==================== design 1
$ cat src/rtl/instr_fetch_stage.sv
// ============================================================================
// instr_fetch_stage
//
// Fetch stage that sits directly upstream of the control unit. It holds the
// program counter and keeps at most one instruction-memory request in flight.
// It latches each returned word and presents it to decode with a valid/ready
// handshake, along with the 6-bit opcode field the control unit consumes.
// A redirect from execute (taken branch or jump) reloads the PC. Any fetch
// that is already in flight on the old path is discarded when it returns.
//
// Ports
//   clk             single clock; all state changes on the rising edge
//   rst             synchronous, active-high reset
//   imem_req_valid  fetch request valid (forced low while rst is high)
//   imem_req_ready  memory accepts the request this cycle
//   imem_req_addr   fetch address (the current pc)
//   imem_rsp_valid  response word valid (one per accepted request)
//   imem_rsp_data   returned instruction word
//   redirect_valid  branch/jump taken; load redirect_pc
//   redirect_pc     redirect target; the two low bits are ignored
//   out_valid       instruction valid towards decode
//   out_ready       decode accepts the instruction
//   out_instr       registered instruction word
//   out_opcode      out_instr[31:26], feeds the control unit
//   out_pc          pc of out_instr
//   fetch_count     number of instructions handed to decode (wraps)
// ============================================================================
module instr_fetch_stage #(
    parameter int                ADDR_W   = 32,
    parameter int                INSTR_W  = 32,
    parameter logic [ADDR_W-1:0] RESET_PC = '0,
    parameter int                CNT_W    = 32
) (
    input  logic               clk,
    input  logic               rst,
    output logic               imem_req_valid,
    input  logic               imem_req_ready,
    output logic [ADDR_W-1:0]  imem_req_addr,
    input  logic               imem_rsp_valid,
    input  logic [INSTR_W-1:0] imem_rsp_data,
    input  logic               redirect_valid,
    input  logic [ADDR_W-1:0]  redirect_pc,
    output logic               out_valid,
    input  logic               out_ready,
    output logic [INSTR_W-1:0] out_instr,
    output logic [5:0]         out_opcode,
    output logic [ADDR_W-1:0]  out_pc,
    output logic [CNT_W-1:0]   fetch_count
);

    // FETCH: request pending. WAIT: request accepted, awaiting the word.
    // FULL: word captured, waiting for decode to take it.
    typedef enum logic [1:0] {
        ST_FETCH = 2'd0,
        ST_WAIT  = 2'd1,
        ST_FULL  = 2'd2
    } state_t;

    state_t              state_reg,       state_next;
    logic [ADDR_W-1:0]   pc_reg,          pc_next;
    logic                drop_reg,        drop_next;
    logic                out_valid_reg,   out_valid_next;
    logic [INSTR_W-1:0]  out_instr_reg,   out_instr_next;
    logic [ADDR_W-1:0]   out_pc_reg,      out_pc_next;
    logic [CNT_W-1:0]    fetch_count_reg, fetch_count_next;

    // Redirect targets are word aligned. Masking the low bits keeps every
    // input bit in use and gives the same result as concatenating zeros.
    logic [ADDR_W-1:0]   redirect_target;
    logic [ADDR_W-1:0]   pc_plus4;

    assign redirect_target = redirect_pc & ~ADDR_W'(3);
    assign pc_plus4        = pc_reg + ADDR_W'(4);

    // ------------------------------------------------------------------
    // State register
    // ------------------------------------------------------------------
    always_ff @(posedge clk) begin
        if (rst) begin
            state_reg       <= ST_FETCH;
            pc_reg          <= RESET_PC;
            drop_reg        <= 1'b0;
            out_valid_reg   <= 1'b0;
            out_instr_reg   <= '0;
            out_pc_reg      <= '0;
            fetch_count_reg <= '0;
        end else begin
            state_reg       <= state_next;
            pc_reg          <= pc_next;
            drop_reg        <= drop_next;
            out_valid_reg   <= out_valid_next;
            out_instr_reg   <= out_instr_next;
            out_pc_reg      <= out_pc_next;
            fetch_count_reg <= fetch_count_next;
        end
    end

    // ------------------------------------------------------------------
    // Next-state logic. A redirect takes priority in every state.
    // ------------------------------------------------------------------
    always_comb begin
        state_next       = state_reg;
        pc_next          = pc_reg;
        drop_next        = drop_reg;
        out_valid_next   = out_valid_reg;
        out_instr_next   = out_instr_reg;
        out_pc_next      = out_pc_reg;
        fetch_count_next = fetch_count_reg;

        case (state_reg)
            ST_FETCH: begin
                if (redirect_valid) begin
                    // The request is suppressed this cycle, so nothing was
                    // accepted. Retry from the new pc.
                    pc_next = redirect_target;
                end else if (imem_req_ready) begin
                    state_next = ST_WAIT;
                end
            end

            ST_WAIT: begin
                if (redirect_valid) begin
                    pc_next = redirect_target;
                    if (imem_rsp_valid) begin
                        // The wrong-path word arrives together with the
                        // redirect. Discard it and fetch the target.
                        drop_next  = 1'b0;
                        state_next = ST_FETCH;
                    end else begin
                        // Still in flight. Mark it so it is thrown away when
                        // it returns. If drop was already set, it stays set.
                        drop_next = 1'b1;
                    end
                end else if (imem_rsp_valid) begin
                    if (drop_reg) begin
                        drop_next  = 1'b0;
                        state_next = ST_FETCH;
                    end else begin
                        out_instr_next = imem_rsp_data;
                        out_pc_next    = pc_reg;
                        out_valid_next = 1'b1;
                        pc_next        = pc_plus4;
                        state_next     = ST_FULL;
                    end
                end
            end

            ST_FULL: begin
                if (redirect_valid) begin
                    // Without out_ready the held instruction is squashed.
                    // With out_ready the handshake still completes.
                    pc_next        = redirect_target;
                    out_valid_next = 1'b0;
                    state_next     = ST_FETCH;
                    if (out_ready) begin
                        fetch_count_next = fetch_count_reg + CNT_W'(1);
                    end
                end else if (out_ready) begin
                    out_valid_next   = 1'b0;
                    fetch_count_next = fetch_count_reg + CNT_W'(1);
                    state_next       = ST_FETCH;
                end
            end

            default: begin
                state_next = ST_FETCH;
            end
        endcase
    end

    // ------------------------------------------------------------------
    // Output logic
    // ------------------------------------------------------------------
    always_comb begin
        imem_req_valid = 1'b0;
        if (!rst && (state_reg == ST_FETCH) && !redirect_valid) begin
            imem_req_valid = 1'b1;
        end
    end

    assign imem_req_addr = pc_reg;
    assign out_valid     = out_valid_reg;
    assign out_instr     = out_instr_reg;
    assign out_pc        = out_pc_reg;
    assign fetch_count   = fetch_count_reg;

    // The opcode is a plain slice of the registered word, so it reads zero
    // after reset along with out_instr.
    generate
        for (genvar gi = 0; gi < 6; gi++) begin : g_opcode
            assign out_opcode[gi] = out_instr_reg[26 + gi];
        end
    endgenerate

endmodule

$ cat config.mk
export PLATFORM = sky130hd
export DESIGN_NAME = instr_fetch_stage
export DESIGN_NICKNAME = d
export VERILOG_FILES = /design/src/rtl/instr_fetch_stage.sv
export SDC_FILE = /design/constraint.sdc
export NUM_CORES = 1
export LEC_CHECK = 0
export CORE_ASPECT_RATIO = 0.7
export CORE_UTILIZATION = 57
export CTS_CLUSTER_SIZE = 16
export DETAILED_ROUTE_END_ITERATION = 6
export DONT_BUFFER_PORTS = 1
export PLACE_DENSITY_LB_ADDON = 0.15
export SLEW_MARGIN = 20
export SYNTH_ARGS = -nofsm -noshare
export SYNTH_HDL_FRONTEND = slang
export SYNTH_SLANG_ARGS = --single-unit
$ cat constraint.sdc
create_clock -name clk -period 2.25 [get_ports clk]
set_input_delay 0.45 -clock clk [delete_from_list [all_inputs] [get_ports clk]]
set_output_delay 0.45 -clock clk [all_outputs]
set_load 0.03 [all_outputs]
**Design 1: selected gate families**

Scale bar: 50 um.
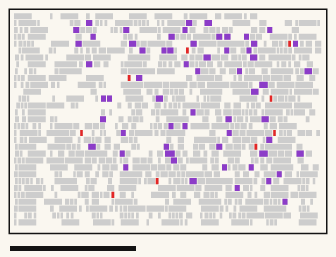
legend:
  inverters:
    color: red
    cells: 9
  AND and OR gates:
    color: purple
    cells: 60

==> flow_summary.yaml <==
# implementation run metrics
outcome:
  status: "complete, but fails checks"
  violations: "DRC"
cells_and_area:
  logic_gate_count: 558
  nClkBuffers: 22
  nNetsFinal: 856
  drive_gt1_frac: 0.143
worst_setup_path:
  crit_slowest_cell: "or4_1"
  crit_path_end_kind: "flop"
sta:
  tightest_slew_ns: 0.647
  finalClockPeriodUsage: 0.924
  fmax_ghz: 0.481
  fin_crit_ns: 2.08
global_routing:
  grt-ovfl-total: 0
  track_usage: 0.317
  antenna_found_initial: 0
  grt_pass1_vias: 5317
  grt_max_degree: 125
min_path:
  hold_path_class: "input port to flop"
synthesis:
  xor_share: 0.0131
clock_tree:
  cts_buffers: 17
floorplanning:
  fp_util: 0.585
route:
  drc: 22
**Design 1: routing congestion map**

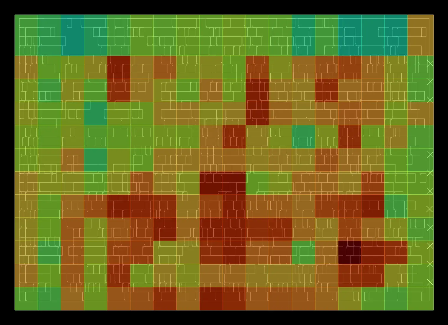
met2 Use GR: 0.507
GR peak layer: met2
WL per Instance: 19.0 um
Final Util: 0.687


==================== design 2
### src/rtl/stream_demux2_pkg.sv
// Shared defaults for the stream_demux2 slice.
package stream_demux2_pkg;
  localparam int DEF_WIDTH = 8;
  localparam int DEF_CNT_W = 16;
endpackage

### src/rtl/stream_demux2_stage.sv
// stream_stage: one-entry valid/ready register slice with its own transfer counter.
module stream_stage
  import stream_demux2_pkg::*;
#(
  parameter int WIDTH = DEF_WIDTH,
  parameter int CNT_W = DEF_CNT_W
) (
  input  logic             clk,
  input  logic             rst,
  input  logic             load,
  input  logic [WIDTH-1:0] load_data,
  input  logic             ready,
  output logic             valid,
  output logic [WIDTH-1:0] data,
  output logic [CNT_W-1:0] cnt
);

  logic             valid_r;
  logic [WIDTH-1:0] data_r;
  logic [CNT_W-1:0] cnt_r;

  // Occupancy: load wins over drain, so a same-cycle load/drain stays full.
  always_ff @(posedge clk) begin
    if (rst) begin
      valid_r <= 1'b0;
    end else if (load) begin
      valid_r <= 1'b1;
    end else if (ready) begin
      valid_r <= 1'b0;
    end else begin
      valid_r <= valid_r;
    end
  end

  // Held word; only replaced by a load, which the top allows only when free or draining.
  always_ff @(posedge clk) begin
    if (rst) begin
      data_r <= '0;
    end else if (load) begin
      data_r <= load_data;
    end else begin
      data_r <= data_r;
    end
  end

  // Completed-transfer counter, wraps silently.
  always_ff @(posedge clk) begin
    if (rst) begin
      cnt_r <= '0;
    end else if (valid_r && ready) begin
      cnt_r <= cnt_r + CNT_W'(1);
    end else begin
      cnt_r <= cnt_r;
    end
  end

  assign valid = valid_r;
  assign data  = data_r;
  assign cnt   = cnt_r;

endmodule

### src/rtl/stream_demux2.sv
// stream_demux2: registered 1-to-2 stream demultiplexer with per-channel transfer counters.
module stream_demux2
  import stream_demux2_pkg::*;
#(
  parameter int WIDTH = DEF_WIDTH,
  parameter int CNT_W = DEF_CNT_W
) (
  input  logic             clk,
  input  logic             rst,
  input  logic             in_valid,
  output logic             in_ready,
  input  logic             in_sel,
  input  logic [WIDTH-1:0] in_data,
  output logic             out0_valid,
  input  logic             out0_ready,
  output logic [WIDTH-1:0] out0_data,
  output logic             out1_valid,
  input  logic             out1_ready,
  output logic [WIDTH-1:0] out1_data,
  output logic [CNT_W-1:0] cnt0,
  output logic [CNT_W-1:0] cnt1
);

  logic ready0_s;
  logic ready1_s;
  logic load0_s;
  logic load1_s;

  // Each channel can take a word when empty or draining this cycle; reset blocks acceptance.
  always_comb begin
    ready0_s = !out0_valid || out0_ready;
    ready1_s = !out1_valid || out1_ready;
    if (rst) begin
      in_ready = 1'b0;
    end else if (in_sel) begin
      in_ready = ready1_s;
    end else begin
      in_ready = ready0_s;
    end
    load0_s = in_valid && in_ready && (in_sel == 1'b0);
    load1_s = in_valid && in_ready && (in_sel == 1'b1);
  end

  stream_stage #(.WIDTH(WIDTH), .CNT_W(CNT_W)) u_ch0 (
    .clk       (clk),
    .rst       (rst),
    .load      (load0_s),
    .load_data (in_data),
    .ready     (out0_ready),
    .valid     (out0_valid),
    .data      (out0_data),
    .cnt       (cnt0)
  );

  stream_stage #(.WIDTH(WIDTH), .CNT_W(CNT_W)) u_ch1 (
    .clk       (clk),
    .rst       (rst),
    .load      (load1_s),
    .load_data (in_data),
    .ready     (out1_ready),
    .valid     (out1_valid),
    .data      (out1_data),
    .cnt       (cnt1)
  );

endmodule
### config.mk
export PLATFORM = sky130hd
export DESIGN_NAME = stream_demux2
export DESIGN_NICKNAME = d
export VERILOG_FILES = /design/src/rtl/stream_demux2_pkg.sv /design/src/rtl/stream_demux2_stage.sv /design/src/rtl/stream_demux2.sv
export SDC_FILE = /design/constraint.sdc
export NUM_CORES = 1
export LEC_CHECK = 0
export CORE_MARGIN = 3
export CORE_UTILIZATION = 30
export CTS_CLUSTER_SIZE = 20
export DETAILED_ROUTE_END_ITERATION = 7
export GPL_TIMING_DRIVEN = 0
export SYNTH_ARGS = -nofsm -noshare
export SYNTH_HDL_FRONTEND = slang
export SYNTH_SLANG_ARGS = --single-unit
### constraint.sdc
create_clock -name clk -period 1.7 [get_ports clk]
set_clock_uncertainty 0.1 [all_clocks]
set_input_delay 0.34 -clock clk [delete_from_list [all_inputs] [get_ports clk]]
set_output_delay 0.34 -clock clk [all_outputs]
set_load 0.005 [all_outputs]
**Design 2: zoomed window**

Scale bar: 5 um. Window x 36 to 56, y 54 to 74 um. Cells in gray, sequential cells in the stronger gray; small squares are vias.
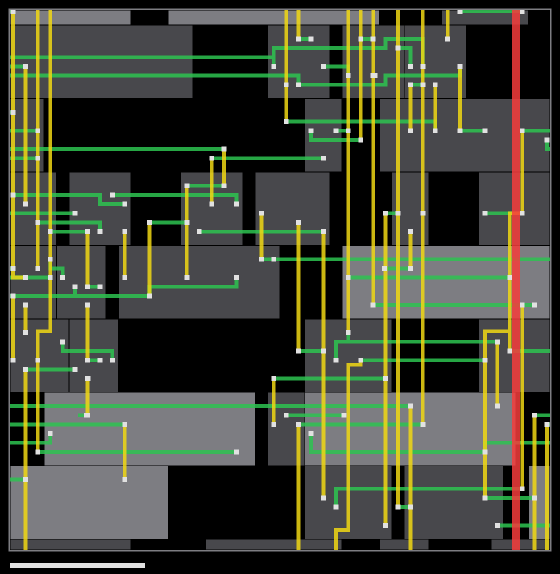
legend:
  metal 4:
    color: red
  metal 1:
    color: green
  metal 2:
    color: yellow
netlist names of flops here include: u_ch1.cnt (3), u_ch1.valid (1)
cells with their middle in the window: 25
most frequent: nand4_1 (3), dfxtp_2 (3)
sequential cells in the window: 4

**Design 2: routing congestion map**

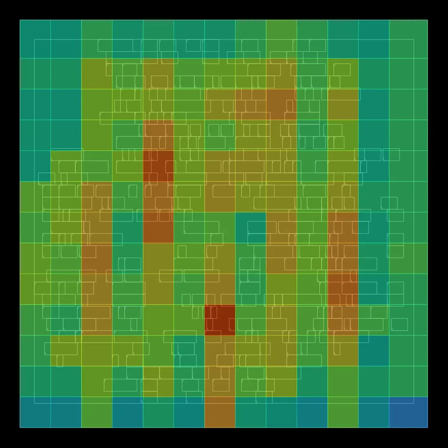
GR peak layer: met2
met2 Use GR: 0.217
WL per Instance: 12.7 um

==> flow_summary.yaml <==
# implementation run metrics
power:
  internal_power_uw: 1710
  power_uw: 2200
floorplanning:
  rows: 30
cells_and_area:
  final-seq-area_um2: 1050
  seq_share: 0.330
  nClkBuffers: 5
  n_antenna_cell: 0
worst_setup_path:
  startpoint: "u_ch0.cnt[4]$_SDFFE_PP0P_"
  r2r_cells: 5
  critPathTopFamily: "buffers and inverters"
synthesis:
  compound_area_frac: 0.0400
  yosysTopAreaCellShare: 0.457
  top_cells_by_area: "dfxtp_1 46%, mux2i_1 7.8%, nor2_1 7.4%, xor2_1 4.4%, xnor2_1 4.0%"
clock_tree:
  post_cts_buffers: 2
min_path:
  hold_depth: 3
  hold_start: "in_sel"
outcome:
  status: "completed"

==================== design 3
--- config.mk ---
export PLATFORM = sky130hd
export DESIGN_NAME = seq_unsigned_divider
export DESIGN_NICKNAME = d
export VERILOG_FILES = /design/src/rtl/seq_unsigned_divider.sv
export SDC_FILE = /design/constraint.sdc
export NUM_CORES = 1
export LEC_CHECK = 0
export ABC_AREA = 1
export CAP_MARGIN = 20
export CORE_MARGIN = 5
export CORE_UTILIZATION = 48
export CTS_CLUSTER_SIZE = 24
export DETAILED_ROUTE_END_ITERATION = 7
export PLACE_DENSITY = 0.81
export RECOVER_POWER = 25
export SYNTH_ARGS = -nofsm -noshare
export SYNTH_HDL_FRONTEND = slang
export SYNTH_SLANG_ARGS = --single-unit
--- constraint.sdc ---
create_clock -name clk -period 1.7 [get_ports clk]
set_input_delay 0.51 -clock clk [delete_from_list [all_inputs] [get_ports clk]]
set_output_delay 0.51 -clock clk [all_outputs]
set_load 0.05 [all_outputs]
--- src/rtl/seq_unsigned_divider.sv ---
// Restoring radix-2 unsigned divider: 16-bit dividend / 8-bit divisor -> 8-bit quotient and remainder.
// One quotient bit per cycle. Divide-by-zero and quotient overflow are reported one cycle after start.
module seq_unsigned_divider (
  input  logic        clk,
  input  logic        rst,
  input  logic        start,
  input  logic [15:0] dividend,
  input  logic [7:0]  divisor,
  output logic        busy,
  output logic        done,
  output logic [7:0]  quotient,
  output logic [7:0]  remainder,
  output logic        of,
  output logic        dz
);

  // EXC is the single wait cycle before a dz/of result is posted; busy stays low in it.
  localparam logic [1:0] ST_IDLE = 2'd0;
  localparam logic [1:0] ST_RUN  = 2'd1;
  localparam logic [1:0] ST_DONE = 2'd2;
  localparam logic [1:0] ST_EXC  = 2'd3;

  logic [1:0] state_q, state_d;
  logic [7:0] r_q, r_d;
  logic [7:0] q_q, q_d;
  logic [7:0] dvs_q, dvs_d;
  logic [2:0] cnt_q, cnt_d;
  logic       exc_dz_q, exc_dz_d;
  logic       busy_q, busy_d;
  logic       done_q, done_d;
  logic [7:0] quo_q, quo_d;
  logic [7:0] rem_q, rem_d;
  logic       of_q, of_d;
  logic       dz_q, dz_d;

  logic [8:0] step_t;
  logic [8:0] step_diff;
  logic       step_ge;
  logic [7:0] step_r;
  logic [7:0] step_q;
  logic       accept;

  // The 9-bit partial remainder is needed because R shifted left can exceed 8 bits before subtracting.
  always_comb begin
    step_t    = {r_q, q_q[7]};
    step_diff = step_t - {1'b0, dvs_q};
    step_ge   = (step_t >= {1'b0, dvs_q});
    step_r    = step_ge ? step_diff[7:0] : step_t[7:0];
    step_q    = {q_q[6:0], step_ge};
  end

  assign accept = start && ((state_q == ST_IDLE) || (state_q == ST_DONE));

  always_comb begin
    state_d  = state_q;
    r_d      = r_q;
    q_d      = q_q;
    dvs_d    = dvs_q;
    cnt_d    = cnt_q;
    exc_dz_d = exc_dz_q;
    busy_d   = busy_q;
    done_d   = 1'b0;
    quo_d    = quo_q;
    rem_d    = rem_q;
    of_d     = of_q;
    dz_d     = dz_q;

    case (state_q)
      ST_IDLE, ST_DONE: begin
        state_d = ST_IDLE;
        if (accept) begin
          dvs_d = divisor;
          of_d  = 1'b0;
          dz_d  = 1'b0;
          if (divisor == 8'd0) begin
            state_d  = ST_EXC;
            exc_dz_d = 1'b1;
          end else if (dividend[15:8] >= divisor) begin
            state_d  = ST_EXC;
            exc_dz_d = 1'b0;
          end else begin
            state_d = ST_RUN;
            busy_d  = 1'b1;
            r_d     = dividend[15:8];
            q_d     = dividend[7:0];
            cnt_d   = 3'd0;
          end
        end
      end
      ST_RUN: begin
        r_d   = step_r;
        q_d   = step_q;
        cnt_d = cnt_q + 3'd1;
        if (cnt_q == 3'd7) begin
          quo_d   = step_q;
          rem_d   = step_r;
          done_d  = 1'b1;
          busy_d  = 1'b0;
          state_d = ST_DONE;
        end
      end
      ST_EXC: begin
        dz_d    = exc_dz_q;
        of_d    = ~exc_dz_q;
        quo_d   = 8'hFF;
        rem_d   = 8'h00;
        done_d  = 1'b1;
        state_d = ST_DONE;
      end
      default: state_d = ST_IDLE;
    endcase
  end

  always_ff @(posedge clk) begin
    if (rst) begin
      state_q  <= ST_IDLE;
      r_q      <= 8'd0;
      q_q      <= 8'd0;
      dvs_q    <= 8'd0;
      cnt_q    <= 3'd0;
      exc_dz_q <= 1'b0;
      busy_q   <= 1'b0;
      done_q   <= 1'b0;
      quo_q    <= 8'd0;
      rem_q    <= 8'd0;
      of_q     <= 1'b0;
      dz_q     <= 1'b0;
    end else begin
      state_q  <= state_d;
      r_q      <= r_d;
      q_q      <= q_d;
      dvs_q    <= dvs_d;
      cnt_q    <= cnt_d;
      exc_dz_q <= exc_dz_d;
      busy_q   <= busy_d;
      done_q   <= done_d;
      quo_q    <= quo_d;
      rem_q    <= rem_d;
      of_q     <= of_d;
      dz_q     <= dz_d;
    end
  end

  assign busy      = busy_q;
  assign done      = done_q;
  assign quotient  = quo_q;
  assign remainder = rem_q;
  assign of        = of_q;
  assign dz        = dz_q;

endmodule

**Design 3: sequential cells grouped by signal name**

Scale bar: 20 um. Other sequential cells in the stronger gray, the rest of the logic in the fainter gray.
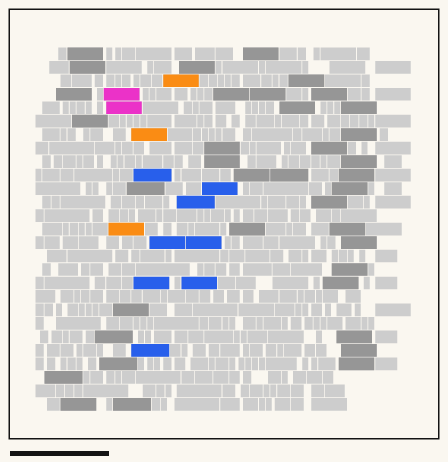
legend:
  cnt_q:
    color: orange
    flops: 3
  state_q:
    color: magenta
    flops: 2
  r_q:
    color: blue
    flops: 8
    where: center
not colored: 37

**Design 3: zoomed window**

Scale bar: 5 um. Window x 33 to 53, y 50 to 70 um. Cells in gray, sequential cells in the stronger gray; small squares are vias.
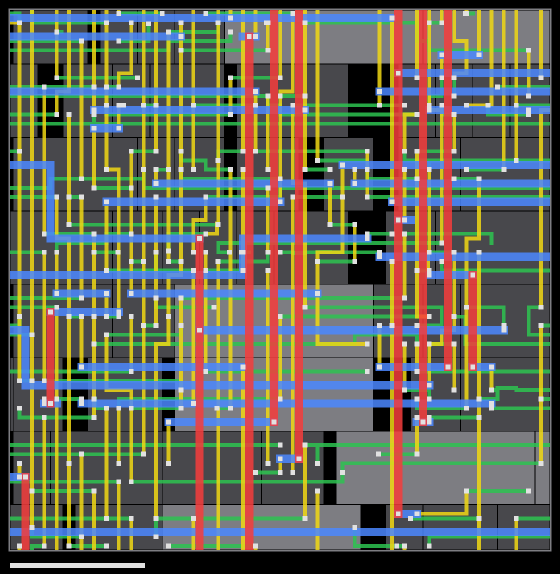
legend:
  metal 3:
    color: blue
  metal 4:
    color: red
  metal 1:
    color: green
  metal 2:
    color: yellow
sequential cells in the window: 6
cells with their middle in the window: 50
most frequent: nand2_1 (6), dfxtp_1 (6), buf_4 (5)
netlist names of flops here include: q_q (4)

==> flow_summary.yaml <==
# implementation run metrics
outcome:
  status: "complete, but fails checks"
  violations: "setup timing"
synthesis:
  ys.flop_type: "dfxtp_1"
  ys_seq_share: 0.358
  mux_share: 0
  synthTopCellsByCount: "101 x nand2_1, 50 x dfxtp_1, 49 x inv_1, 39 x nand3_1, 36 x a21oi_1"
route:
  viasPerCell: 5.99
place:
  dp.final_hpwl_um: 6320
cells_and_area:
  nNetsFinal: 569
  final-seq-area_um2: 1010
  layout.cells.most_common: "nand2_1"
  lay_top_cells: "73 x nand2_1, 64 x buf_4, 41 x dfxtp_1, 32 x inv_1"
  comb_share: 0.445
sta:
  setup-violations-final: 21
  setup_ws_ns: -0.208
worst_setup_path:
  critPathTopFamily: "buffers and inverters"

==================== design 4
**Design 4: routing congestion map**

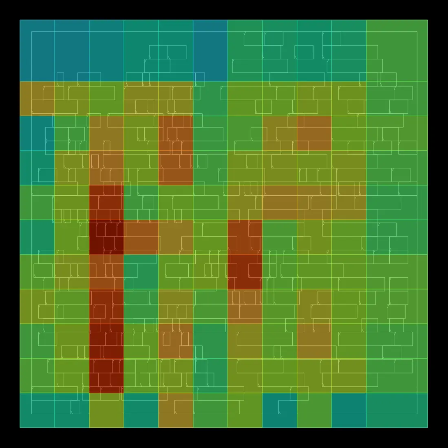
**Design 4: sequential cells grouped by signal name**

Scale bar: 20 um. Other sequential cells in the stronger gray, the rest of the logic in the fainter gray.
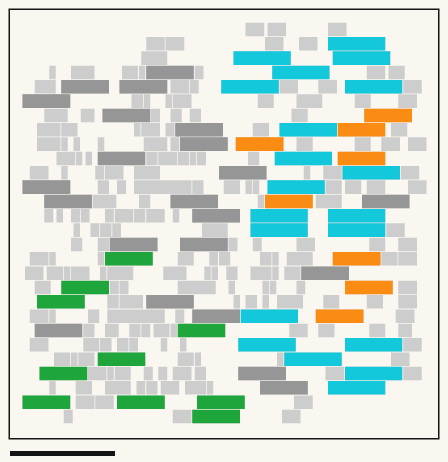
`src/rtl/nh_pixel_streamer_pkg.sv`:
```
// Shared parameters, padded-geometry helpers and FSM encoding for the pixel streamer.
// NH_ZERO_PAD_EN widens the output frame by NH_DIM-1 in each dimension.
package nh_pixel_streamer_pkg;

   localparam int PIXEL_WIDTH = 8;
   localparam int IMG_WIDTH   = 28;
   localparam int IMG_HEIGHT  = 28;
   localparam int NH_DIM      = 3;
   localparam int ADDR_WIDTH  = 10;

   // Zero border thickness on each side of the emitted frame.
   function automatic int pad_of(input int nh_dim);
`ifdef NH_ZERO_PAD_EN
      return (nh_dim - 1) / 2;
`else
      return 0;
`endif
   endfunction

   // Emitted (padded) width or height for an image dimension.
   function automatic int out_dim(input int img_dim, input int nh_dim);
      return img_dim + 2 * pad_of(nh_dim);
   endfunction

   typedef enum logic [1:0] {
      IDLE  = 2'd0,
      RUN   = 2'd1,
      DRAIN = 2'd2,
      DONE  = 2'd3
   } stream_state_t;

   typedef struct packed {
      logic frame_end;
      logic line_end;
   } pix_tag_t;

endpackage

```
`src/rtl/nh_pixel_streamer_if.sv`:
```
// Control, RAM-read and shift-register handshake bundle of the pixel streamer.
interface nh_pixel_streamer_if #(
   parameter int PIXEL_WIDTH = nh_pixel_streamer_pkg::PIXEL_WIDTH,
   parameter int ADDR_WIDTH  = nh_pixel_streamer_pkg::ADDR_WIDTH
);
   logic                   start;
   logic                   stall;
   logic                   rd_en;
   logic [ADDR_WIDTH-1:0]  rd_addr;
   logic [PIXEL_WIDTH-1:0] rd_data;
   logic                   shift_out_rdy;
   logic [PIXEL_WIDTH-1:0] shift_out;
   logic                   line_end;
   logic                   frame_end;
   logic                   busy;
   logic                   done;

   modport master (
      input  start, stall, rd_data,
      output rd_en, rd_addr, shift_out_rdy, shift_out, line_end, frame_end, busy, done
   );

   modport slave (
      output start, stall, rd_data,
      input  rd_en, rd_addr, shift_out_rdy, shift_out, line_end, frame_end, busy, done
   );
endinterface

```
`src/rtl/nh_stream_skid_fifo.sv`:
```
// Two-entry skid FIFO of {frame_end, line_end, pixel}; an empty FIFO passes din
// straight to dout so a same-cycle push+pop costs no extra latency.
module nh_stream_skid_fifo
   import nh_pixel_streamer_pkg::*;
#(
   parameter int WIDTH = PIXEL_WIDTH + $bits(pix_tag_t)
) (
   input  logic             clock,
   input  logic             reset,
   input  logic             push,
   input  logic [WIDTH-1:0] din,
   input  logic             pop,
   output logic [WIDTH-1:0] dout,
   output logic [1:0]       count
);
   logic [WIDTH-1:0] mem [2];
   logic             wr_ptr;
   logic             rd_ptr;
   logic             store;
   logic             drain;

   assign dout  = (count == 2'd0) ? din : mem[rd_ptr];
   assign store = push && !(pop && count == 2'd0);
   assign drain = pop && (count != 2'd0);

   always_ff @(posedge clock or negedge reset) begin
      if (!reset) begin
         wr_ptr <= 1'b0;
         rd_ptr <= 1'b0;
         count  <= 2'd0;
      end else begin
         if (store) wr_ptr <= ~wr_ptr;
         if (drain) rd_ptr <= ~rd_ptr;
         count <= count + {1'b0, store} - {1'b0, drain};
      end
   end

   always_ff @(posedge clock) begin
      if (store) mem[wr_ptr] <= din;
   end
endmodule

```
`src/rtl/nh_pixel_streamer.sv`:
```
// Raster-order frame reader feeding the neighborhood shift-register controller.
// Build with NH_ZERO_PAD_EN to surround the frame with (NH_DIM-1)/2 zero pixels.
module nh_pixel_streamer
   import nh_pixel_streamer_pkg::*;
#(
   parameter int PIXEL_WIDTH = nh_pixel_streamer_pkg::PIXEL_WIDTH,
   parameter int IMG_WIDTH   = nh_pixel_streamer_pkg::IMG_WIDTH,
   parameter int IMG_HEIGHT  = nh_pixel_streamer_pkg::IMG_HEIGHT,
   parameter int NH_DIM      = nh_pixel_streamer_pkg::NH_DIM,
   parameter int ADDR_WIDTH  = nh_pixel_streamer_pkg::ADDR_WIDTH
) (
   input  logic                clock,
   input  logic                reset,
   nh_pixel_streamer_if.master bus
);
   localparam int OUT_W = out_dim(IMG_WIDTH, NH_DIM);
   localparam int OUT_H = out_dim(IMG_HEIGHT, NH_DIM);
   localparam int CW    = $clog2(OUT_W);
   localparam int RW    = $clog2(OUT_H);
   localparam int FW    = PIXEL_WIDTH + $bits(pix_tag_t);

   stream_state_t          state, state_nxt;
   logic [CW-1:0]          col;
   logic [RW-1:0]          row;
   logic [ADDR_WIDTH-1:0]  addr;
   logic                   last_col, last_row;
   logic                   issue, rd_en;
   logic                   pad_slot;

   logic                   fly_vld;
   pix_tag_t               fly_tag;
   logic [PIXEL_WIDTH-1:0] fly_pix;

   logic [1:0]             fifo_cnt;
   logic                   pop;
   logic [FW-1:0]          head;
   pix_tag_t               head_tag;

   logic                   out_rdy, out_le, out_fe;
   logic [PIXEL_WIDTH-1:0] out_pix;

   assign last_col = (col == CW'(OUT_W - 1));
   assign last_row = (row == RW'(OUT_H - 1));

`ifdef NH_ZERO_PAD_EN
   localparam int PAD = pad_of(NH_DIM);
   logic fly_pad;

   assign pad_slot = (col < CW'(PAD)) || (col >= CW'(IMG_WIDTH + PAD)) ||
                     (row < RW'(PAD)) || (row >= RW'(IMG_HEIGHT + PAD));

   always_ff @(posedge clock or negedge reset) begin
      if (!reset) fly_pad <= 1'b0;
      else        fly_pad <= pad_slot;
   end

   // Pad slots ride the same one-cycle slot as a real read, arriving as zero.
   assign fly_pix = fly_pad ? '0 : bus.rd_data;
`else
   assign pad_slot = 1'b0;
   assign fly_pix  = bus.rd_data;
`endif

   always_ff @(posedge clock or negedge reset) begin
      if (!reset) state <= IDLE;
      else        state <= state_nxt;
   end

   // Issue only when a free FIFO entry is guaranteed for the returning slot.
   always_comb begin
      state_nxt = state;
      issue     = 1'b0;
      rd_en     = 1'b0;
      case (state)
         IDLE:  if (bus.start) state_nxt = RUN;
         RUN: begin
            issue = !bus.stall && (({1'b0, fifo_cnt} + {2'b0, fly_vld}) < 3'd2);
            rd_en = issue && !pad_slot;
            if (issue && last_col && last_row) state_nxt = DRAIN;
         end
         DRAIN: if (!fly_vld && fifo_cnt == 2'd0) state_nxt = DONE;
         DONE:  state_nxt = IDLE;
         default: state_nxt = IDLE;
      endcase
   end

   always_ff @(posedge clock or negedge reset) begin
      if (!reset) begin
         col  <= '0;
         row  <= '0;
         addr <= '0;
      end else if (state == IDLE) begin
         col  <= '0;
         row  <= '0;
         addr <= '0;
      end else if (issue) begin
         if (rd_en) addr <= addr + 1'b1;
         if (last_col) begin
            col <= '0;
            row <= last_row ? '0 : row + 1'b1;
         end else begin
            col <= col + 1'b1;
         end
      end
   end

   always_ff @(posedge clock or negedge reset) begin
      if (!reset) begin
         fly_vld <= 1'b0;
         fly_tag <= '0;
      end else begin
         fly_vld           <= issue;
         fly_tag.frame_end <= last_col && last_row;
         fly_tag.line_end  <= last_col;
      end
   end

   assign pop      = !bus.stall && (fifo_cnt != 2'd0 || fly_vld);
   assign head_tag = pix_tag_t'(head[FW-1:PIXEL_WIDTH]);

   nh_stream_skid_fifo #(.WIDTH(FW)) u_skid (
      .clock (clock),
      .reset (reset),
      .push  (fly_vld),
      .din   ({fly_tag, fly_pix}),
      .pop   (pop),
      .dout  (head),
      .count (fifo_cnt)
   );

   always_ff @(posedge clock or negedge reset) begin
      if (!reset) begin
         out_rdy <= 1'b0;
         out_le  <= 1'b0;
         out_fe  <= 1'b0;
         out_pix <= '0;
      end else begin
         out_rdy <= pop;
         out_le  <= pop && head_tag.line_end;
         out_fe  <= pop && head_tag.frame_end;
         if (pop) out_pix <= head[PIXEL_WIDTH-1:0];
      end
   end

   assign bus.rd_en         = rd_en;
   assign bus.rd_addr       = addr;
   assign bus.shift_out_rdy = out_rdy;
   assign bus.shift_out     = out_pix;
   assign bus.line_end      = out_le;
   assign bus.frame_end     = out_fe;
   assign bus.busy          = (state != IDLE);
   assign bus.done          = (state == DONE);
endmodule

```
`src/flat_wrapper.sv`:
```
// flat-port wrapper written by rule: the top's interface ports become plain ports
module nh_pixel_streamer_flat import nh_pixel_streamer_pkg::*;
#(
   parameter int PIXEL_WIDTH = nh_pixel_streamer_pkg::PIXEL_WIDTH,
   parameter int IMG_WIDTH   = nh_pixel_streamer_pkg::IMG_WIDTH,
   parameter int IMG_HEIGHT  = nh_pixel_streamer_pkg::IMG_HEIGHT,
   parameter int NH_DIM      = nh_pixel_streamer_pkg::NH_DIM,
   parameter int ADDR_WIDTH  = nh_pixel_streamer_pkg::ADDR_WIDTH
)
  (clock, reset, bus_start, bus_stall, bus_rd_data, bus_rd_en, bus_rd_addr, bus_shift_out_rdy, bus_shift_out, bus_line_end, bus_frame_end, bus_busy, bus_done);
  nh_pixel_streamer_if #(.PIXEL_WIDTH(PIXEL_WIDTH), .ADDR_WIDTH(ADDR_WIDTH)) bus_i ();
  input  logic clock;
  input  logic reset;
  input wire logic [$bits(bus_i.start)-1:0] bus_start;
  input wire logic [$bits(bus_i.stall)-1:0] bus_stall;
  input wire logic [$bits(bus_i.rd_data)-1:0] bus_rd_data;
  output wire logic [$bits(bus_i.rd_en)-1:0] bus_rd_en;
  output wire logic [$bits(bus_i.rd_addr)-1:0] bus_rd_addr;
  output wire logic [$bits(bus_i.shift_out_rdy)-1:0] bus_shift_out_rdy;
  output wire logic [$bits(bus_i.shift_out)-1:0] bus_shift_out;
  output wire logic [$bits(bus_i.line_end)-1:0] bus_line_end;
  output wire logic [$bits(bus_i.frame_end)-1:0] bus_frame_end;
  output wire logic [$bits(bus_i.busy)-1:0] bus_busy;
  output wire logic [$bits(bus_i.done)-1:0] bus_done;
  assign bus_i.start = bus_start;
  assign bus_i.stall = bus_stall;
  assign bus_i.rd_data = bus_rd_data;
  assign bus_rd_en = bus_i.rd_en;
  assign bus_rd_addr = bus_i.rd_addr;
  assign bus_shift_out_rdy = bus_i.shift_out_rdy;
  assign bus_shift_out = bus_i.shift_out;
  assign bus_line_end = bus_i.line_end;
  assign bus_frame_end = bus_i.frame_end;
  assign bus_busy = bus_i.busy;
  assign bus_done = bus_i.done;
  nh_pixel_streamer #(.PIXEL_WIDTH(PIXEL_WIDTH), .IMG_WIDTH(IMG_WIDTH), .IMG_HEIGHT(IMG_HEIGHT), .NH_DIM(NH_DIM), .ADDR_WIDTH(ADDR_WIDTH)) u_core (.clock(clock), .reset(reset), .bus(bus_i));
endmodule
```
`config.mk`:
```
export PLATFORM = sky130hd
export DESIGN_NAME = nh_pixel_streamer_flat
export DESIGN_NICKNAME = d
export VERILOG_FILES = /design/src/rtl/nh_pixel_streamer_pkg.sv /design/src/rtl/nh_pixel_streamer_if.sv /design/src/rtl/nh_stream_skid_fifo.sv /design/src/rtl/nh_pixel_streamer.sv /design/src/flat_wrapper.sv
export SDC_FILE = /design/constraint.sdc
export NUM_CORES = 1
export LEC_CHECK = 0
export CORE_MARGIN = 2
export CORE_UTILIZATION = 45
export DETAILED_ROUTE_END_ITERATION = 12
export PLACE_DENSITY_LB_ADDON = 0.1
export REMOVE_ABC_BUFFERS = 1
export SYNTH_ARGS = -nofsm -noshare
export SYNTH_HDL_FRONTEND = slang
export SYNTH_SLANG_ARGS = --single-unit
```
`constraint.sdc`:
```
create_clock -name clock -period 5.6 [get_ports clock]
set_clock_uncertainty 0.2 [all_clocks]
set_input_delay 0.56 -clock clock [delete_from_list [all_inputs] [get_ports clock]]
set_output_delay 0.56 -clock clock [all_outputs]
set_load 0.05 [all_outputs]
```
==> flow_summary.yaml <==
# implementation run metrics
outcome:
  status: "completed"
cells_and_area:
  drive_gt1_frac: 0.0840
  final_core_util: 0.562
  final_area_um2: 3290
  regMostFlops: "u_core.u_skid.mem"
worst_setup_path:
  cp_max_fo: 17
  crit_arrival_ns: 2.98
  path_common_cell: "clkdlybuf4s50_1"
  cp_num_buf_inv: 4
  rrSetupSlack_ns: 3.24
  critPathTopFamily: "buffers and inverters"
  path_cells: "clkdlybuf4s50_1 > buf_4 > a211oi_4 > nand2_1 > inv_1 > clkdlybuf4s50_1"
  r2r_start: "u_core.fly_vld$_DFF_PN0_"
global_routing:
  met1_usage: 0.235
sta:
  tns_ns: 0
  slew_headroom: 0.372
route:
  wl_per_cell_um: 15.0
  first_pass_iters: 4
  route.vias.total: 1796
  drc: 0
  route.met3.wl_um: 233
  routed_wirelength_um: 5060
floorplanning:
  fp_util: 0.459
synthesis:
  ys.flop_type: "dfrtp_1"
  compound_area_frac: 0.103
  ys_cells: 220
clock_tree:
  post_cts_buffers: 0
min_path:
  hold_path_class: "input port to asynchronous set/reset pin"
job:
  max_cap_viol_count: 0
place:
  dp.cells: 321
Notes on 'routing congestion map' of design 4 above:
global-route track usage on met3: 0.0400
GR peak layer: met2
GRT Overall Usage: 0.174

Notes on 'sequential cells grouped by signal name' of design 4 above:
legend:
  u_core.u_skid.mem:
    color: cyan
    flops: 20
  u_core.bus.shift_out:
    color: orange
    flops: 8
  u_core.bus.rd_addr:
    color: green
    flops: 10


==================== design 5
**Design 5: zoomed window**

Scale bar: 5 um. Window x 17 to 37, y 44 to 64 um. Cells in gray, sequential cells in the stronger gray; small squares are vias.
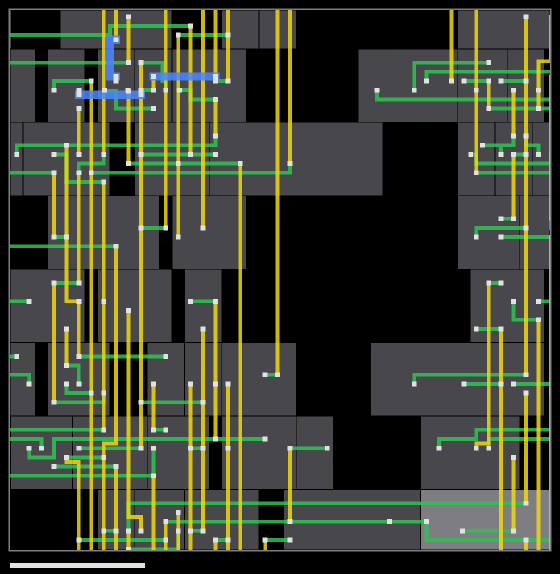
**Design 5: routed metal, one color a layer**

Scale bar: 20 um.
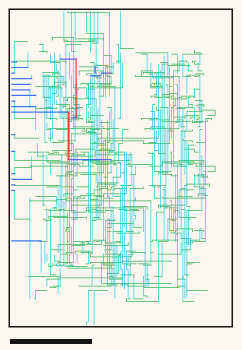
File: src/rtl/multicycle_ctrl_pkg.sv
// Shared encodings for the rv32i multi-cycle sequencer: FSM states, trap causes
// and the base-ISA opcodes the decoder accepts.
package multicycle_ctrl_pkg;

    typedef enum logic [2:0] {
        MC_FETCH  = 3'd0,
        MC_DECODE = 3'd1,
        MC_EXEC   = 3'd2,
        MC_MEM    = 3'd3,
        MC_WB     = 3'd4,
        MC_TRAP   = 3'd7
    } mc_state_e;

    typedef enum logic [1:0] {
        TRAP_NONE    = 2'b00,
        TRAP_ILLEGAL = 2'b01,
        TRAP_IMEM_TO = 2'b10,
        TRAP_DMEM_TO = 2'b11
    } trap_cause_e;

    localparam logic [6:0] OPC_OP     = 7'b0110011;
    localparam logic [6:0] OPC_OP_IMM = 7'b0010011;
    localparam logic [6:0] OPC_LOAD   = 7'b0000011;
    localparam logic [6:0] OPC_STORE  = 7'b0100011;
    localparam logic [6:0] OPC_BRANCH = 7'b1100011;
    localparam logic [6:0] OPC_JAL    = 7'b1101111;
    localparam logic [6:0] OPC_LUI    = 7'b0110111;
    localparam logic [6:0] OPC_AUIPC  = 7'b0010111;

    function automatic logic opcode_legal(input logic [6:0] op);
        case (op)
            OPC_OP, OPC_OP_IMM, OPC_LOAD, OPC_STORE,
            OPC_BRANCH, OPC_JAL, OPC_LUI, OPC_AUIPC: opcode_legal = 1'b1;
            default:                                 opcode_legal = 1'b0;
        endcase
    endfunction

endpackage

File: src/rtl/multicycle_ctrl_if.sv
// Instruction/data memory request-ready handshake between the sequencer and memories.
interface multicycle_ctrl_if;
    logic imem_req;
    logic imem_ready;
    logic dmem_req;
    logic dmem_we;
    logic dmem_ready;

    modport master (
        output imem_req, dmem_req, dmem_we,
        input  imem_ready, dmem_ready
    );

    modport slave (
        input  imem_req, dmem_req, dmem_we,
        output imem_ready, dmem_ready
    );
endinterface

File: src/rtl/multicycle_ctrl_mem_wait_timer.sv
// Memory wait counter: clear/enable, expired when the next count would reach MEM_TIMEOUT-1.
module mem_wait_timer #(
    parameter int unsigned MEM_TIMEOUT = 16,
    parameter int unsigned CNT_WIDTH   = 8
) (
    input  logic clk,
    input  logic rst,
    input  logic clr,
    input  logic en,
    output logic expired
);

    localparam logic [CNT_WIDTH-1:0] LIMIT = CNT_WIDTH'(MEM_TIMEOUT - 1);

    logic [CNT_WIDTH-1:0] cnt_q, cnt_d, cnt_inc;

    // expired looks at the incremented value so the trap edge coincides with the
    // counter reaching its limit; it must not depend on clr (clr derives from it).
    always_comb begin
        cnt_inc = cnt_q + CNT_WIDTH'(1);
        cnt_d   = cnt_q;
        if (clr)     cnt_d = '0;
        else if (en) cnt_d = cnt_inc;
        expired = en && (cnt_inc == LIMIT);
    end

    always_ff @(posedge clk) begin
        if (rst) cnt_q <= '0;
        else     cnt_q <= cnt_d;
    end

endmodule

File: src/rtl/multicycle_ctrl.sv
// rv32i multi-cycle sequencer: FETCH/DECODE/EXEC/MEM/WB with memory-timeout and illegal-opcode traps.
// Optional perf counters (cycle_cnt, instret_cnt) under `define MCYC_PERF_CNT_EN.
module multicycle_ctrl
    import multicycle_ctrl_pkg::*;
#(
    parameter int unsigned MEM_TIMEOUT = 16,
    parameter int unsigned CNT_WIDTH   = 8
) (
    input  logic               clk,
    input  logic               rst,
    input  logic [6:0]         opcode,
    input  logic               ctrl_reg_write,
    input  logic               ctrl_mem_write,
    input  logic               ctrl_branch,
    multicycle_ctrl_if.master  mem,
    output logic               ir_write,
    output logic               pc_write,
    output logic               pc_sel,
    output logic               reg_write_en,
    output logic               retire,
    output logic [2:0]         state_o,
    output logic               trap,
    output logic [1:0]         trap_cause
`ifdef MCYC_PERF_CNT_EN
    ,
    output logic [31:0]        cycle_cnt,
    output logic [31:0]        instret_cnt
`endif
);

    mc_state_e   state_q, state_d;
    trap_cause_e trap_cause_q, trap_cause_d;
    logic        imem_req, dmem_req, dmem_we;
    logic        tmr_en, tmr_clr, tmr_expired;

    mem_wait_timer #(
        .MEM_TIMEOUT (MEM_TIMEOUT),
        .CNT_WIDTH   (CNT_WIDTH)
    ) u_timer (
        .clk     (clk),
        .rst     (rst),
        .clr     (tmr_clr),
        .en      (tmr_en),
        .expired (tmr_expired)
    );

    always_comb begin
        state_d      = state_q;
        trap_cause_d = trap_cause_q;
        imem_req     = 1'b0;
        dmem_req     = 1'b0;
        dmem_we      = 1'b0;
        ir_write     = 1'b0;
        pc_write     = 1'b0;
        pc_sel       = 1'b0;
        reg_write_en = 1'b0;
        retire       = 1'b0;
        tmr_en       = 1'b0;

        case (state_q)
            MC_FETCH: begin
                imem_req = 1'b1;
                if (mem.imem_ready) begin
                    ir_write = 1'b1;
                    state_d  = MC_DECODE;
                end else begin
                    tmr_en = 1'b1;
                    if (tmr_expired) begin
                        state_d      = MC_TRAP;
                        trap_cause_d = TRAP_IMEM_TO;
                    end
                end
            end
            MC_DECODE: begin
                if (opcode_legal(opcode)) begin
                    state_d = MC_EXEC;
                end else begin
                    state_d      = MC_TRAP;
                    trap_cause_d = TRAP_ILLEGAL;
                end
            end
            MC_EXEC: begin
                if (opcode == OPC_LOAD || opcode == OPC_STORE) begin
                    state_d = MC_MEM;
                end else if (opcode == OPC_BRANCH) begin
                    pc_write = 1'b1;
                    pc_sel   = ctrl_branch;
                    retire   = 1'b1;
                    state_d  = MC_FETCH;
                end else begin
                    state_d = MC_WB;
                end
            end
            MC_MEM: begin
                dmem_req = 1'b1;
                dmem_we  = ctrl_mem_write;
                if (mem.dmem_ready) begin
                    if (opcode == OPC_STORE) begin
                        pc_write = 1'b1;
                        retire   = 1'b1;
                        state_d  = MC_FETCH;
                    end else begin
                        state_d = MC_WB;
                    end
                end else begin
                    tmr_en = 1'b1;
                    if (tmr_expired) begin
                        state_d      = MC_TRAP;
                        trap_cause_d = TRAP_DMEM_TO;
                    end
                end
            end
            MC_WB: begin
                reg_write_en = ctrl_reg_write;
                pc_write     = 1'b1;
                pc_sel       = ctrl_branch;
                retire       = 1'b1;
                state_d      = MC_FETCH;
            end
            MC_TRAP: ;
            default: state_d = MC_FETCH;
        endcase

        // Reset overrides any in-flight handshake, including same-cycle strobes.
        if (rst) begin
            state_d      = MC_FETCH;
            trap_cause_d = TRAP_NONE;
            imem_req     = 1'b0;
            dmem_req     = 1'b0;
            dmem_we      = 1'b0;
            ir_write     = 1'b0;
            pc_write     = 1'b0;
            pc_sel       = 1'b0;
            reg_write_en = 1'b0;
            retire       = 1'b0;
            tmr_en       = 1'b0;
        end

        tmr_clr = (state_d != state_q);
    end

    always_ff @(posedge clk) begin
        if (rst) begin
            state_q      <= MC_FETCH;
            trap_cause_q <= TRAP_NONE;
        end else begin
            state_q      <= state_d;
            trap_cause_q <= trap_cause_d;
        end
    end

    assign mem.imem_req = imem_req;
    assign mem.dmem_req = dmem_req;
    assign mem.dmem_we  = dmem_we;
    assign state_o      = state_q;
    assign trap         = (state_q == MC_TRAP);
    assign trap_cause   = trap_cause_q;

`ifdef MCYC_PERF_CNT_EN
    logic [31:0] cycle_cnt_q, cycle_cnt_d, instret_cnt_q, instret_cnt_d;

    always_comb begin
        cycle_cnt_d   = cycle_cnt_q + 32'd1;
        instret_cnt_d = instret_cnt_q + {31'd0, retire};
    end

    always_ff @(posedge clk) begin
        if (rst) begin
            cycle_cnt_q   <= '0;
            instret_cnt_q <= '0;
        end else begin
            cycle_cnt_q   <= cycle_cnt_d;
            instret_cnt_q <= instret_cnt_d;
        end
    end

    assign cycle_cnt   = cycle_cnt_q;
    assign instret_cnt = instret_cnt_q;
`endif

endmodule

File: src/flat_wrapper.sv
// flat-port wrapper written by rule: the top's interface ports become plain ports
module multicycle_ctrl_flat import multicycle_ctrl_pkg::*;
#(
    parameter int unsigned MEM_TIMEOUT = 16,
    parameter int unsigned CNT_WIDTH   = 8
)
  (clk, rst, opcode, ctrl_reg_write, ctrl_mem_write, ctrl_branch, ir_write, pc_write, pc_sel, reg_write_en, retire, state_o, trap, trap_cause, mem_imem_req, mem_dmem_req, mem_dmem_we, mem_imem_ready, mem_dmem_ready);
  multicycle_ctrl_if mem_i ();
  input  logic clk;
  input  logic rst;
  input  logic [6:0] opcode;
  input  logic ctrl_reg_write;
  input  logic ctrl_mem_write;
  input  logic ctrl_branch;
  output logic ir_write;
  output logic pc_write;
  output logic pc_sel;
  output logic reg_write_en;
  output logic retire;
  output logic [2:0] state_o;
  output logic trap;
  output logic [1:0] trap_cause;
  output wire logic [$bits(mem_i.imem_req)-1:0] mem_imem_req;
  output wire logic [$bits(mem_i.dmem_req)-1:0] mem_dmem_req;
  output wire logic [$bits(mem_i.dmem_we)-1:0] mem_dmem_we;
  input wire logic [$bits(mem_i.imem_ready)-1:0] mem_imem_ready;
  input wire logic [$bits(mem_i.dmem_ready)-1:0] mem_dmem_ready;
  assign mem_imem_req = mem_i.imem_req;
  assign mem_dmem_req = mem_i.dmem_req;
  assign mem_dmem_we = mem_i.dmem_we;
  assign mem_i.imem_ready = mem_imem_ready;
  assign mem_i.dmem_ready = mem_dmem_ready;
  multicycle_ctrl #(.MEM_TIMEOUT(MEM_TIMEOUT), .CNT_WIDTH(CNT_WIDTH)) u_core (.clk(clk), .rst(rst), .opcode(opcode), .ctrl_reg_write(ctrl_reg_write), .ctrl_mem_write(ctrl_mem_write), .ctrl_branch(ctrl_branch), .mem(mem_i), .ir_write(ir_write), .pc_write(pc_write), .pc_sel(pc_sel), .reg_write_en(reg_write_en), .retire(retire), .state_o(state_o), .trap(trap), .trap_cause(trap_cause));
endmodule
File: config.mk
export PLATFORM = sky130hd
export DESIGN_NAME = multicycle_ctrl_flat
export DESIGN_NICKNAME = d
export VERILOG_FILES = /design/src/rtl/multicycle_ctrl_pkg.sv /design/src/rtl/multicycle_ctrl_if.sv /design/src/rtl/multicycle_ctrl_mem_wait_timer.sv /design/src/rtl/multicycle_ctrl.sv /design/src/flat_wrapper.sv
export SDC_FILE = /design/constraint.sdc
export NUM_CORES = 1
export LEC_CHECK = 0
export ABC_AREA = 1
export CAP_MARGIN = 0
export CORE_ASPECT_RATIO = 1.5
export CORE_MARGIN = 4
export CORE_UTILIZATION = 35
export CTS_CLUSTER_DIAMETER = 30
export DETAILED_ROUTE_END_ITERATION = 12
export GPL_TIMING_DRIVEN = 1
export PLACE_DENSITY_LB_ADDON = 0.05
export SLEW_MARGIN = 20
export SYNTH_ARGS = -nofsm -noshare
export SYNTH_HDL_FRONTEND = slang
export SYNTH_SLANG_ARGS = --single-unit
File: constraint.sdc
create_clock -name clk -period 1.8 [get_ports clk]
set_input_delay 0.27 -clock clk [delete_from_list [all_inputs] [get_ports clk]]
set_output_delay 0.27 -clock clk [all_outputs]
set_load 0.02 [all_outputs]
==> flow_summary.yaml <==
# implementation run metrics
sta:
  setup_ws_ns: -0.115
  finClkSkew_ns: 0.00190
  setup-violations-final: 9
place:
  placed_cell_area_um2: 1700
  dp.final_hpwl_um: 2640
power:
  combPwrFrac: 0.632
  pg_clk_uw: 264
  pwr-share-seq: 0.223
  p_switching_uw: 796
cells_and_area:
  clk_share: 0.0221
  drive_gt1_frac: 0.526
  n_antenna_cell: 0
  design.seq.count: 13
  comb_share: 0.452
  inverters: 25
  final_core_util: 0.684
outcome:
  status: "complete, but fails checks"
  violations: "setup timing"
floorplanning:
  fp_util: 0.372
route:
  route.vias.total: 1344
  route.met3.wl_um: 82
  first_pass_iters: 4
  drc: 0
  top_layer_used: "met4"
synthesis:
  top_cells_by_area: "dfxtp_1 24%, nand2_1 15%, nor3_2 8.1%, inv_1 7.5%, nor2_1 7.5%"
  compound_area_frac: 0.0983
  ys_cells: 175
  ys.flop_type: "dfxtp_1"
  synth.comb.largest_family: "simple AND/OR/NAND/NOR gates"
  synthArstFlopShare: 0
worst_setup_path:
  r2r-end: "u_core.u_timer.cnt_q[5]$_SDFFE_PP0P_"
  crit_slowest_cell: "dfxtp_2"
  critPathTopFamily: "simple AND/OR/NAND/NOR gates"
  rrSetupSlack_ns: -0.12
  endpoint: "u_core.u_timer.cnt_q[5]$_SDFFE_PP0P_"
global_routing:
  track_usage: 0.172
  grt_busiest_layer: "met2"
  grtUsageMet3: 0.0194
clock_tree:
  cts_buffers: 3
  cts_resized: 62
## Picture notes: 'zoomed window' of design 5
legend:
  metal 1:
    color: green
  metal 2:
    color: yellow
  metal 3:
    color: blue
sequential cells in the window: 1
cells with their middle in the window: 40
most frequent: buf_4 (8), nand2_1 (7)
netlist names of flops here include: u_core.u_timer.cnt_q (1)

## Picture notes: 'routed metal, one color a layer' of design 5
legend:
  metal 4:
    color: red
    wire_length: 25.8 um
  metal 1:
    color: green
    wire_length: 1370 um
  metal 3:
    color: blue
    wire_length: 82.5 um
  metal 2:
    color: cyan
    wire_length: 2060 um


==================== design 6
<file path="config.mk">
export PLATFORM = sky130hd
export DESIGN_NAME = iro_seed_loader
export DESIGN_NICKNAME = d
export VERILOG_FILES = /design/src/rtl/iro_seed_loader.sv
export SDC_FILE = /design/constraint.sdc
export NUM_CORES = 1
export LEC_CHECK = 0
export ABC_AREA = 1
export CORE_UTILIZATION = 51
export CTS_BUF_LIST = sky130_fd_sc_hd__clkbuf_4 sky130_fd_sc_hd__clkbuf_8
export DETAILED_ROUTE_END_ITERATION = 12
export GPL_ROUTABILITY_DRIVEN = 0
export GPL_TIMING_DRIVEN = 0
export PLACE_DENSITY = 0.78
export SLEW_MARGIN = 25
export SYNTH_ARGS = -nofsm -noshare
export SYNTH_HDL_FRONTEND = slang
export SYNTH_SLANG_ARGS = --single-unit
</file>
<file path="constraint.sdc">
create_clock -name clk -period 1.8 [get_ports clk]
set_clock_uncertainty 0.05 [all_clocks]
set_input_delay 0.27 -clock clk [delete_from_list [all_inputs] [get_ports clk]]
set_output_delay 0.27 -clock clk [all_outputs]
set_load 0.01 [all_outputs]
</file>
<file path="src/rtl/iro_seed_loader.sv">
// Host-side seed/run sequencer for the instrumented ring oscillator: shifts a seed
// MSB-first onto bclk/bdat, runs the oscillator for a programmed number of clocks, then freezes it.
module iro_seed_loader #(
    parameter int N_STAGES = 25,
    parameter int CLK_DIV  = 2
) (
    input  logic                clk,
    input  logic                rst_n,
    input  logic                start,
    input  logic                abort,
    input  logic [N_STAGES-1:0] seed_in,
    input  logic [15:0]         run_cycles,
    output logic                bclk,
    output logic                bdat,
    output logic                enable,
    output logic                hold,
    output logic                busy,
    output logic                done
);

    localparam int DIV_W = (CLK_DIV > 1) ? $clog2(CLK_DIV) : 1;
    localparam int BIT_W = $clog2(N_STAGES + 1);
    localparam logic [DIV_W-1:0] DIV_LAST = DIV_W'(CLK_DIV - 1);

    typedef enum logic [2:0] {
        S_IDLE,
        S_SHIFT_LO,
        S_SHIFT_HI,
        S_ARM,
        S_RUN,
        S_FROZEN
    } state_e;

    state_e              state_q, state_d;
    logic [DIV_W-1:0]    div_q, div_d;
    logic [BIT_W-1:0]    bits_q, bits_d;
    logic [N_STAGES-1:0] shreg_q, shreg_d;
    logic [15:0]         limit_q, limit_d;
    logic [15:0]         run_q, run_d;

    logic bclk_q, bclk_d;
    logic bdat_q, bdat_d;
    logic enable_q, enable_d;
    logic hold_q, hold_d;
    logic busy_q, busy_d;
    logic done_q, done_d;

    logic accept;
    assign accept = start && !abort && (state_q == S_IDLE || state_q == S_FROZEN);

    always_comb begin
        // NOTE: every variable gets a default before the case so no path can infer a latch.
        state_d = state_q;
        div_d   = div_q;
        bits_d  = bits_q;
        shreg_d = shreg_q;
        limit_d = limit_q;
        run_d   = run_q;

        case (state_q)
            S_IDLE, S_FROZEN: begin
                if (accept) begin
                    shreg_d = seed_in;
                    limit_d = run_cycles;
                    bits_d  = BIT_W'(N_STAGES);
                    div_d   = '0;
                    state_d = S_SHIFT_LO;
                end
            end
            S_SHIFT_LO: begin
                if (div_q == DIV_LAST) begin
                    div_d   = '0;
                    state_d = S_SHIFT_HI;
                end else begin
                    div_d = div_q + 1'b1;
                end
            end
            S_SHIFT_HI: begin
                if (div_q == DIV_LAST) begin
                    div_d   = '0;
                    shreg_d = shreg_q << 1;
                    bits_d  = bits_q - 1'b1;
                    state_d = (bits_q == BIT_W'(1)) ? S_ARM : S_SHIFT_LO;
                end else begin
                    div_d = div_q + 1'b1;
                end
            end
            S_ARM: begin
                run_d   = '0;
                state_d = S_RUN;
            end
            S_RUN: begin
                // A zero limit never matches, so the counter just wraps and RUN persists.
                run_d = run_q + 16'd1;
                if (limit_q != '0 && run_d == limit_q) begin
                    state_d = S_FROZEN;
                end
            end
            default: state_d = S_IDLE;
        endcase

        if (abort) begin
            state_d = S_IDLE;
        end
    end

    // Outputs are decoded from the next state and registered, so they change on the
    // same edge as the state and never depend combinationally on the inputs.
    always_comb begin
        bclk_d   = (state_d == S_SHIFT_HI);
        bdat_d   = (state_d == S_SHIFT_LO || state_d == S_SHIFT_HI) ? shreg_d[N_STAGES-1] : 1'b0;
        enable_d = (state_d == S_RUN || state_d == S_FROZEN);
        hold_d   = (state_d == S_FROZEN);
        busy_d   = !(state_d == S_IDLE || state_d == S_FROZEN);
        done_d   = (state_d == S_FROZEN) && (state_q != S_FROZEN);
    end

    // NOTE: sequential state uses non-blocking assignments so all registers update together.
    always_ff @(posedge clk or negedge rst_n) begin
        if (!rst_n) begin
            state_q  <= S_IDLE;
            div_q    <= '0;
            bits_q   <= '0;
            shreg_q  <= '0;
            limit_q  <= '0;
            run_q    <= '0;
            bclk_q   <= 1'b0;
            bdat_q   <= 1'b0;
            enable_q <= 1'b0;
            hold_q   <= 1'b0;
            busy_q   <= 1'b0;
            done_q   <= 1'b0;
        end else begin
            state_q  <= state_d;
            div_q    <= div_d;
            bits_q   <= bits_d;
            shreg_q  <= shreg_d;
            limit_q  <= limit_d;
            run_q    <= run_d;
            bclk_q   <= bclk_d;
            bdat_q   <= bdat_d;
            enable_q <= enable_d;
            hold_q   <= hold_d;
            busy_q   <= busy_d;
            done_q   <= done_d;
        end
    end

    assign bclk   = bclk_q;
    assign bdat   = bdat_q;
    assign enable = enable_q;
    assign hold   = hold_q;
    assign busy   = busy_q;
    assign done   = done_q;

endmodule

</file>
**Design 6: zoomed window**

Scale bar: 5 um. Window x 34 to 54, y 52 to 72 um. Cells in gray, sequential cells in the stronger gray; small squares are vias.
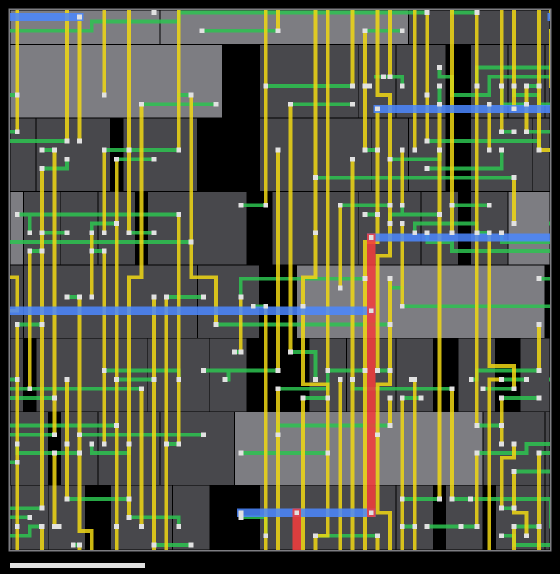
legend:
  metal 2:
    color: yellow
  metal 1:
    color: green
  metal 4:
    color: red
  metal 3:
    color: blue
cells with their middle in the window: 44
most frequent: nand2_1 (9), inv_1 (6), nor2_2 (4)
sequential cells in the window: 3

==> flow_summary.yaml <==
# implementation run metrics
worst_setup_path:
  crit_path_end_kind: "flop"
  r2r_start: "run_q[1]$_DFFE_PN0P_"
  worst_ep_required_time_ns: 2.03
  crit_slowest_cell: "dfrtp_1"
  path_common_cell: "nand2_1"
  cp_max_fo: 5
  startpoint: "run_q[1]$_DFFE_PN0P_"
sta:
  setup_ws_ns: -0.345
  setup-violations-final: 6
  fmax_ghz: 0.466
  hold_viol_final: 0
  tns_ns: -1.72
clock_tree:
  htree_levels: 3
  clkLatencyLatePin_ns: 0.35
  cts_resized: 27
  cts_tree: "built"
synthesis:
  top_area_cell: "dfrtp_1"
  ys_seq_share: 0.476
  synthArstFlopShare: 1.00
  mux_share: 0
  simple_gate_area_frac: 0.375
  yosysTopAreaCellShare: 0.476
  top_cells_by_area: "dfrtp_1 48%, nand2_1 17%, nand3_1 9.8%, inv_1 4.9%, nor2_1 3.6%"
  ys.flop_type: "dfrtp_1"
cells_and_area:
  drive_gt1_frac: 0.153
  nNetsFinal: 630
  nNonClkBuffers: 76
  largest_reg_flops: 25
  clk_share: 0.0452
job:
  max_cap_viol_count: 0
power:
  power_uw: 4660
global_routing:
  antenna_found_initial: 0
  grt_pass1_wl_um: 16100
  met1_usage: 0.325
place:
  placed_cell_area_um2: 4430
  post-place-ws_ns: -0.582
outcome:
  status: "complete, but fails checks"
  violations: "setup timing"
route:
  final_antenna_net_count: 0
**Design 6: routing congestion map**

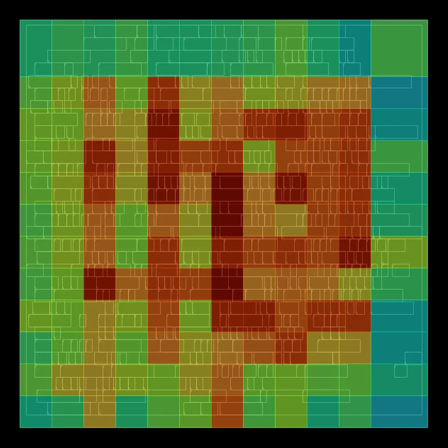
met2 Use GR: 0.462
global-route track usage on met3: 0.0622
Final Util: 0.687
GRT Overall Usage: 0.271
GR peak layer: met2


==================== design 7
**Design 7: zoomed window**

Scale bar: 5 um. Window x 192 to 212, y 273 to 293 um. Cells in gray, sequential cells in the stronger gray; small squares are vias.
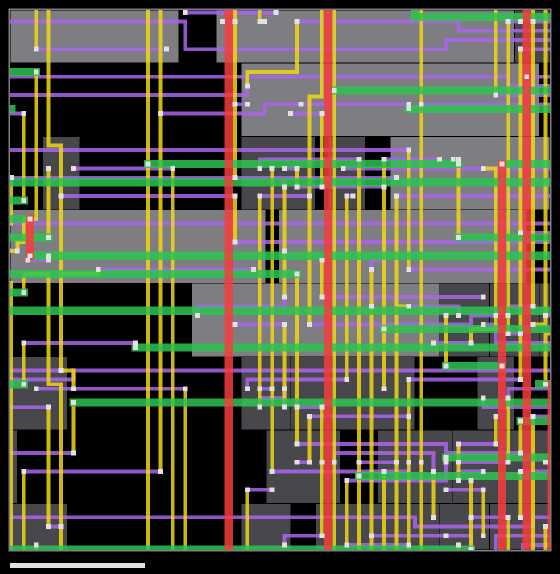
$ cat src/rtl/tile_compress_ctrl.sv
// Tile compression sequencer: buffers a 32-pixel RGBA tile, builds the min header,
// then streams header + 32 payload beats (deltas or raw). Optional counters: TILE_STATS_EN.
module tile_compress_ctrl #(
    parameter int DELTA_BITS  = 4,
    parameter int TILE_PIXELS = 32
) (
    input  logic        clk,
    input  logic        rst_n,
    input  logic        in_valid,
    output logic        in_ready,
    input  logic [31:0] in_pixel,
    output logic        out_valid,
    input  logic        out_ready,
    output logic [47:0] out_data,
    output logic        out_is_hdr,
    output logic        out_last,
    output logic        out_compressed,
    output logic [31:0] stat_tiles_comp,
    output logic [31:0] stat_tiles_raw
);
    // Handshake: a beat/pixel transfers on a rising edge where valid && ready;
    // a producer holding valid keeps its data stable until that edge.
    typedef enum logic [1:0] {COLLECT, EVAL, SEND_HDR, SEND_DATA} state_t;

    localparam logic [4:0] LAST_IDX  = 5'(TILE_PIXELS - 1);
    localparam logic [8:0] DELTA_LIM = 9'(1 << DELTA_BITS);

    state_t      state;
    logic [4:0]  pix_cnt;
    logic [4:0]  idx;
    logic [31:0] pix_buf [TILE_PIXELS];
    logic [7:0]  max_c   [4];
    logic [7:0]  min_reg [4];
    logic [7:0]  min_c   [4];
    logic        comp_c;
    logic [47:0] hdr_c;
    logic [4:0]  pay_idx;
    logic [31:0] pay_pixel;
    logic [47:0] pay_data;
    logic [7:0]  delta;

    always_ff @(posedge clk) begin
        if (state == COLLECT && in_valid)
            pix_buf[pix_cnt] <= in_pixel;
    end

    // Min-header block: channel minima over the whole buffer, compressability from running max.
    always_comb begin
        comp_c = 1'b1;
        for (int c = 0; c < 4; c++) begin
            min_c[c] = 8'hFF;
            for (int p = 0; p < TILE_PIXELS; p++)
                if (pix_buf[p][c*8 +: 8] < min_c[c])
                    min_c[c] = pix_buf[p][c*8 +: 8];
            if ({1'b0, max_c[c] - min_c[c]} >= DELTA_LIM)
                comp_c = 1'b0;
        end
        hdr_c = {4'b0, min_c[0], min_c[1], min_c[2], min_c[3], 11'b0, comp_c};
    end

    // Payload for the beat that will be presented after the current handshake.
    always_comb begin
        pay_idx   = (state == SEND_HDR) ? 5'd0 : idx + 5'd1;
        pay_pixel = pix_buf[pay_idx];
        pay_data  = '0;
        delta     = '0;
        if (out_compressed) begin
            for (int c = 0; c < 4; c++) begin
                delta = pay_pixel[c*8 +: 8] - min_reg[c];
                pay_data[c*DELTA_BITS +: DELTA_BITS] = delta[DELTA_BITS-1:0];
            end
        end else begin
            pay_data[31:0] = pay_pixel;
        end
    end

    always_ff @(posedge clk or negedge rst_n) begin
        if (!rst_n) begin
            state          <= COLLECT;
            pix_cnt        <= '0;
            idx            <= '0;
            in_ready       <= 1'b1;
            out_valid      <= 1'b0;
            out_is_hdr     <= 1'b0;
            out_last       <= 1'b0;
            out_compressed <= 1'b0;
            out_data       <= '0;
            for (int c = 0; c < 4; c++) begin
                max_c[c]   <= '0;
                min_reg[c] <= '0;
            end
        end else begin
            case (state)
                COLLECT: begin
                    if (in_valid) begin
                        for (int c = 0; c < 4; c++)
                            if (in_pixel[c*8 +: 8] > max_c[c])
                                max_c[c] <= in_pixel[c*8 +: 8];
                        pix_cnt <= pix_cnt + 5'd1;
                        if (pix_cnt == LAST_IDX) begin
                            state    <= EVAL;
                            in_ready <= 1'b0;
                        end
                    end
                end
                EVAL: begin
                    for (int c = 0; c < 4; c++)
                        min_reg[c] <= min_c[c];
                    out_data       <= hdr_c;
                    out_compressed <= comp_c;
                    out_valid      <= 1'b1;
                    out_is_hdr     <= 1'b1;
                    state          <= SEND_HDR;
                end
                SEND_HDR: begin
                    if (out_ready) begin
                        idx        <= '0;
                        out_is_hdr <= 1'b0;
                        out_data   <= pay_data;
                        out_last   <= (TILE_PIXELS == 1);
                        state      <= SEND_DATA;
                    end
                end
                SEND_DATA: begin
                    if (out_ready) begin
                        if (idx == LAST_IDX) begin
                            idx       <= '0;
                            out_valid <= 1'b0;
                            out_last  <= 1'b0;
                            out_data  <= '0;
                            in_ready  <= 1'b1;
                            state     <= COLLECT;
                            for (int c = 0; c < 4; c++)
                                max_c[c] <= '0;
                        end else begin
                            idx      <= idx + 5'd1;
                            out_data <= pay_data;
                            out_last <= (idx + 5'd1 == LAST_IDX);
                        end
                    end
                end
                default: state <= COLLECT;
            endcase
        end
    end

`ifdef TILE_STATS_EN
    always_ff @(posedge clk or negedge rst_n) begin
        if (!rst_n) begin
            stat_tiles_comp <= '0;
            stat_tiles_raw  <= '0;
        end else if (state == SEND_DATA && out_ready && idx == LAST_IDX) begin
            if (out_compressed)
                stat_tiles_comp <= stat_tiles_comp + 32'd1;
            else
                stat_tiles_raw  <= stat_tiles_raw + 32'd1;
        end
    end
`else
    assign stat_tiles_comp = '0;
    assign stat_tiles_raw  = '0;
`endif

endmodule
$ cat config.mk
export PLATFORM = sky130hd
export DESIGN_NAME = tile_compress_ctrl
export DESIGN_NICKNAME = d
export VERILOG_FILES = /design/src/rtl/tile_compress_ctrl.sv
export SDC_FILE = /design/constraint.sdc
export NUM_CORES = 2
export LEC_CHECK = 0
export CORE_MARGIN = 5
export CORE_UTILIZATION = 55
export CTS_CLUSTER_SIZE = 28
export DETAILED_ROUTE_END_ITERATION = 7
export PLACE_DENSITY = 0.72
export SYNTH_ARGS = -nofsm -noshare
export SYNTH_HDL_FRONTEND = slang
export SYNTH_SLANG_ARGS = --single-unit
$ cat constraint.sdc
create_clock -name clk -period 68.5 [get_ports clk]
set_input_delay 20.55 -clock clk [delete_from_list [all_inputs] [get_ports clk]]
set_output_delay 20.55 -clock clk [all_outputs]
set_load 0.01 [all_outputs]
==> flow_summary.yaml <==
# implementation run metrics
global_routing:
  grt_busiest_layer: "met2"
  track_usage: 0.332
  antenna_found_initial: 5
synthesis:
  compound_area_frac: 0.209
  syn_area_um2: 85600
  synthTopCellsByCount: "1024 x edfxtp_1, 823 x ha_1, 717 x inv_1, 651 x nand2_1, 555 x nor2_1"
  synthArstFlopShare: 0.0962
route:
  final_antenna_net_count: 0
  met2_length_um: 125000
  viasPerCell: 6.72
worst_setup_path:
  endpoint: "out_compressed$_DFFE_PN0P_"
  cpPeakStageDelay_ns: 0.52
  worst_ep_required_time_ns: 69.21
clock_tree:
  cts_sinks: 1133
  cts_resized: 1
  cts-root-buf: "clkbuf_16"
outcome:
  status: "completed"
floorplanning:
  fp_util: 0.555
  ios: 153
  chip_area_um2: 164000
cells_and_area:
  final-seq-area_um2: 33500
  lay_top_cells: "1024 x edfxtp_1, 823 x ha_1, 716 x inv_1, 646 x nand2_1, 514 x nor2_1"
  fillerInstances: 12500
  n_antenna_cell: 4
min_path:
  hold_start: "out_last$_DFFE_PN0P_"
  hold_depth: 2
  whs_endpoint: "out_last$_DFFE_PN0P_"
place:
  post-place-ws_ns: 0.250
  routabilityCongestion: 0.976
sta:
  setup-violations-final: 0
  hold_ws_ns: 0.494
job:
  warnings: 38
## Picture notes: 'zoomed window' of design 7
legend:
  metal 3:
    color: green
  metal 4:
    color: red
  metal 2:
    color: yellow
  metal 1:
    color: purple
netlist names of flops here include: pix_buf (5)
sequential cells in the window: 7
most frequent: edfxtp_1 (5), o21ai_0 (4)
cells with their middle in the window: 22


==================== design 8
**Design 8: I/O nets highlighted**

Scale bar: 50 um.
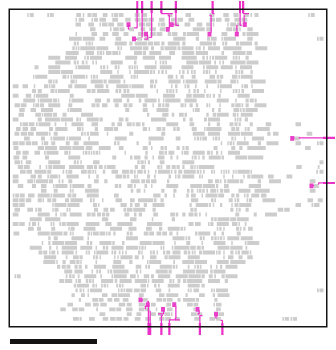
**Design 8: zoomed window**

Scale bar: 5 um. Window x 81 to 101, y 117 to 137 um. Cells in gray, sequential cells in the stronger gray; small squares are vias.
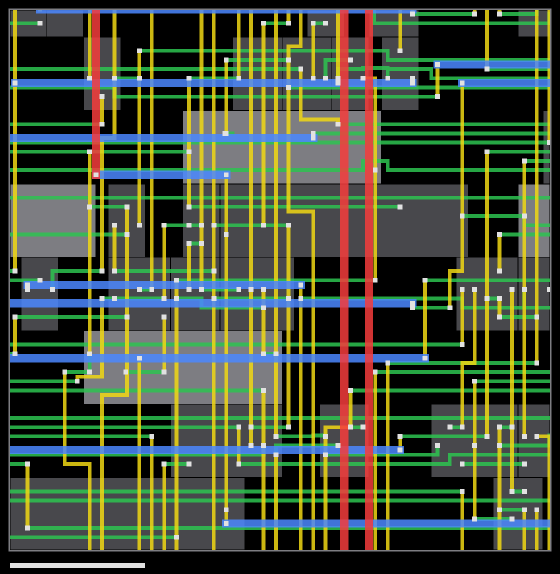
### src/rtl/efpga_pad_pkg.sv
// Shared constants for the eFPGA pad-ring controller: register word addresses,
// reset patterns and the set of lock-protected registers.
package efpga_pad_pkg;

  localparam int unsigned DATA_W = 32;

  localparam int unsigned REG_OWNER       = 0;
  localparam int unsigned REG_CPU_OUT     = 1;
  localparam int unsigned REG_CPU_OE      = 2;
  localparam int unsigned REG_IE          = 3;
  localparam int unsigned REG_PE          = 4;
  localparam int unsigned REG_DS          = 5;
  localparam int unsigned REG_IRQ_RISE_EN = 6;
  localparam int unsigned REG_IRQ_FALL_EN = 7;
  localparam int unsigned REG_IRQ_STATUS  = 8;
  localparam int unsigned REG_PAD_IN      = 9;
  localparam int unsigned REG_LOCK        = 10;

  localparam logic [DATA_W-1:0] RST_ZERO    = 32'h0000_0000;
  localparam logic [DATA_W-1:0] RST_PAD_CFG = 32'hFFFF_FFFF;
  localparam logic [DATA_W-1:0] LOCK_SET_MASK = 32'h0000_0001;

  // Registers frozen once LOCK is set; data-path and irq registers stay live.
  function automatic logic is_lock_protected(input logic [DATA_W-1:0] addr);
    return (addr == DATA_W'(REG_OWNER)) || (addr == DATA_W'(REG_IE)) ||
           (addr == DATA_W'(REG_PE))    || (addr == DATA_W'(REG_DS)) ||
           (addr == DATA_W'(REG_LOCK));
  endfunction

endpackage

### src/rtl/pad_sync_edge.sv
// Multi-stage synchroniser for pad inputs with rise/fall detection; edges are
// masked until the chain has flushed its reset contents after reset release.
module pad_sync_edge #(
  parameter int unsigned NUM_PADS    = 16,
  parameter int unsigned SYNC_STAGES = 2
) (
  input  logic                clk,
  input  logic                resetn,
  input  logic [NUM_PADS-1:0] pad_c,
  output logic [NUM_PADS-1:0] pad_in,
  output logic [NUM_PADS-1:0] rise,
  output logic [NUM_PADS-1:0] fall
);

  localparam int unsigned WARM  = SYNC_STAGES + 1;
  localparam int unsigned CNT_W = $clog2(WARM + 1);

  logic [NUM_PADS-1:0] stage [SYNC_STAGES];
  logic [NUM_PADS-1:0] last_q;
  logic [CNT_W-1:0]    warm_cnt;
  logic                armed;

  always_ff @(posedge clk) begin
    if (!resetn) begin
      for (int i = 0; i < int'(SYNC_STAGES); i++) stage[i] <= '0;
      last_q   <= '0;
      warm_cnt <= '0;
    end else begin
      stage[0] <= pad_c;
      for (int i = 1; i < int'(SYNC_STAGES); i++) stage[i] <= stage[i-1];
      last_q <= stage[SYNC_STAGES-1];
      if (warm_cnt != CNT_W'(WARM)) warm_cnt <= warm_cnt + CNT_W'(1);
    end
  end

  assign armed  = (warm_cnt == CNT_W'(WARM));
  assign pad_in = stage[SYNC_STAGES-1];
  assign rise   = armed ? (stage[SYNC_STAGES-1] & ~last_q) : '0;
  assign fall   = armed ? (~stage[SYNC_STAGES-1] & last_q) : '0;

endmodule

### src/rtl/efpga_pad_ctrl.sv
// Pad-ring controller: CPU register file, registered read port, per-pad
// ownership mux between eFPGA fabric and CPU, and edge interrupt logic.
module efpga_pad_ctrl
  import efpga_pad_pkg::*;
#(
  parameter int unsigned NUM_PADS    = 16,
  parameter int unsigned SYNC_STAGES = 2,
  parameter int unsigned ADDR_W      = 4
) (
  input  logic                CLK,
  input  logic                resetn,
  input  logic [NUM_PADS-1:0] I_top,
  input  logic [NUM_PADS-1:0] T_top,
  output logic [NUM_PADS-1:0] O_top,
  input  logic [NUM_PADS-1:0] pad_C,
  output logic [NUM_PADS-1:0] pad_I,
  output logic [NUM_PADS-1:0] pad_OEN,
  output logic [NUM_PADS-1:0] pad_IE,
  output logic [NUM_PADS-1:0] pad_PE,
  output logic [NUM_PADS-1:0] pad_DS,
  input  logic                WriteStrobe,
  input  logic [ADDR_W-1:0]   WriteAddr,
  input  logic [DATA_W-1:0]   WriteData,
  input  logic                ReadStrobe,
  input  logic [ADDR_W-1:0]   ReadAddr,
  output logic [DATA_W-1:0]   ReadData,
  output logic                ReadValid,
  output logic                irq
);

  logic [NUM_PADS-1:0] owner, cpu_out, cpu_oe, ie, pe, ds;
  logic [NUM_PADS-1:0] rise_en, fall_en, status, status_next;
  logic [NUM_PADS-1:0] pad_in, rise, fall, wdata, w1c;
  logic                lock;
  logic [DATA_W-1:0]   waddr, raddr, rd_word;
  logic                unused_wdata;

  assign waddr        = DATA_W'(WriteAddr);
  assign raddr        = DATA_W'(ReadAddr);
  assign wdata        = WriteData[NUM_PADS-1:0];
  assign unused_wdata = ^WriteData;

  pad_sync_edge #(
    .NUM_PADS    (NUM_PADS),
    .SYNC_STAGES (SYNC_STAGES)
  ) u_sync (
    .clk    (CLK),
    .resetn (resetn),
    .pad_c  (pad_C),
    .pad_in (pad_in),
    .rise   (rise),
    .fall   (fall)
  );

  // A new edge wins over a same-cycle write-1-to-clear of that bit.
  always_comb begin
    w1c = '0;
    if (WriteStrobe && (waddr == DATA_W'(REG_IRQ_STATUS))) w1c = wdata;
    status_next = (status & ~w1c) | (rise & rise_en) | (fall & fall_en);
  end

  always_comb begin
    rd_word = '0;
    case (raddr)
      DATA_W'(REG_OWNER):       rd_word = DATA_W'(owner);
      DATA_W'(REG_CPU_OUT):     rd_word = DATA_W'(cpu_out);
      DATA_W'(REG_CPU_OE):      rd_word = DATA_W'(cpu_oe);
      DATA_W'(REG_IE):          rd_word = DATA_W'(ie);
      DATA_W'(REG_PE):          rd_word = DATA_W'(pe);
      DATA_W'(REG_DS):          rd_word = DATA_W'(ds);
      DATA_W'(REG_IRQ_RISE_EN): rd_word = DATA_W'(rise_en);
      DATA_W'(REG_IRQ_FALL_EN): rd_word = DATA_W'(fall_en);
      DATA_W'(REG_IRQ_STATUS):  rd_word = DATA_W'(status);
      DATA_W'(REG_PAD_IN):      rd_word = DATA_W'(pad_in);
      DATA_W'(REG_LOCK):        rd_word = DATA_W'(lock);
      default:                  rd_word = '0;
    endcase
  end

  always_ff @(posedge CLK) begin
    if (!resetn) begin
      owner     <= NUM_PADS'(RST_ZERO);
      cpu_out   <= NUM_PADS'(RST_ZERO);
      cpu_oe    <= NUM_PADS'(RST_ZERO);
      ie        <= NUM_PADS'(RST_PAD_CFG);
      pe        <= NUM_PADS'(RST_PAD_CFG);
      ds        <= NUM_PADS'(RST_PAD_CFG);
      rise_en   <= NUM_PADS'(RST_ZERO);
      fall_en   <= NUM_PADS'(RST_ZERO);
      status    <= NUM_PADS'(RST_ZERO);
      lock      <= 1'b0;
      irq       <= 1'b0;
      ReadValid <= 1'b0;
      ReadData  <= '0;
    end else begin
      if (WriteStrobe && !(lock && is_lock_protected(waddr))) begin
        case (waddr)
          DATA_W'(REG_OWNER):       owner   <= wdata;
          DATA_W'(REG_CPU_OUT):     cpu_out <= wdata;
          DATA_W'(REG_CPU_OE):      cpu_oe  <= wdata;
          DATA_W'(REG_IE):          ie      <= wdata;
          DATA_W'(REG_PE):          pe      <= wdata;
          DATA_W'(REG_DS):          ds      <= wdata;
          DATA_W'(REG_IRQ_RISE_EN): rise_en <= wdata;
          DATA_W'(REG_IRQ_FALL_EN): fall_en <= wdata;
          DATA_W'(REG_LOCK):        lock    <= lock | (|(WriteData & LOCK_SET_MASK));
          default: ;
        endcase
      end
      status    <= status_next;
      irq       <= |status;
      ReadValid <= ReadStrobe;
      if (ReadStrobe) ReadData <= rd_word;
    end
  end

  assign pad_I   = (owner & cpu_out) | (~owner & I_top);
  assign pad_OEN = (owner & ~cpu_oe) | (~owner & T_top);
  assign O_top   = ~owner & pad_C;
  assign pad_IE  = ie;
  assign pad_PE  = pe;
  assign pad_DS  = ds;

endmodule

### config.mk
export PLATFORM = sky130hd
export DESIGN_NAME = efpga_pad_ctrl
export DESIGN_NICKNAME = d
export VERILOG_FILES = /design/src/rtl/efpga_pad_pkg.sv /design/src/rtl/pad_sync_edge.sv /design/src/rtl/efpga_pad_ctrl.sv
export SDC_FILE = /design/constraint.sdc
export NUM_CORES = 1
export LEC_CHECK = 0
export CORE_UTILIZATION = 30
export DETAILED_ROUTE_END_ITERATION = 12
export GPL_TIMING_DRIVEN = 0
export SLEW_MARGIN = 10
export SYNTH_ARGS = -nofsm -noshare
export SYNTH_HDL_FRONTEND = slang
export SYNTH_SLANG_ARGS = --single-unit
### constraint.sdc
create_clock -name CLK -period 2.52 [get_ports CLK]
set_input_delay 0.63 -clock CLK [delete_from_list [all_inputs] [get_ports CLK]]
set_output_delay 0.63 -clock CLK [all_outputs]
set_load 0.05 [all_outputs]
==> flow_summary.yaml <==
# implementation run metrics
cells_and_area:
  buf_share: 0.182
  clk_share: 0.0652
  seq_share: 0.333
  logic_area_um2: 4770
route:
  initialDrtViolationCount: 853
  wl_per_cell_um: 23.7
  routed_wirelength_um: 42000
  viasPerCell: 5.31
worst_setup_path:
  crit_path_end_kind: "primary output"
  startpoint: "pad_IE[12]$_SDFFE_PN1P_"
  worst_ep_required_time_ns: 1.89
  r2r_cells: 5
  cpPeakStageDelay_ns: 0.86
synthesis:
  most_common_cell: "nand2_1"
  synthTopCellsByCount: "255 x nand2_1, 213 x dfxtp_1, 103 x a21oi_1, 50 x and2_1, 50 x o211ai_1"
  yosysTopAreaCellShare: 0.443
  ys_cells: 1128
  netlist_instances: 1128
  syn_area_um2: 9620
  avgSynthCellArea_um2: 8.53
  top_cells_by_area: "dfxtp_1 44%, nand2_1 10%, a21oi_1 5.4%, mux2i_1 4.1%, o211ai_1 3.9%"
power:
  cellPowerDensity_nw_per_um2: 654
  pwr-share-seq: 0.420
  p_sw_frac: 0.277
  combPwrFrac: 0.140
place:
  dp.cells: 1732
  post-place-ws_ns: -0.743
  placed_cell_area_um2: 12100
global_routing:
  grt_pass1_wl_um: 61300
  grt_pass1_vias: 9036
min_path:
  hold_depth: 1
clock_tree:
  clkLatencyLatePin_ns: 0.53
  cts_tree: "built"
floorplanning:
  die_w_um: 181
  chip_area_um2: 32800
  ios: 222
outcome:
  status: "completed"
sta:
  slew_violations: 0
  setup_ws_ns: 0.0246
  fin_crit_ns: 2.50
About 'I/O nets highlighted' of design 8:
legend:
  O_top:
    color: magenta
    bits: 16
    direction: output
    edge: 8 top, 6 bottom, 2 right
    end_cells: 16
    buffers: 16
    wire: 213 um

About 'zoomed window' of design 8:
legend:
  metal 4:
    color: red
  metal 2:
    color: yellow
  metal 1:
    color: green
  metal 3:
    color: blue
most frequent: nand2_1 (7)
sequential cells in the window: 2
cells with their middle in the window: 22
netlist names of flops here include: fall_en (1), u_sync.last_q (1)


==================== design 9
**Design 9: routed metal, one color a layer**

Scale bar: 20 um.
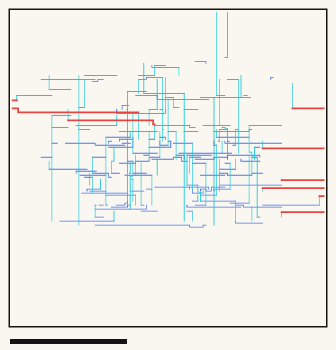
**Design 9: zoomed window**

Scale bar: 5 um. Window x 17 to 37, y 28 to 48 um. Cells in gray, sequential cells in the stronger gray; small squares are vias.
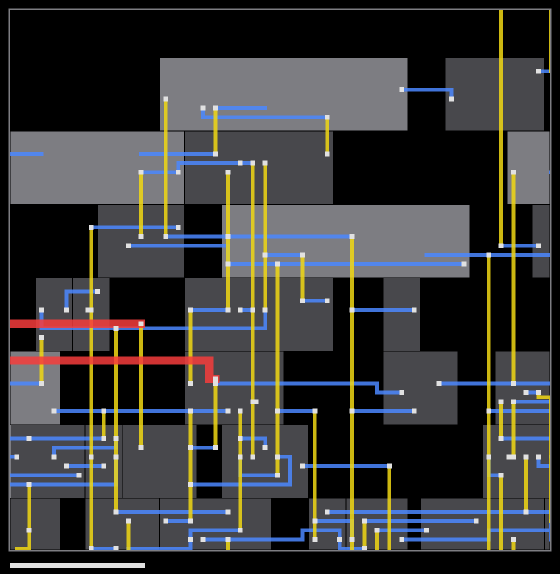
<file path="config.mk">
export PLATFORM = sky130hd
export DESIGN_NAME = selector_sequencer
export DESIGN_NICKNAME = d
export VERILOG_FILES = /design/src/rtl/selector_sequencer.sv
export SDC_FILE = /design/constraint.sdc
export NUM_CORES = 1
export LEC_CHECK = 0
export ABC_AREA = 0
export CORE_MARGIN = 5
export CORE_UTILIZATION = 30
export DETAILED_ROUTE_END_ITERATION = 7
export HOLD_SLACK_MARGIN = 0.08
export SYNTH_ARGS = -nofsm -noshare
export SYNTH_HDL_FRONTEND = slang
export SYNTH_SLANG_ARGS = --single-unit
</file>
<file path="constraint.sdc">
create_clock -name clk -period 1.78 [get_ports clk]
set_input_delay 0.356 -clock clk [delete_from_list [all_inputs] [get_ports clk]]
set_output_delay 0.356 -clock clk [all_outputs]
set_load 0.005 [all_outputs]
</file>
<file path="src/rtl/selector_sequencer.sv">
// Debounced pushbutton mode selector: a two-flop synchroniser feeds a debounce FSM.
// Each accepted press steps selector_out with wrap-around; a host load takes priority.
module selector_sequencer #(
  parameter int WIDTH           = 2,
  parameter int NUM_MODES       = 4,
  parameter int DEBOUNCE_CYCLES = 4
) (
  input  logic             clk,
  input  logic             reset,
  input  logic             button_in,
  input  logic             load_en,
  input  logic [WIDTH-1:0] load_value,
  output logic [WIDTH-1:0] selector_out,
  output logic             changed,
  output logic             pressed
);

  typedef enum logic [1:0] {
    IDLE      = 2'd0,
    ARMING    = 2'd1,
    HELD      = 2'd2,
    RELEASING = 2'd3
  } state_e;

  localparam int               CW          = $clog2(DEBOUNCE_CYCLES + 1);
  localparam logic [CW-1:0]    CNT_ONE     = CW'(1);
  localparam logic [CW-1:0]    CNT_LAST    = CW'(DEBOUNCE_CYCLES);
  localparam logic [WIDTH:0]   MODES_LIMIT = (WIDTH + 1)'(NUM_MODES);
  localparam logic [WIDTH-1:0] SEL_MAX     = WIDTH'(NUM_MODES - 1);
  localparam logic [WIDTH-1:0] SEL_ONE     = WIDTH'(1);

  logic             sync1_q, btn_sync_q;
  state_e           state_q, state_d;
  logic [CW-1:0]    cnt_q, cnt_d;
  logic [WIDTH-1:0] selector_q, selector_d;
  logic             changed_q, changed_d;
  logic             pressed_q, pressed_d;
  logic             accept;
  logic             load_ok;

  // State register, synchroniser and registered outputs.
  // NOTE: sequential state uses non-blocking assignments so every flop samples pre-edge values.
  always_ff @(posedge clk or posedge reset) begin
    if (reset) begin
      sync1_q    <= 1'b0;
      btn_sync_q <= 1'b0;
      state_q    <= IDLE;
      cnt_q      <= '0;
      selector_q <= '0;
      changed_q  <= 1'b0;
      pressed_q  <= 1'b0;
    end else begin
      sync1_q    <= button_in;
      btn_sync_q <= sync1_q;
      state_q    <= state_d;
      cnt_q      <= cnt_d;
      selector_q <= selector_d;
      changed_q  <= changed_d;
      pressed_q  <= pressed_d;
    end
  end

  // Next-state logic; accept marks the cycle a press is qualified.
  // NOTE: every comb output is defaulted first so no path can infer a latch.
  always_comb begin
    state_d = state_q;
    cnt_d   = cnt_q;
    accept  = 1'b0;
    unique case (state_q)
      IDLE: begin
        if (btn_sync_q) begin
          if (DEBOUNCE_CYCLES == 1) begin
            accept  = 1'b1;
            state_d = HELD;
            cnt_d   = '0;
          end else begin
            state_d = ARMING;
            cnt_d   = CNT_ONE;
          end
        end
      end
      ARMING: begin
        if (!btn_sync_q) begin
          state_d = IDLE;
          cnt_d   = '0;
        end else if (cnt_q + CNT_ONE == CNT_LAST) begin
          accept  = 1'b1;
          state_d = HELD;
          cnt_d   = '0;
        end else begin
          cnt_d = cnt_q + CNT_ONE;
        end
      end
      HELD: begin
        if (!btn_sync_q) begin
          if (DEBOUNCE_CYCLES == 1) begin
            state_d = IDLE;
            cnt_d   = '0;
          end else begin
            state_d = RELEASING;
            cnt_d   = CNT_ONE;
          end
        end
      end
      RELEASING: begin
        if (btn_sync_q) begin
          state_d = HELD;
          cnt_d   = '0;
        end else if (cnt_q + CNT_ONE == CNT_LAST) begin
          state_d = IDLE;
          cnt_d   = '0;
        end else begin
          cnt_d = cnt_q + CNT_ONE;
        end
      end
      default: begin
        state_d = IDLE;
        cnt_d   = '0;
      end
    endcase
  end

  // Output logic: a valid load overrides a same-cycle press increment.
  always_comb begin
    load_ok    = load_en && ({1'b0, load_value} < MODES_LIMIT);
    selector_d = selector_q;
    if (load_ok) begin
      selector_d = load_value;
    end else if (accept) begin
      selector_d = (selector_q == SEL_MAX) ? '0 : selector_q + SEL_ONE;
    end
    changed_d = (selector_d != selector_q);
    pressed_d = (state_d == HELD) || (state_d == RELEASING);
  end

  assign selector_out = selector_q;
  assign changed      = changed_q;
  assign pressed      = pressed_q;

endmodule

</file>
==> flow_summary.yaml <==
# implementation run metrics
synthesis:
  synth-seq-cells: 11
  ys_cells: 51
  synth.distinct_cells: 24
  synth.comb.largest_family: "simple AND/OR/NAND/NOR gates"
  xor_share: 0.0913
  yosys_warnings: 0
  synthArstFlopShare: 1.00
  simple_gate_area_frac: 0.159
route:
  final_antenna_net_count: 0
  first_pass_iters: 3
  drc: 0
  routed_wirelength_um: 951
power:
  peakVddDrop_uv: 657
clock_tree:
  cts_buffers: 3
  cts_tree: "built"
sta:
  setup_ws_ns: 0.189
  setup-violations-final: 0
  tns_ns: 0
worst_setup_path:
  critPathTopFamily: "buffers and inverters"
  endpoint: "selector_out[1]"
  worstSetupPathType: "flop to primary output"
cells_and_area:
  buf_share: 0.125
  largest_class: "combinational gates"
  nNetsFinal: 74
  clk_share: 0.0363
  drive_gt1_frac: 0.0938
global_routing:
  grt_max_degree: 12
place:
  dp.cells: 85
  placed_cell_area_um2: 697
floorplanning:
  ios: 10
min_path:
  hold_depth: 0
outcome:
  status: "completed"
## Picture notes: 'routed metal, one color a layer' of design 9
legend:
  metal 2:
    color: cyan
    wire_length: 407 um
  metal 1:
    color: blue
    wire_length: 466 um
  metal 3:
    color: red
    wire_length: 79.3 um

## Picture notes: 'zoomed window' of design 9
legend:
  metal 3:
    color: red
  metal 1:
    color: blue
  metal 2:
    color: yellow
most frequent: dfrtp_1 (3)
cells with their middle in the window: 23
sequential cells in the window: 3


==================== design 10
File: config.mk
export PLATFORM = sky130hd
export DESIGN_NAME = dcm_reconfig_ctrl
export DESIGN_NICKNAME = d
export VERILOG_FILES = /design/src/rtl/dcm_ctrl_pkg.sv /design/src/rtl/cycle_counter.sv /design/src/rtl/dcm_reconfig_ctrl.sv
export SDC_FILE = /design/constraint.sdc
export NUM_CORES = 1
export LEC_CHECK = 0
export ABC_AREA = 1
export CAP_MARGIN = 10
export CORE_UTILIZATION = 23
export DETAILED_ROUTE_END_ITERATION = 6
export SETUP_SLACK_MARGIN = 0.05
export SYNTH_ARGS = -nofsm -noshare
export SYNTH_HDL_FRONTEND = slang
export SYNTH_SLANG_ARGS = --single-unit
export TNS_END_PERCENT = 30
File: constraint.sdc
create_clock -name clock -period 2.8 [get_ports clock]
set_clock_uncertainty 0.05 [all_clocks]
set_input_delay 0.56 -clock clock [delete_from_list [all_inputs] [get_ports clock]]
set_output_delay 0.56 -clock clock [all_outputs]
set_load 0.005 [all_outputs]
File: src/rtl/dcm_ctrl_pkg.sv
// Shared types and defaults for the clock-manager reconfiguration sequencer.
package dcm_ctrl_pkg;

  localparam int unsigned PROG_W = 3;

  localparam logic [PROG_W-1:0] PROG_RESET_DEF    = 3'b000;
  localparam int unsigned       DRAIN_STABLE_DEF  = 2;
  localparam int unsigned       DRAIN_TIMEOUT_DEF = 1024;
  localparam int unsigned       SETTLE_CYCLES_DEF = 16;

  typedef enum logic [1:0] {
    ST_IDLE   = 2'd0,
    ST_DRAIN  = 2'd1,
    ST_APPLY  = 2'd2,
    ST_SETTLE = 2'd3
  } dcm_state_e;

endpackage

File: src/rtl/cycle_counter.sv
// Saturating up-counter; done_o is high while the count sits at LIMIT.
module cycle_counter #(
  parameter int unsigned LIMIT = 1
) (
  input  logic clk_i,
  input  logic rst_ni,
  input  logic clear_i,
  input  logic en_i,
  output logic done_o
);

  localparam int unsigned W = (LIMIT < 1) ? 1 : $clog2(LIMIT + 1);
  localparam logic [W-1:0] LIMIT_C = W'(LIMIT);

  logic [W-1:0] count_q, count_d;

  always_comb begin
    count_d = count_q;
    if (clear_i)
      count_d = '0;
    else if (en_i && (count_q != LIMIT_C))
      count_d = count_q + 1'b1;
  end

  always_ff @(posedge clk_i or negedge rst_ni) begin
    if (!rst_ni) count_q <= '0;
    else         count_q <= count_d;
  end

  assign done_o = (count_q == LIMIT_C);

endmodule

File: src/rtl/dcm_reconfig_ctrl.sv
// Pauses producers, waits for the CDC path to drain, strobes a new program word
// into the clock manager, then holds producers for a fixed settle interval.
module dcm_reconfig_ctrl
  import dcm_ctrl_pkg::*;
#(
  parameter logic [PROG_W-1:0] PROG_RESET    = PROG_RESET_DEF,
  parameter int unsigned       DRAIN_STABLE  = DRAIN_STABLE_DEF,
  parameter int unsigned       DRAIN_TIMEOUT = DRAIN_TIMEOUT_DEF,
  parameter int unsigned       SETTLE_CYCLES = SETTLE_CYCLES_DEF
) (
  input  logic              clock,
  input  logic              reset,
  input  logic              update,
  input  logic [PROG_W-1:0] prog_in,
  input  logic              buffer_empty,
  input  logic              data_2_valid,
  output logic              hold,
  output logic [PROG_W-1:0] prog_out,
  output logic              prog_load,
  output logic              busy,
  output logic              timeout
);

  dcm_state_e        state_q, state_d;
  logic [PROG_W-1:0] pend_q, pend_d;
  logic [PROG_W-1:0] prog_out_q, prog_out_d;
  logic [PROG_W-1:0] prog_q, prog_d;
  logic              req_q, req_d;
  logic              timeout_q, timeout_d;

  logic              drained;
  logic              stable_done, tmo_done, settle_done;
  logic [PROG_W-1:0] pend_eff, queue_val;
  logic              queue_req;

  assign drained = buffer_empty & ~data_2_valid;

  // Timeout and settle limits are one less than the cycle counts because the
  // exit decision is taken on the edge after the counter reaches its limit.
  cycle_counter #(.LIMIT(DRAIN_STABLE)) u_stable (
    .clk_i   (clock),
    .rst_ni  (reset),
    .clear_i ((state_q != ST_DRAIN) || !drained),
    .en_i    (drained),
    .done_o  (stable_done)
  );

  cycle_counter #(.LIMIT(DRAIN_TIMEOUT - 1)) u_timeout (
    .clk_i   (clock),
    .rst_ni  (reset),
    .clear_i (state_q != ST_DRAIN),
    .en_i    (1'b1),
    .done_o  (tmo_done)
  );

  cycle_counter #(.LIMIT(SETTLE_CYCLES - 1)) u_settle (
    .clk_i   (clock),
    .rst_ni  (reset),
    .clear_i (state_q != ST_SETTLE),
    .en_i    (1'b1),
    .done_o  (settle_done)
  );

  // A request arriving on the deciding edge is folded in rather than dropped.
  assign pend_eff  = update ? prog_in : pend_q;
  assign queue_req = req_q | update;
  assign queue_val = update ? prog_in : prog_q;

  always_comb begin
    state_d    = state_q;
    pend_d     = pend_q;
    prog_out_d = prog_out_q;
    prog_d     = prog_q;
    req_d      = req_q;
    timeout_d  = timeout_q;
    unique case (state_q)
      ST_IDLE: begin
        if (update && (prog_in != prog_out_q)) begin
          pend_d    = prog_in;
          timeout_d = 1'b0;
          state_d   = ST_DRAIN;
        end
      end
      ST_DRAIN: begin
        pend_d = pend_eff;
        if (stable_done) begin
          prog_out_d = pend_eff;
          state_d    = ST_APPLY;
        end else if (tmo_done) begin
          timeout_d = 1'b1;
          state_d   = ST_IDLE;
        end
      end
      ST_APPLY: begin
        state_d = ST_SETTLE;
        if (update) begin
          req_d  = 1'b1;
          prog_d = prog_in;
        end
      end
      ST_SETTLE: begin
        if (update) begin
          req_d  = 1'b1;
          prog_d = prog_in;
        end
        if (settle_done) begin
          req_d = 1'b0;
          if (queue_req && (queue_val != prog_out_q)) begin
            pend_d  = queue_val;
            state_d = ST_DRAIN;
          end else begin
            state_d = ST_IDLE;
          end
        end
      end
      default: state_d = ST_IDLE;
    endcase
  end

  always_ff @(posedge clock or negedge reset) begin
    if (!reset) begin
      state_q    <= ST_IDLE;
      pend_q     <= PROG_RESET;
      prog_out_q <= PROG_RESET;
      prog_q     <= PROG_RESET;
      req_q      <= 1'b0;
      timeout_q  <= 1'b0;
    end else begin
      state_q    <= state_d;
      pend_q     <= pend_d;
      prog_out_q <= prog_out_d;
      prog_q     <= prog_d;
      req_q      <= req_d;
      timeout_q  <= timeout_d;
    end
  end

  assign hold      = (state_q != ST_IDLE);
  assign busy      = (state_q != ST_IDLE);
  assign prog_load = (state_q == ST_APPLY);
  assign prog_out  = prog_out_q;
  assign timeout   = timeout_q;

endmodule

==> flow_summary.yaml <==
# implementation run metrics
outcome:
  status: "complete, but fails checks"
  violations: "DRC"
power:
  p_switching_uw: 633
  leakage_uw: 0.000888
synthesis:
  ys_seq_share: 0.464
  synth.distinct_cells: 27
  xor_share: 0.0280
cells_and_area:
  fillerInstances: 706
  layoutNonFillerInstCount: 296
  final_core_util: 0.291
clock_tree:
  clkLatencyLatePin_ns: 0.28
worst_setup_path:
  cp_num_buf_inv: 2
  critical_path.startpoint_type: "flop"
route:
  drc: 1
global_routing:
  track_usage: 0.103
sta:
  slew_headroom: 0.679
**Design 10: zoomed window**

Scale bar: 5 um. Window x 32 to 52, y 49 to 69 um. Cells in gray, sequential cells in the stronger gray; small squares are vias.
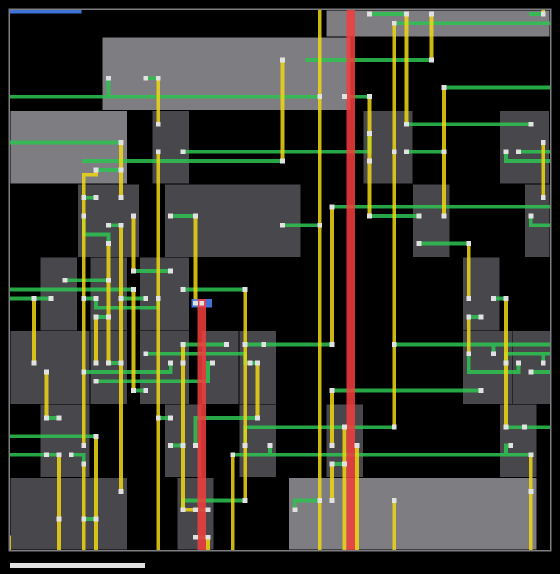
legend:
  metal 1:
    color: green
  metal 4:
    color: red
  metal 2:
    color: yellow
  metal 3:
    color: blue
sequential cells in the window: 2
most frequent: nand2_1 (6), nor2_1 (5), inv_1 (4)
cells with their middle in the window: 27
netlist names of flops here include: req_q (1), state_q (1)

**Design 10: selected gate families**

Scale bar: 20 um.
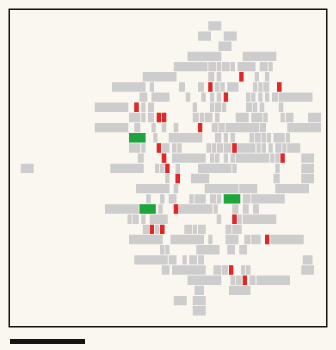
legend:
  adder and majority cells:
    color: green
    cells: 3
  inverters:
    color: red
    cells: 21

**Design 10: sequential cells grouped by signal name**

Scale bar: 20 um. Other sequential cells in the stronger gray, the rest of the logic in the fainter gray.
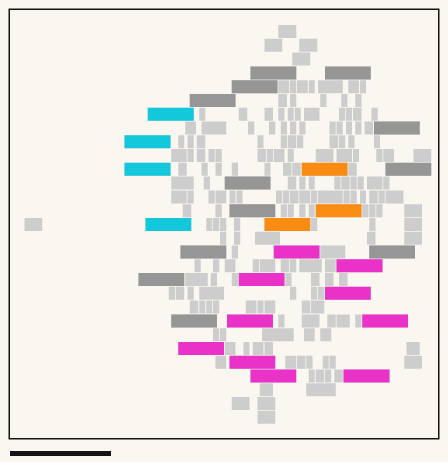
legend:
  u_timeout.count_q:
    color: magenta
    flops: 10
  u_settle.count_q:
    color: cyan
    flops: 4
  pend_q:
    color: orange
    flops: 3
not colored: 12


==================== design 11
**Design 11: selected gate families**

Scale bar: 20 um.
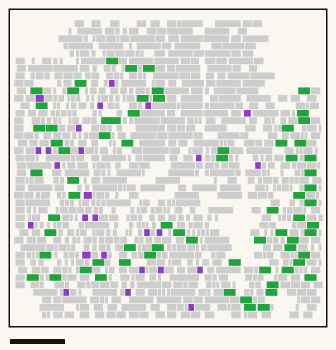
--- config.mk ---
export PLATFORM = sky130hd
export DESIGN_NAME = branch_resolve_unit_flat
export DESIGN_NICKNAME = d
export VERILOG_FILES = /design/src/rtl/branch_resolve_unit_if.sv /design/src/rtl/branch_resolve_unit.sv /design/src/flat_wrapper.sv
export SDC_FILE = /design/constraint.sdc
export NUM_CORES = 1
export LEC_CHECK = 0
export CORE_UTILIZATION = 52
export DETAILED_ROUTE_END_ITERATION = 7
export PLACE_DENSITY = 0.88
export SLEW_MARGIN = 20
export SYNTH_ARGS = -nofsm -noshare
export SYNTH_HDL_FRONTEND = slang
export SYNTH_SLANG_ARGS = --single-unit
--- constraint.sdc ---
create_clock -name clk -period 7 [get_ports clk]
set_input_delay 1.4 -clock clk [delete_from_list [all_inputs] [get_ports clk]]
set_output_delay 1.4 -clock clk [all_outputs]
set_load 0.05 [all_outputs]
--- src/rtl/branch_resolve_unit_if.sv ---
// EX-stage branch resolution bus: IF prediction lookup, EX request and registered result.
interface branch_resolve_unit_if #(
  parameter int unsigned XLEN = 32
);
  logic [XLEN-1:0] if_pc;
  logic            if_pred_taken;
  logic            ex_valid;
  logic            ex_branch;
  logic            ex_stall;
  logic [2:0]      ex_funct3;
  logic [XLEN-1:0] ex_rs1;
  logic [XLEN-1:0] ex_rs2;
  logic [XLEN-1:0] ex_pc;
  logic [XLEN-1:0] ex_imm;
  logic            ex_pred_taken;
  logic            res_valid;
  logic            res_taken;
  logic            res_illegal;
  logic            mispredict;
  logic [XLEN-1:0] redirect_pc;
  logic            flush;

  modport master (
    output if_pc, ex_valid, ex_branch, ex_stall, ex_funct3, ex_rs1, ex_rs2, ex_pc, ex_imm,
           ex_pred_taken,
    input  if_pred_taken, res_valid, res_taken, res_illegal, mispredict, redirect_pc, flush
  );

  modport slave (
    input  if_pc, ex_valid, ex_branch, ex_stall, ex_funct3, ex_rs1, ex_rs2, ex_pc, ex_imm,
           ex_pred_taken,
    output if_pred_taken, res_valid, res_taken, res_illegal, mispredict, redirect_pc, flush
  );
endinterface

--- src/rtl/branch_resolve_unit.sv ---
// Branch condition evaluation, registered resolution/redirect, mispredict flush sequencer
// and a 2-bit saturating branch history table feeding IF predictions.
module branch_resolve_unit #(
  parameter int unsigned XLEN         = 32,
  parameter int unsigned BHT_ENTRIES  = 16,
  parameter int unsigned FLUSH_CYCLES = 2
) (
  input logic                  clk,
  input logic                  rst,
  branch_resolve_unit_if.slave bus
);
  localparam int unsigned IDX = $clog2(BHT_ENTRIES);
  localparam int unsigned CW  = (FLUSH_CYCLES > 1) ? $clog2(FLUSH_CYCLES) : 1;

  typedef enum logic [0:0] {StIdle, StFlush} state_e;

  state_e          state_q, state_d;
  logic [CW-1:0]   cnt_q, cnt_d;
  logic            taken, illegal, mispred, acc;
  logic [XLEN-1:0] target;
  logic [IDX-1:0]  wr_idx;
  logic [1:0]      bht_q [BHT_ENTRIES];

  logic            res_valid_q, res_taken_q, res_illegal_q, mispredict_q;
  logic [XLEN-1:0] redirect_q;

  always_comb begin
    taken   = 1'b0;
    illegal = 1'b0;
    case (bus.ex_funct3)
      3'b000:  taken = (bus.ex_rs1 == bus.ex_rs2);
      3'b001:  taken = (bus.ex_rs1 != bus.ex_rs2);
      3'b100:  taken = ($signed(bus.ex_rs1) < $signed(bus.ex_rs2));
      3'b101:  taken = ($signed(bus.ex_rs1) >= $signed(bus.ex_rs2));
      3'b110:  taken = (bus.ex_rs1 < bus.ex_rs2);
      3'b111:  taken = (bus.ex_rs1 >= bus.ex_rs2);
      default: illegal = 1'b1;
    endcase
  end

  assign target  = taken ? (bus.ex_pc + bus.ex_imm) : (bus.ex_pc + XLEN'(4));
  assign mispred = taken ^ bus.ex_pred_taken;
  // Anything reaching EX while flushing is wrong-path and must not resolve or train.
  assign acc     = bus.ex_valid & bus.ex_branch & ~bus.ex_stall & (state_q == StIdle);
  assign wr_idx  = bus.ex_pc[IDX+1:2];

  always_comb begin
    state_d = state_q;
    cnt_d   = cnt_q;
    case (state_q)
      StIdle: begin
        if (acc && mispred) begin
          state_d = StFlush;
          cnt_d   = CW'(FLUSH_CYCLES - 1);
        end
      end
      StFlush: begin
        if (cnt_q == '0) state_d = StIdle;
        else             cnt_d   = cnt_q - 1'b1;
      end
      default: state_d = StIdle;
    endcase
  end

  always_ff @(posedge clk or posedge rst) begin
    if (rst) begin
      state_q <= StIdle;
      cnt_q   <= '0;
    end else begin
      state_q <= state_d;
      cnt_q   <= cnt_d;
    end
  end

  // res_taken/redirect_pc keep the last resolution; the strobes clear when nothing is accepted.
  always_ff @(posedge clk or posedge rst) begin
    if (rst) begin
      res_valid_q   <= 1'b0;
      res_taken_q   <= 1'b0;
      res_illegal_q <= 1'b0;
      mispredict_q  <= 1'b0;
      redirect_q    <= '0;
    end else begin
      res_valid_q   <= acc;
      res_illegal_q <= acc & illegal;
      mispredict_q  <= acc & mispred;
      if (acc) begin
        res_taken_q <= taken;
        redirect_q  <= target;
      end
    end
  end

  always_ff @(posedge clk or posedge rst) begin
    if (rst) begin
      for (int i = 0; i < int'(BHT_ENTRIES); i++) bht_q[i] <= 2'b01;
    end else if (acc && !illegal) begin
      if (taken && bht_q[wr_idx] != 2'b11)       bht_q[wr_idx] <= bht_q[wr_idx] + 2'b01;
      else if (!taken && bht_q[wr_idx] != 2'b00) bht_q[wr_idx] <= bht_q[wr_idx] - 2'b01;
    end
  end

  assign bus.if_pred_taken = bht_q[bus.if_pc[IDX+1:2]][1];
  assign bus.res_valid     = res_valid_q;
  assign bus.res_taken     = res_taken_q;
  assign bus.res_illegal   = res_illegal_q;
  assign bus.mispredict    = mispredict_q;
  assign bus.redirect_pc   = redirect_q;
  assign bus.flush         = (state_q == StFlush);
endmodule

--- src/flat_wrapper.sv ---
// flat-port wrapper written by rule: the top's interface ports become plain ports
module branch_resolve_unit_flat 
#(
  parameter int unsigned XLEN         = 32,
  parameter int unsigned BHT_ENTRIES  = 16,
  parameter int unsigned FLUSH_CYCLES = 2
)
  (clk, rst, bus_if_pc, bus_ex_valid, bus_ex_branch, bus_ex_stall, bus_ex_funct3, bus_ex_rs1, bus_ex_rs2, bus_ex_pc, bus_ex_imm, bus_ex_pred_taken, bus_if_pred_taken, bus_res_valid, bus_res_taken, bus_res_illegal, bus_mispredict, bus_redirect_pc, bus_flush);
  branch_resolve_unit_if #(.XLEN(XLEN)) bus_i ();
  input logic clk;
  input logic rst;
  input wire logic [$bits(bus_i.if_pc)-1:0] bus_if_pc;
  input wire logic [$bits(bus_i.ex_valid)-1:0] bus_ex_valid;
  input wire logic [$bits(bus_i.ex_branch)-1:0] bus_ex_branch;
  input wire logic [$bits(bus_i.ex_stall)-1:0] bus_ex_stall;
  input wire logic [$bits(bus_i.ex_funct3)-1:0] bus_ex_funct3;
  input wire logic [$bits(bus_i.ex_rs1)-1:0] bus_ex_rs1;
  input wire logic [$bits(bus_i.ex_rs2)-1:0] bus_ex_rs2;
  input wire logic [$bits(bus_i.ex_pc)-1:0] bus_ex_pc;
  input wire logic [$bits(bus_i.ex_imm)-1:0] bus_ex_imm;
  input wire logic [$bits(bus_i.ex_pred_taken)-1:0] bus_ex_pred_taken;
  output wire logic [$bits(bus_i.if_pred_taken)-1:0] bus_if_pred_taken;
  output wire logic [$bits(bus_i.res_valid)-1:0] bus_res_valid;
  output wire logic [$bits(bus_i.res_taken)-1:0] bus_res_taken;
  output wire logic [$bits(bus_i.res_illegal)-1:0] bus_res_illegal;
  output wire logic [$bits(bus_i.mispredict)-1:0] bus_mispredict;
  output wire logic [$bits(bus_i.redirect_pc)-1:0] bus_redirect_pc;
  output wire logic [$bits(bus_i.flush)-1:0] bus_flush;
  assign bus_i.if_pc = bus_if_pc;
  assign bus_i.ex_valid = bus_ex_valid;
  assign bus_i.ex_branch = bus_ex_branch;
  assign bus_i.ex_stall = bus_ex_stall;
  assign bus_i.ex_funct3 = bus_ex_funct3;
  assign bus_i.ex_rs1 = bus_ex_rs1;
  assign bus_i.ex_rs2 = bus_ex_rs2;
  assign bus_i.ex_pc = bus_ex_pc;
  assign bus_i.ex_imm = bus_ex_imm;
  assign bus_i.ex_pred_taken = bus_ex_pred_taken;
  assign bus_if_pred_taken = bus_i.if_pred_taken;
  assign bus_res_valid = bus_i.res_valid;
  assign bus_res_taken = bus_i.res_taken;
  assign bus_res_illegal = bus_i.res_illegal;
  assign bus_mispredict = bus_i.mispredict;
  assign bus_redirect_pc = bus_i.redirect_pc;
  assign bus_flush = bus_i.flush;
  branch_resolve_unit #(.XLEN(XLEN), .BHT_ENTRIES(BHT_ENTRIES), .FLUSH_CYCLES(FLUSH_CYCLES)) u_core (.clk(clk), .rst(rst), .bus(bus_i));
endmodule
==> flow_summary.yaml <==
# implementation run metrics
cells_and_area:
  fillerInstances: 919
  final_area_um2: 8850
  logic_area_um2: 4510
  layoutNonFillerInstCount: 1089
  buf_share: 0.206
  design.seq.count: 70
  largest_class: "combinational gates"
clock_tree:
  cts_resized: 0
  ctsHoldBuffers: 0
  clkLatencyLatePin_ns: 0.34
  cts_buffers: 9
job:
  warnings: 58
outcome:
  status: "completed"
worst_setup_path:
  cp_num_buf_inv: 2
  worst_ep_required_time_ns: 5.60
  crit_slowest_cell: "clkdlybuf4s50_1"
power:
  combPwrFrac: 0.447
  p_switching_uw: 725
  internal_power_uw: 1160
sta:
  tns_ns: 0
  tightest_slew_ns: 0.931
floorplanning:
  rows: 40
global_routing:
  grtUsageMet3: 0.0675
  grt_busiest_layer: "met2"
synthesis:
  xor_share: 0.0658
  netlist_instances: 755
place:
  dp.final_hpwl_um: 14100
Notes on 'selected gate families' of design 11 above:
legend:
  adder and majority cells:
    color: green
    cells: 70
  AND and OR gates:
    color: purple
    cells: 26


==================== design 12
**config.mk**
```make
export PLATFORM = sky130hd
export DESIGN_NAME = universal_shift_unit
export DESIGN_NICKNAME = d
export VERILOG_FILES = /design/src/rtl/usu_pkg.sv /design/src/rtl/usu_shift_step.sv /design/src/rtl/universal_shift_unit.sv
export SDC_FILE = /design/constraint.sdc
export NUM_CORES = 1
export LEC_CHECK = 0
export CORE_ASPECT_RATIO = 0.8
export CORE_MARGIN = 10
export CORE_UTILIZATION = 51
export CTS_BUF_LIST = sky130_fd_sc_hd__clkbuf_8
export DETAILED_ROUTE_END_ITERATION = 12
export GPL_ROUTABILITY_DRIVEN = 0
export HOLD_SLACK_MARGIN = 0.08
export PLACE_DENSITY = 0.82
export SLEW_MARGIN = 15
export SYNTH_ARGS = -nofsm -noshare
export SYNTH_HDL_FRONTEND = slang
export SYNTH_SLANG_ARGS = --single-unit
```
**constraint.sdc**
```tcl
create_clock -name clk -period 1.85 [get_ports clk]
set_input_delay 0.4625 -clock clk [delete_from_list [all_inputs] [get_ports clk]]
set_output_delay 0.4625 -clock clk [all_outputs]
set_load 0.02 [all_outputs]
```
**src/rtl/usu_pkg.sv**
```systemverilog
`default_nettype none
// ============================================================================
//  Module      : usu_pkg
//  Description : Op-code constants, FSM state encoding and helpers for the
//                universal shift unit.
//  Revision    : 1.0 - initial release
// ============================================================================
package usu_pkg;

    localparam logic [2:0] OP_HOLD = 3'd0;
    localparam logic [2:0] OP_LOAD = 3'd1;
    localparam logic [2:0] OP_SHL  = 3'd2;
    localparam logic [2:0] OP_SHR  = 3'd3;
    localparam logic [2:0] OP_ASR  = 3'd4;
    localparam logic [2:0] OP_ROL  = 3'd5;
    localparam logic [2:0] OP_ROR  = 3'd6;
    localparam logic [2:0] OP_RSVD = 3'd7;

    typedef enum logic [1:0] {
        ST_IDLE  = 2'd0,
        ST_SHIFT = 2'd1,
        ST_DONE  = 2'd2
    } state_t;

    function automatic logic is_shift_op(input logic [2:0] op);
        return (op >= OP_SHL) && (op <= OP_ROR);
    endfunction

endpackage
`default_nettype wire

```
**src/rtl/usu_shift_step.sv**
```systemverilog
`default_nettype none
// ============================================================================
//  Module      : usu_shift_step
//  Description : Combinational single-bit step of a shift/rotate operation.
//  Revision    : 1.0 - initial release
// ============================================================================
module usu_shift_step
    import usu_pkg::*;
#(
    parameter int WIDTH = 8
) (
    input  logic [WIDTH-1:0] i_reg,
    input  logic [2:0]       i_op,
    input  logic             i_fill,
    output logic [WIDTH-1:0] o_reg,
    output logic             o_bit
);

    always_comb begin
        o_reg = i_reg;
        o_bit = 1'b0;
        case (i_op)
            OP_SHL: begin
                o_reg = {i_reg[WIDTH-2:0], i_fill};
                o_bit = i_reg[WIDTH-1];
            end
            OP_SHR: begin
                o_reg = {i_fill, i_reg[WIDTH-1:1]};
                o_bit = i_reg[0];
            end
            OP_ASR: begin
                o_reg = {i_reg[WIDTH-1], i_reg[WIDTH-1:1]};
                o_bit = i_reg[0];
            end
            OP_ROL: begin
                o_reg = {i_reg[WIDTH-2:0], i_reg[WIDTH-1]};
                o_bit = i_reg[WIDTH-1];
            end
            OP_ROR: begin
                o_reg = {i_reg[0], i_reg[WIDTH-1:1]};
                o_bit = i_reg[0];
            end
            default: begin
                o_reg = i_reg;
                o_bit = 1'b0;
            end
        endcase
    end

endmodule
`default_nettype wire

```
**src/rtl/universal_shift_unit.sv**
```systemverilog
`default_nettype none
// ============================================================================
//  Module      : universal_shift_unit
//  Description : Command-driven shift register performing multi-bit shifts and
//                rotates one bit per cycle, with valid/ready handshakes.
//  Revision    : 1.0 - initial release
// ============================================================================
module universal_shift_unit
    import usu_pkg::*;
#(
    parameter  int WIDTH = 8,
    localparam int SAW   = $clog2(WIDTH)
) (
    input  logic             clk,
    input  logic             reset,
    input  logic             cmd_valid,
    output logic             cmd_ready,
    input  logic [2:0]       cmd_op,
    input  logic [SAW-1:0]   cmd_shamt,
    input  logic [WIDTH-1:0] data_in,
    input  logic             serial_in,
    output logic [WIDTH-1:0] reg_out,
    output logic             serial_out,
    output logic             res_valid,
    input  logic             res_ready
);

    state_t           state_q, state_d;
    logic [WIDTH-1:0] reg_q, reg_d;
    logic             sout_q, sout_d;
    logic [SAW-1:0]   cnt_q, cnt_d;
    logic [2:0]       op_q, op_d;
    logic             fill_q, fill_d;

    logic [WIDTH-1:0] w_step_reg;
    logic             w_step_bit;

    usu_shift_step #(.WIDTH(WIDTH)) u_step (
        .i_reg  (reg_q),
        .i_op   (op_q),
        .i_fill (fill_q),
        .o_reg  (w_step_reg),
        .o_bit  (w_step_bit)
    );

    always_comb begin
        state_d = state_q;
        reg_d   = reg_q;
        sout_d  = sout_q;
        cnt_d   = cnt_q;
        op_d    = op_q;
        fill_d  = fill_q;
        case (state_q)
            ST_IDLE: begin
                if (cmd_valid) begin
                    if (cmd_op == OP_LOAD) begin
                        reg_d   = data_in;
                        state_d = ST_DONE;
                    end else if (is_shift_op(cmd_op) && (cmd_shamt != '0)) begin
                        // Op and fill bit are captured so later pin activity is ignored
                        op_d    = cmd_op;
                        fill_d  = serial_in;
                        cnt_d   = cmd_shamt;
                        state_d = ST_SHIFT;
                    end else begin
                        state_d = ST_DONE;
                    end
                end
            end
            ST_SHIFT: begin
                reg_d  = w_step_reg;
                sout_d = w_step_bit;
                cnt_d  = cnt_q - SAW'(1);
                if (cnt_q == SAW'(1)) begin
                    state_d = ST_DONE;
                end
            end
            ST_DONE: begin
                if (res_ready) begin
                    state_d = ST_IDLE;
                end
            end
            default: begin
                state_d = ST_IDLE;
            end
        endcase
    end

    always_ff @(posedge clk) begin
        if (reset) begin
            state_q <= ST_IDLE;
            reg_q   <= '0;
            sout_q  <= 1'b0;
            cnt_q   <= '0;
            op_q    <= OP_HOLD;
            fill_q  <= 1'b0;
        end else begin
            state_q <= state_d;
            reg_q   <= reg_d;
            sout_q  <= sout_d;
            cnt_q   <= cnt_d;
            op_q    <= op_d;
            fill_q  <= fill_d;
        end
    end

    assign cmd_ready  = (state_q == ST_IDLE);
    assign res_valid  = (state_q == ST_DONE);
    assign reg_out    = reg_q;
    assign serial_out = sout_q;

endmodule
`default_nettype wire
```
==> flow_summary.yaml <==
# implementation run metrics
outcome:
  status: "completed"
power:
  cellPowerDensity_nw_per_um2: 665
  peakVddDrop_uv: 399
clock_tree:
  ctsHoldBuffers: 0
  cts_sinks: 18
global_routing:
  grt_busiest_layer: "met2"
  met1_usage: 0.194
  grt_pass1_wl_um: 5890
floorplanning:
  chip_area_um2: 4850
place:
  dp.cells: 213
cells_and_area:
  inverters: 4
  buf_share: 0.255
  nNetsFinal: 214
worst_setup_path:
  rrSetupSlack_ns: 0.20
  crit_arrival_ns: 1.34
synthesis:
  fp_nets: 174
  simple_gate_area_frac: 0.294
  synth-seq-cells: 18
**Design 12: selected gate families**

Scale bar: 20 um.
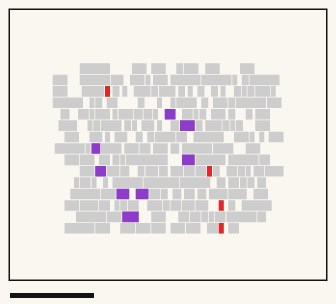
legend:
  AND and OR gates:
    color: purple
    cells: 8
  inverters:
    color: red
    cells: 4

**Design 12: sequential cells grouped by signal name**

Scale bar: 20 um. Other sequential cells in the stronger gray, the rest of the logic in the fainter gray.
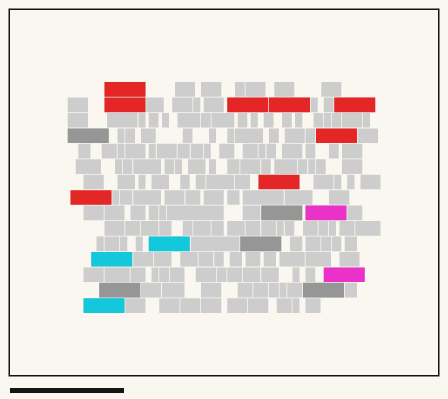
legend:
  state_q:
    color: magenta
    flops: 2
  reg_out:
    color: red
    flops: 8
  op_q:
    color: cyan
    flops: 3

**Design 12: zoomed window**

Scale bar: 5 um. Window x 28 to 48, y 35 to 55 um. Cells in gray, sequential cells in the stronger gray; small squares are vias.
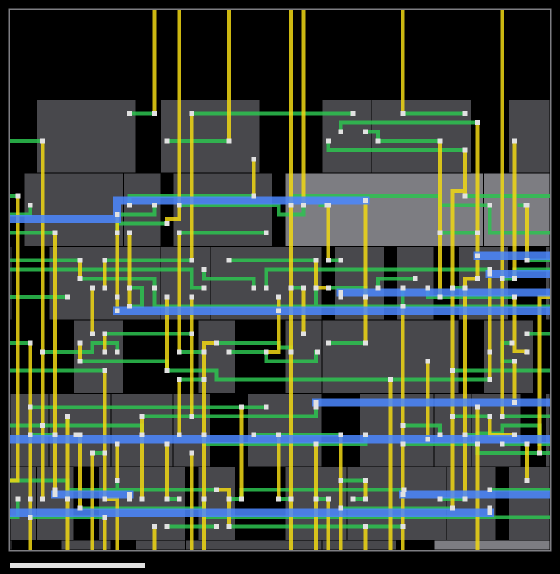
legend:
  metal 1:
    color: green
  metal 2:
    color: yellow
  metal 3:
    color: blue
sequential cells in the window: 1
cells with their middle in the window: 33
netlist names of flops here include: reg_out (1)
most frequent: clkdlybuf4s50_1 (5)



## Gallery

Routing congestion map.
Plate I
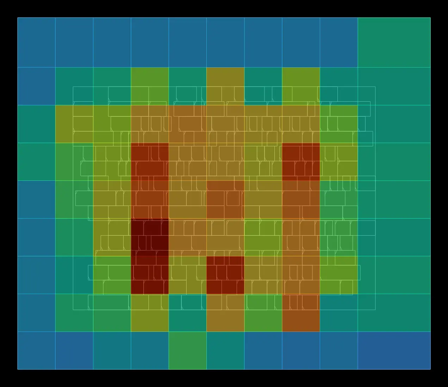
Plate II
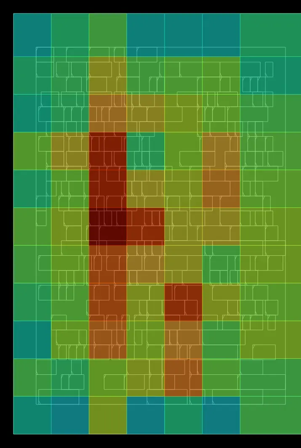
Plate III
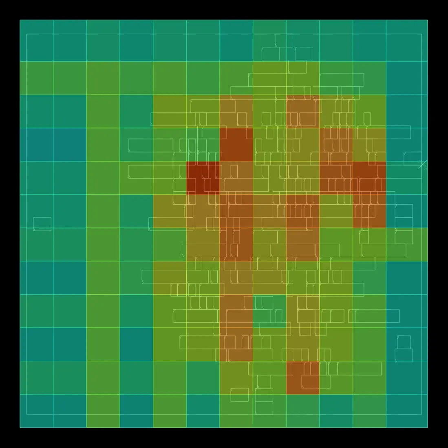
Plate IV
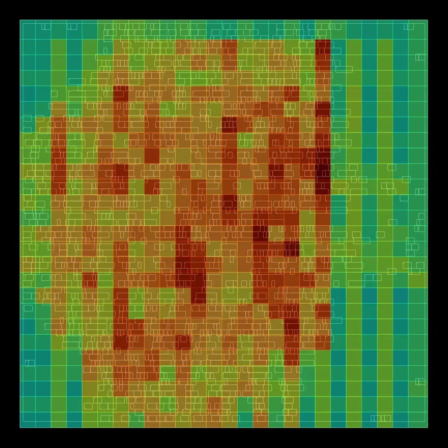
Plate V
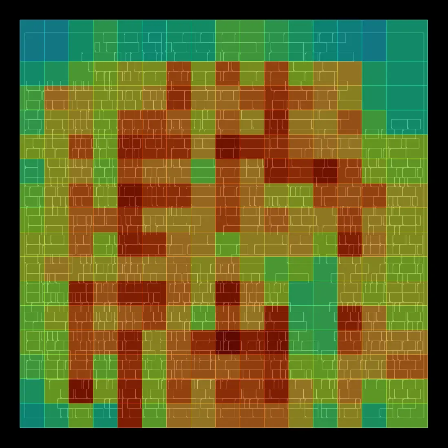
Plate VI
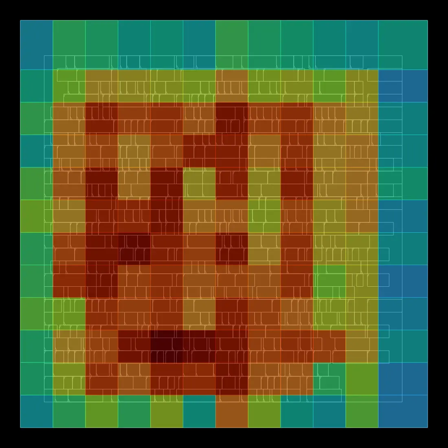
| picture | from |
|---|---|
| Plate IV | design 8 |
| Plate I | design 12 |
| Plate III | design 10 |
| Plate VI | design 3 |
| Plate II | design 5 |
| Plate V | design 11 |
Of these, lowest utilization: Plate III


==> layout pictures side by side <==
Selected gate families.
image #1
Scale bar: 20 um.
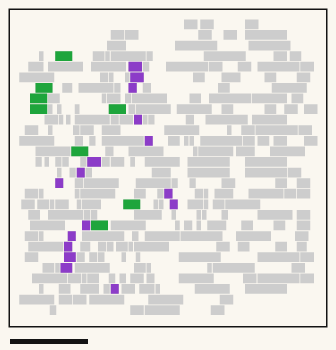
image #2
Scale bar: 20 um.
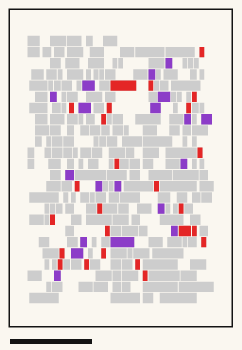
image #3
Scale bar: 20 um.
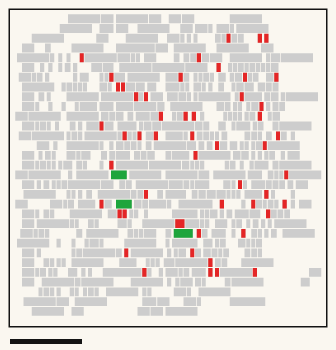
image #4
Scale bar: 20 um.
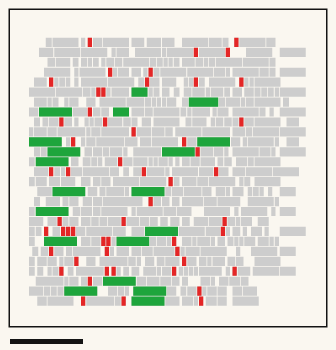
image #5
Scale bar: 20 um.
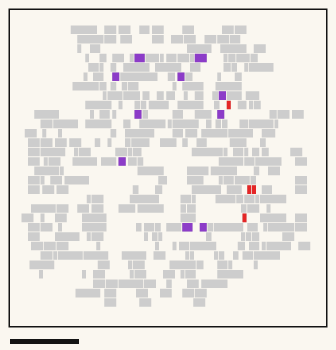
image #6
Scale bar: 50 um.
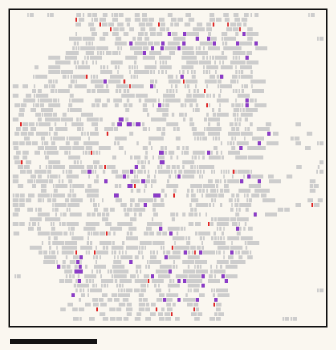
- image #1 = design 4
- image #3 = design 6
- image #4 = design 3
- image #6 = design 8
- image #5 = design 2
- image #2 = design 5

Power is estimated from default activity; no workload was simulated.
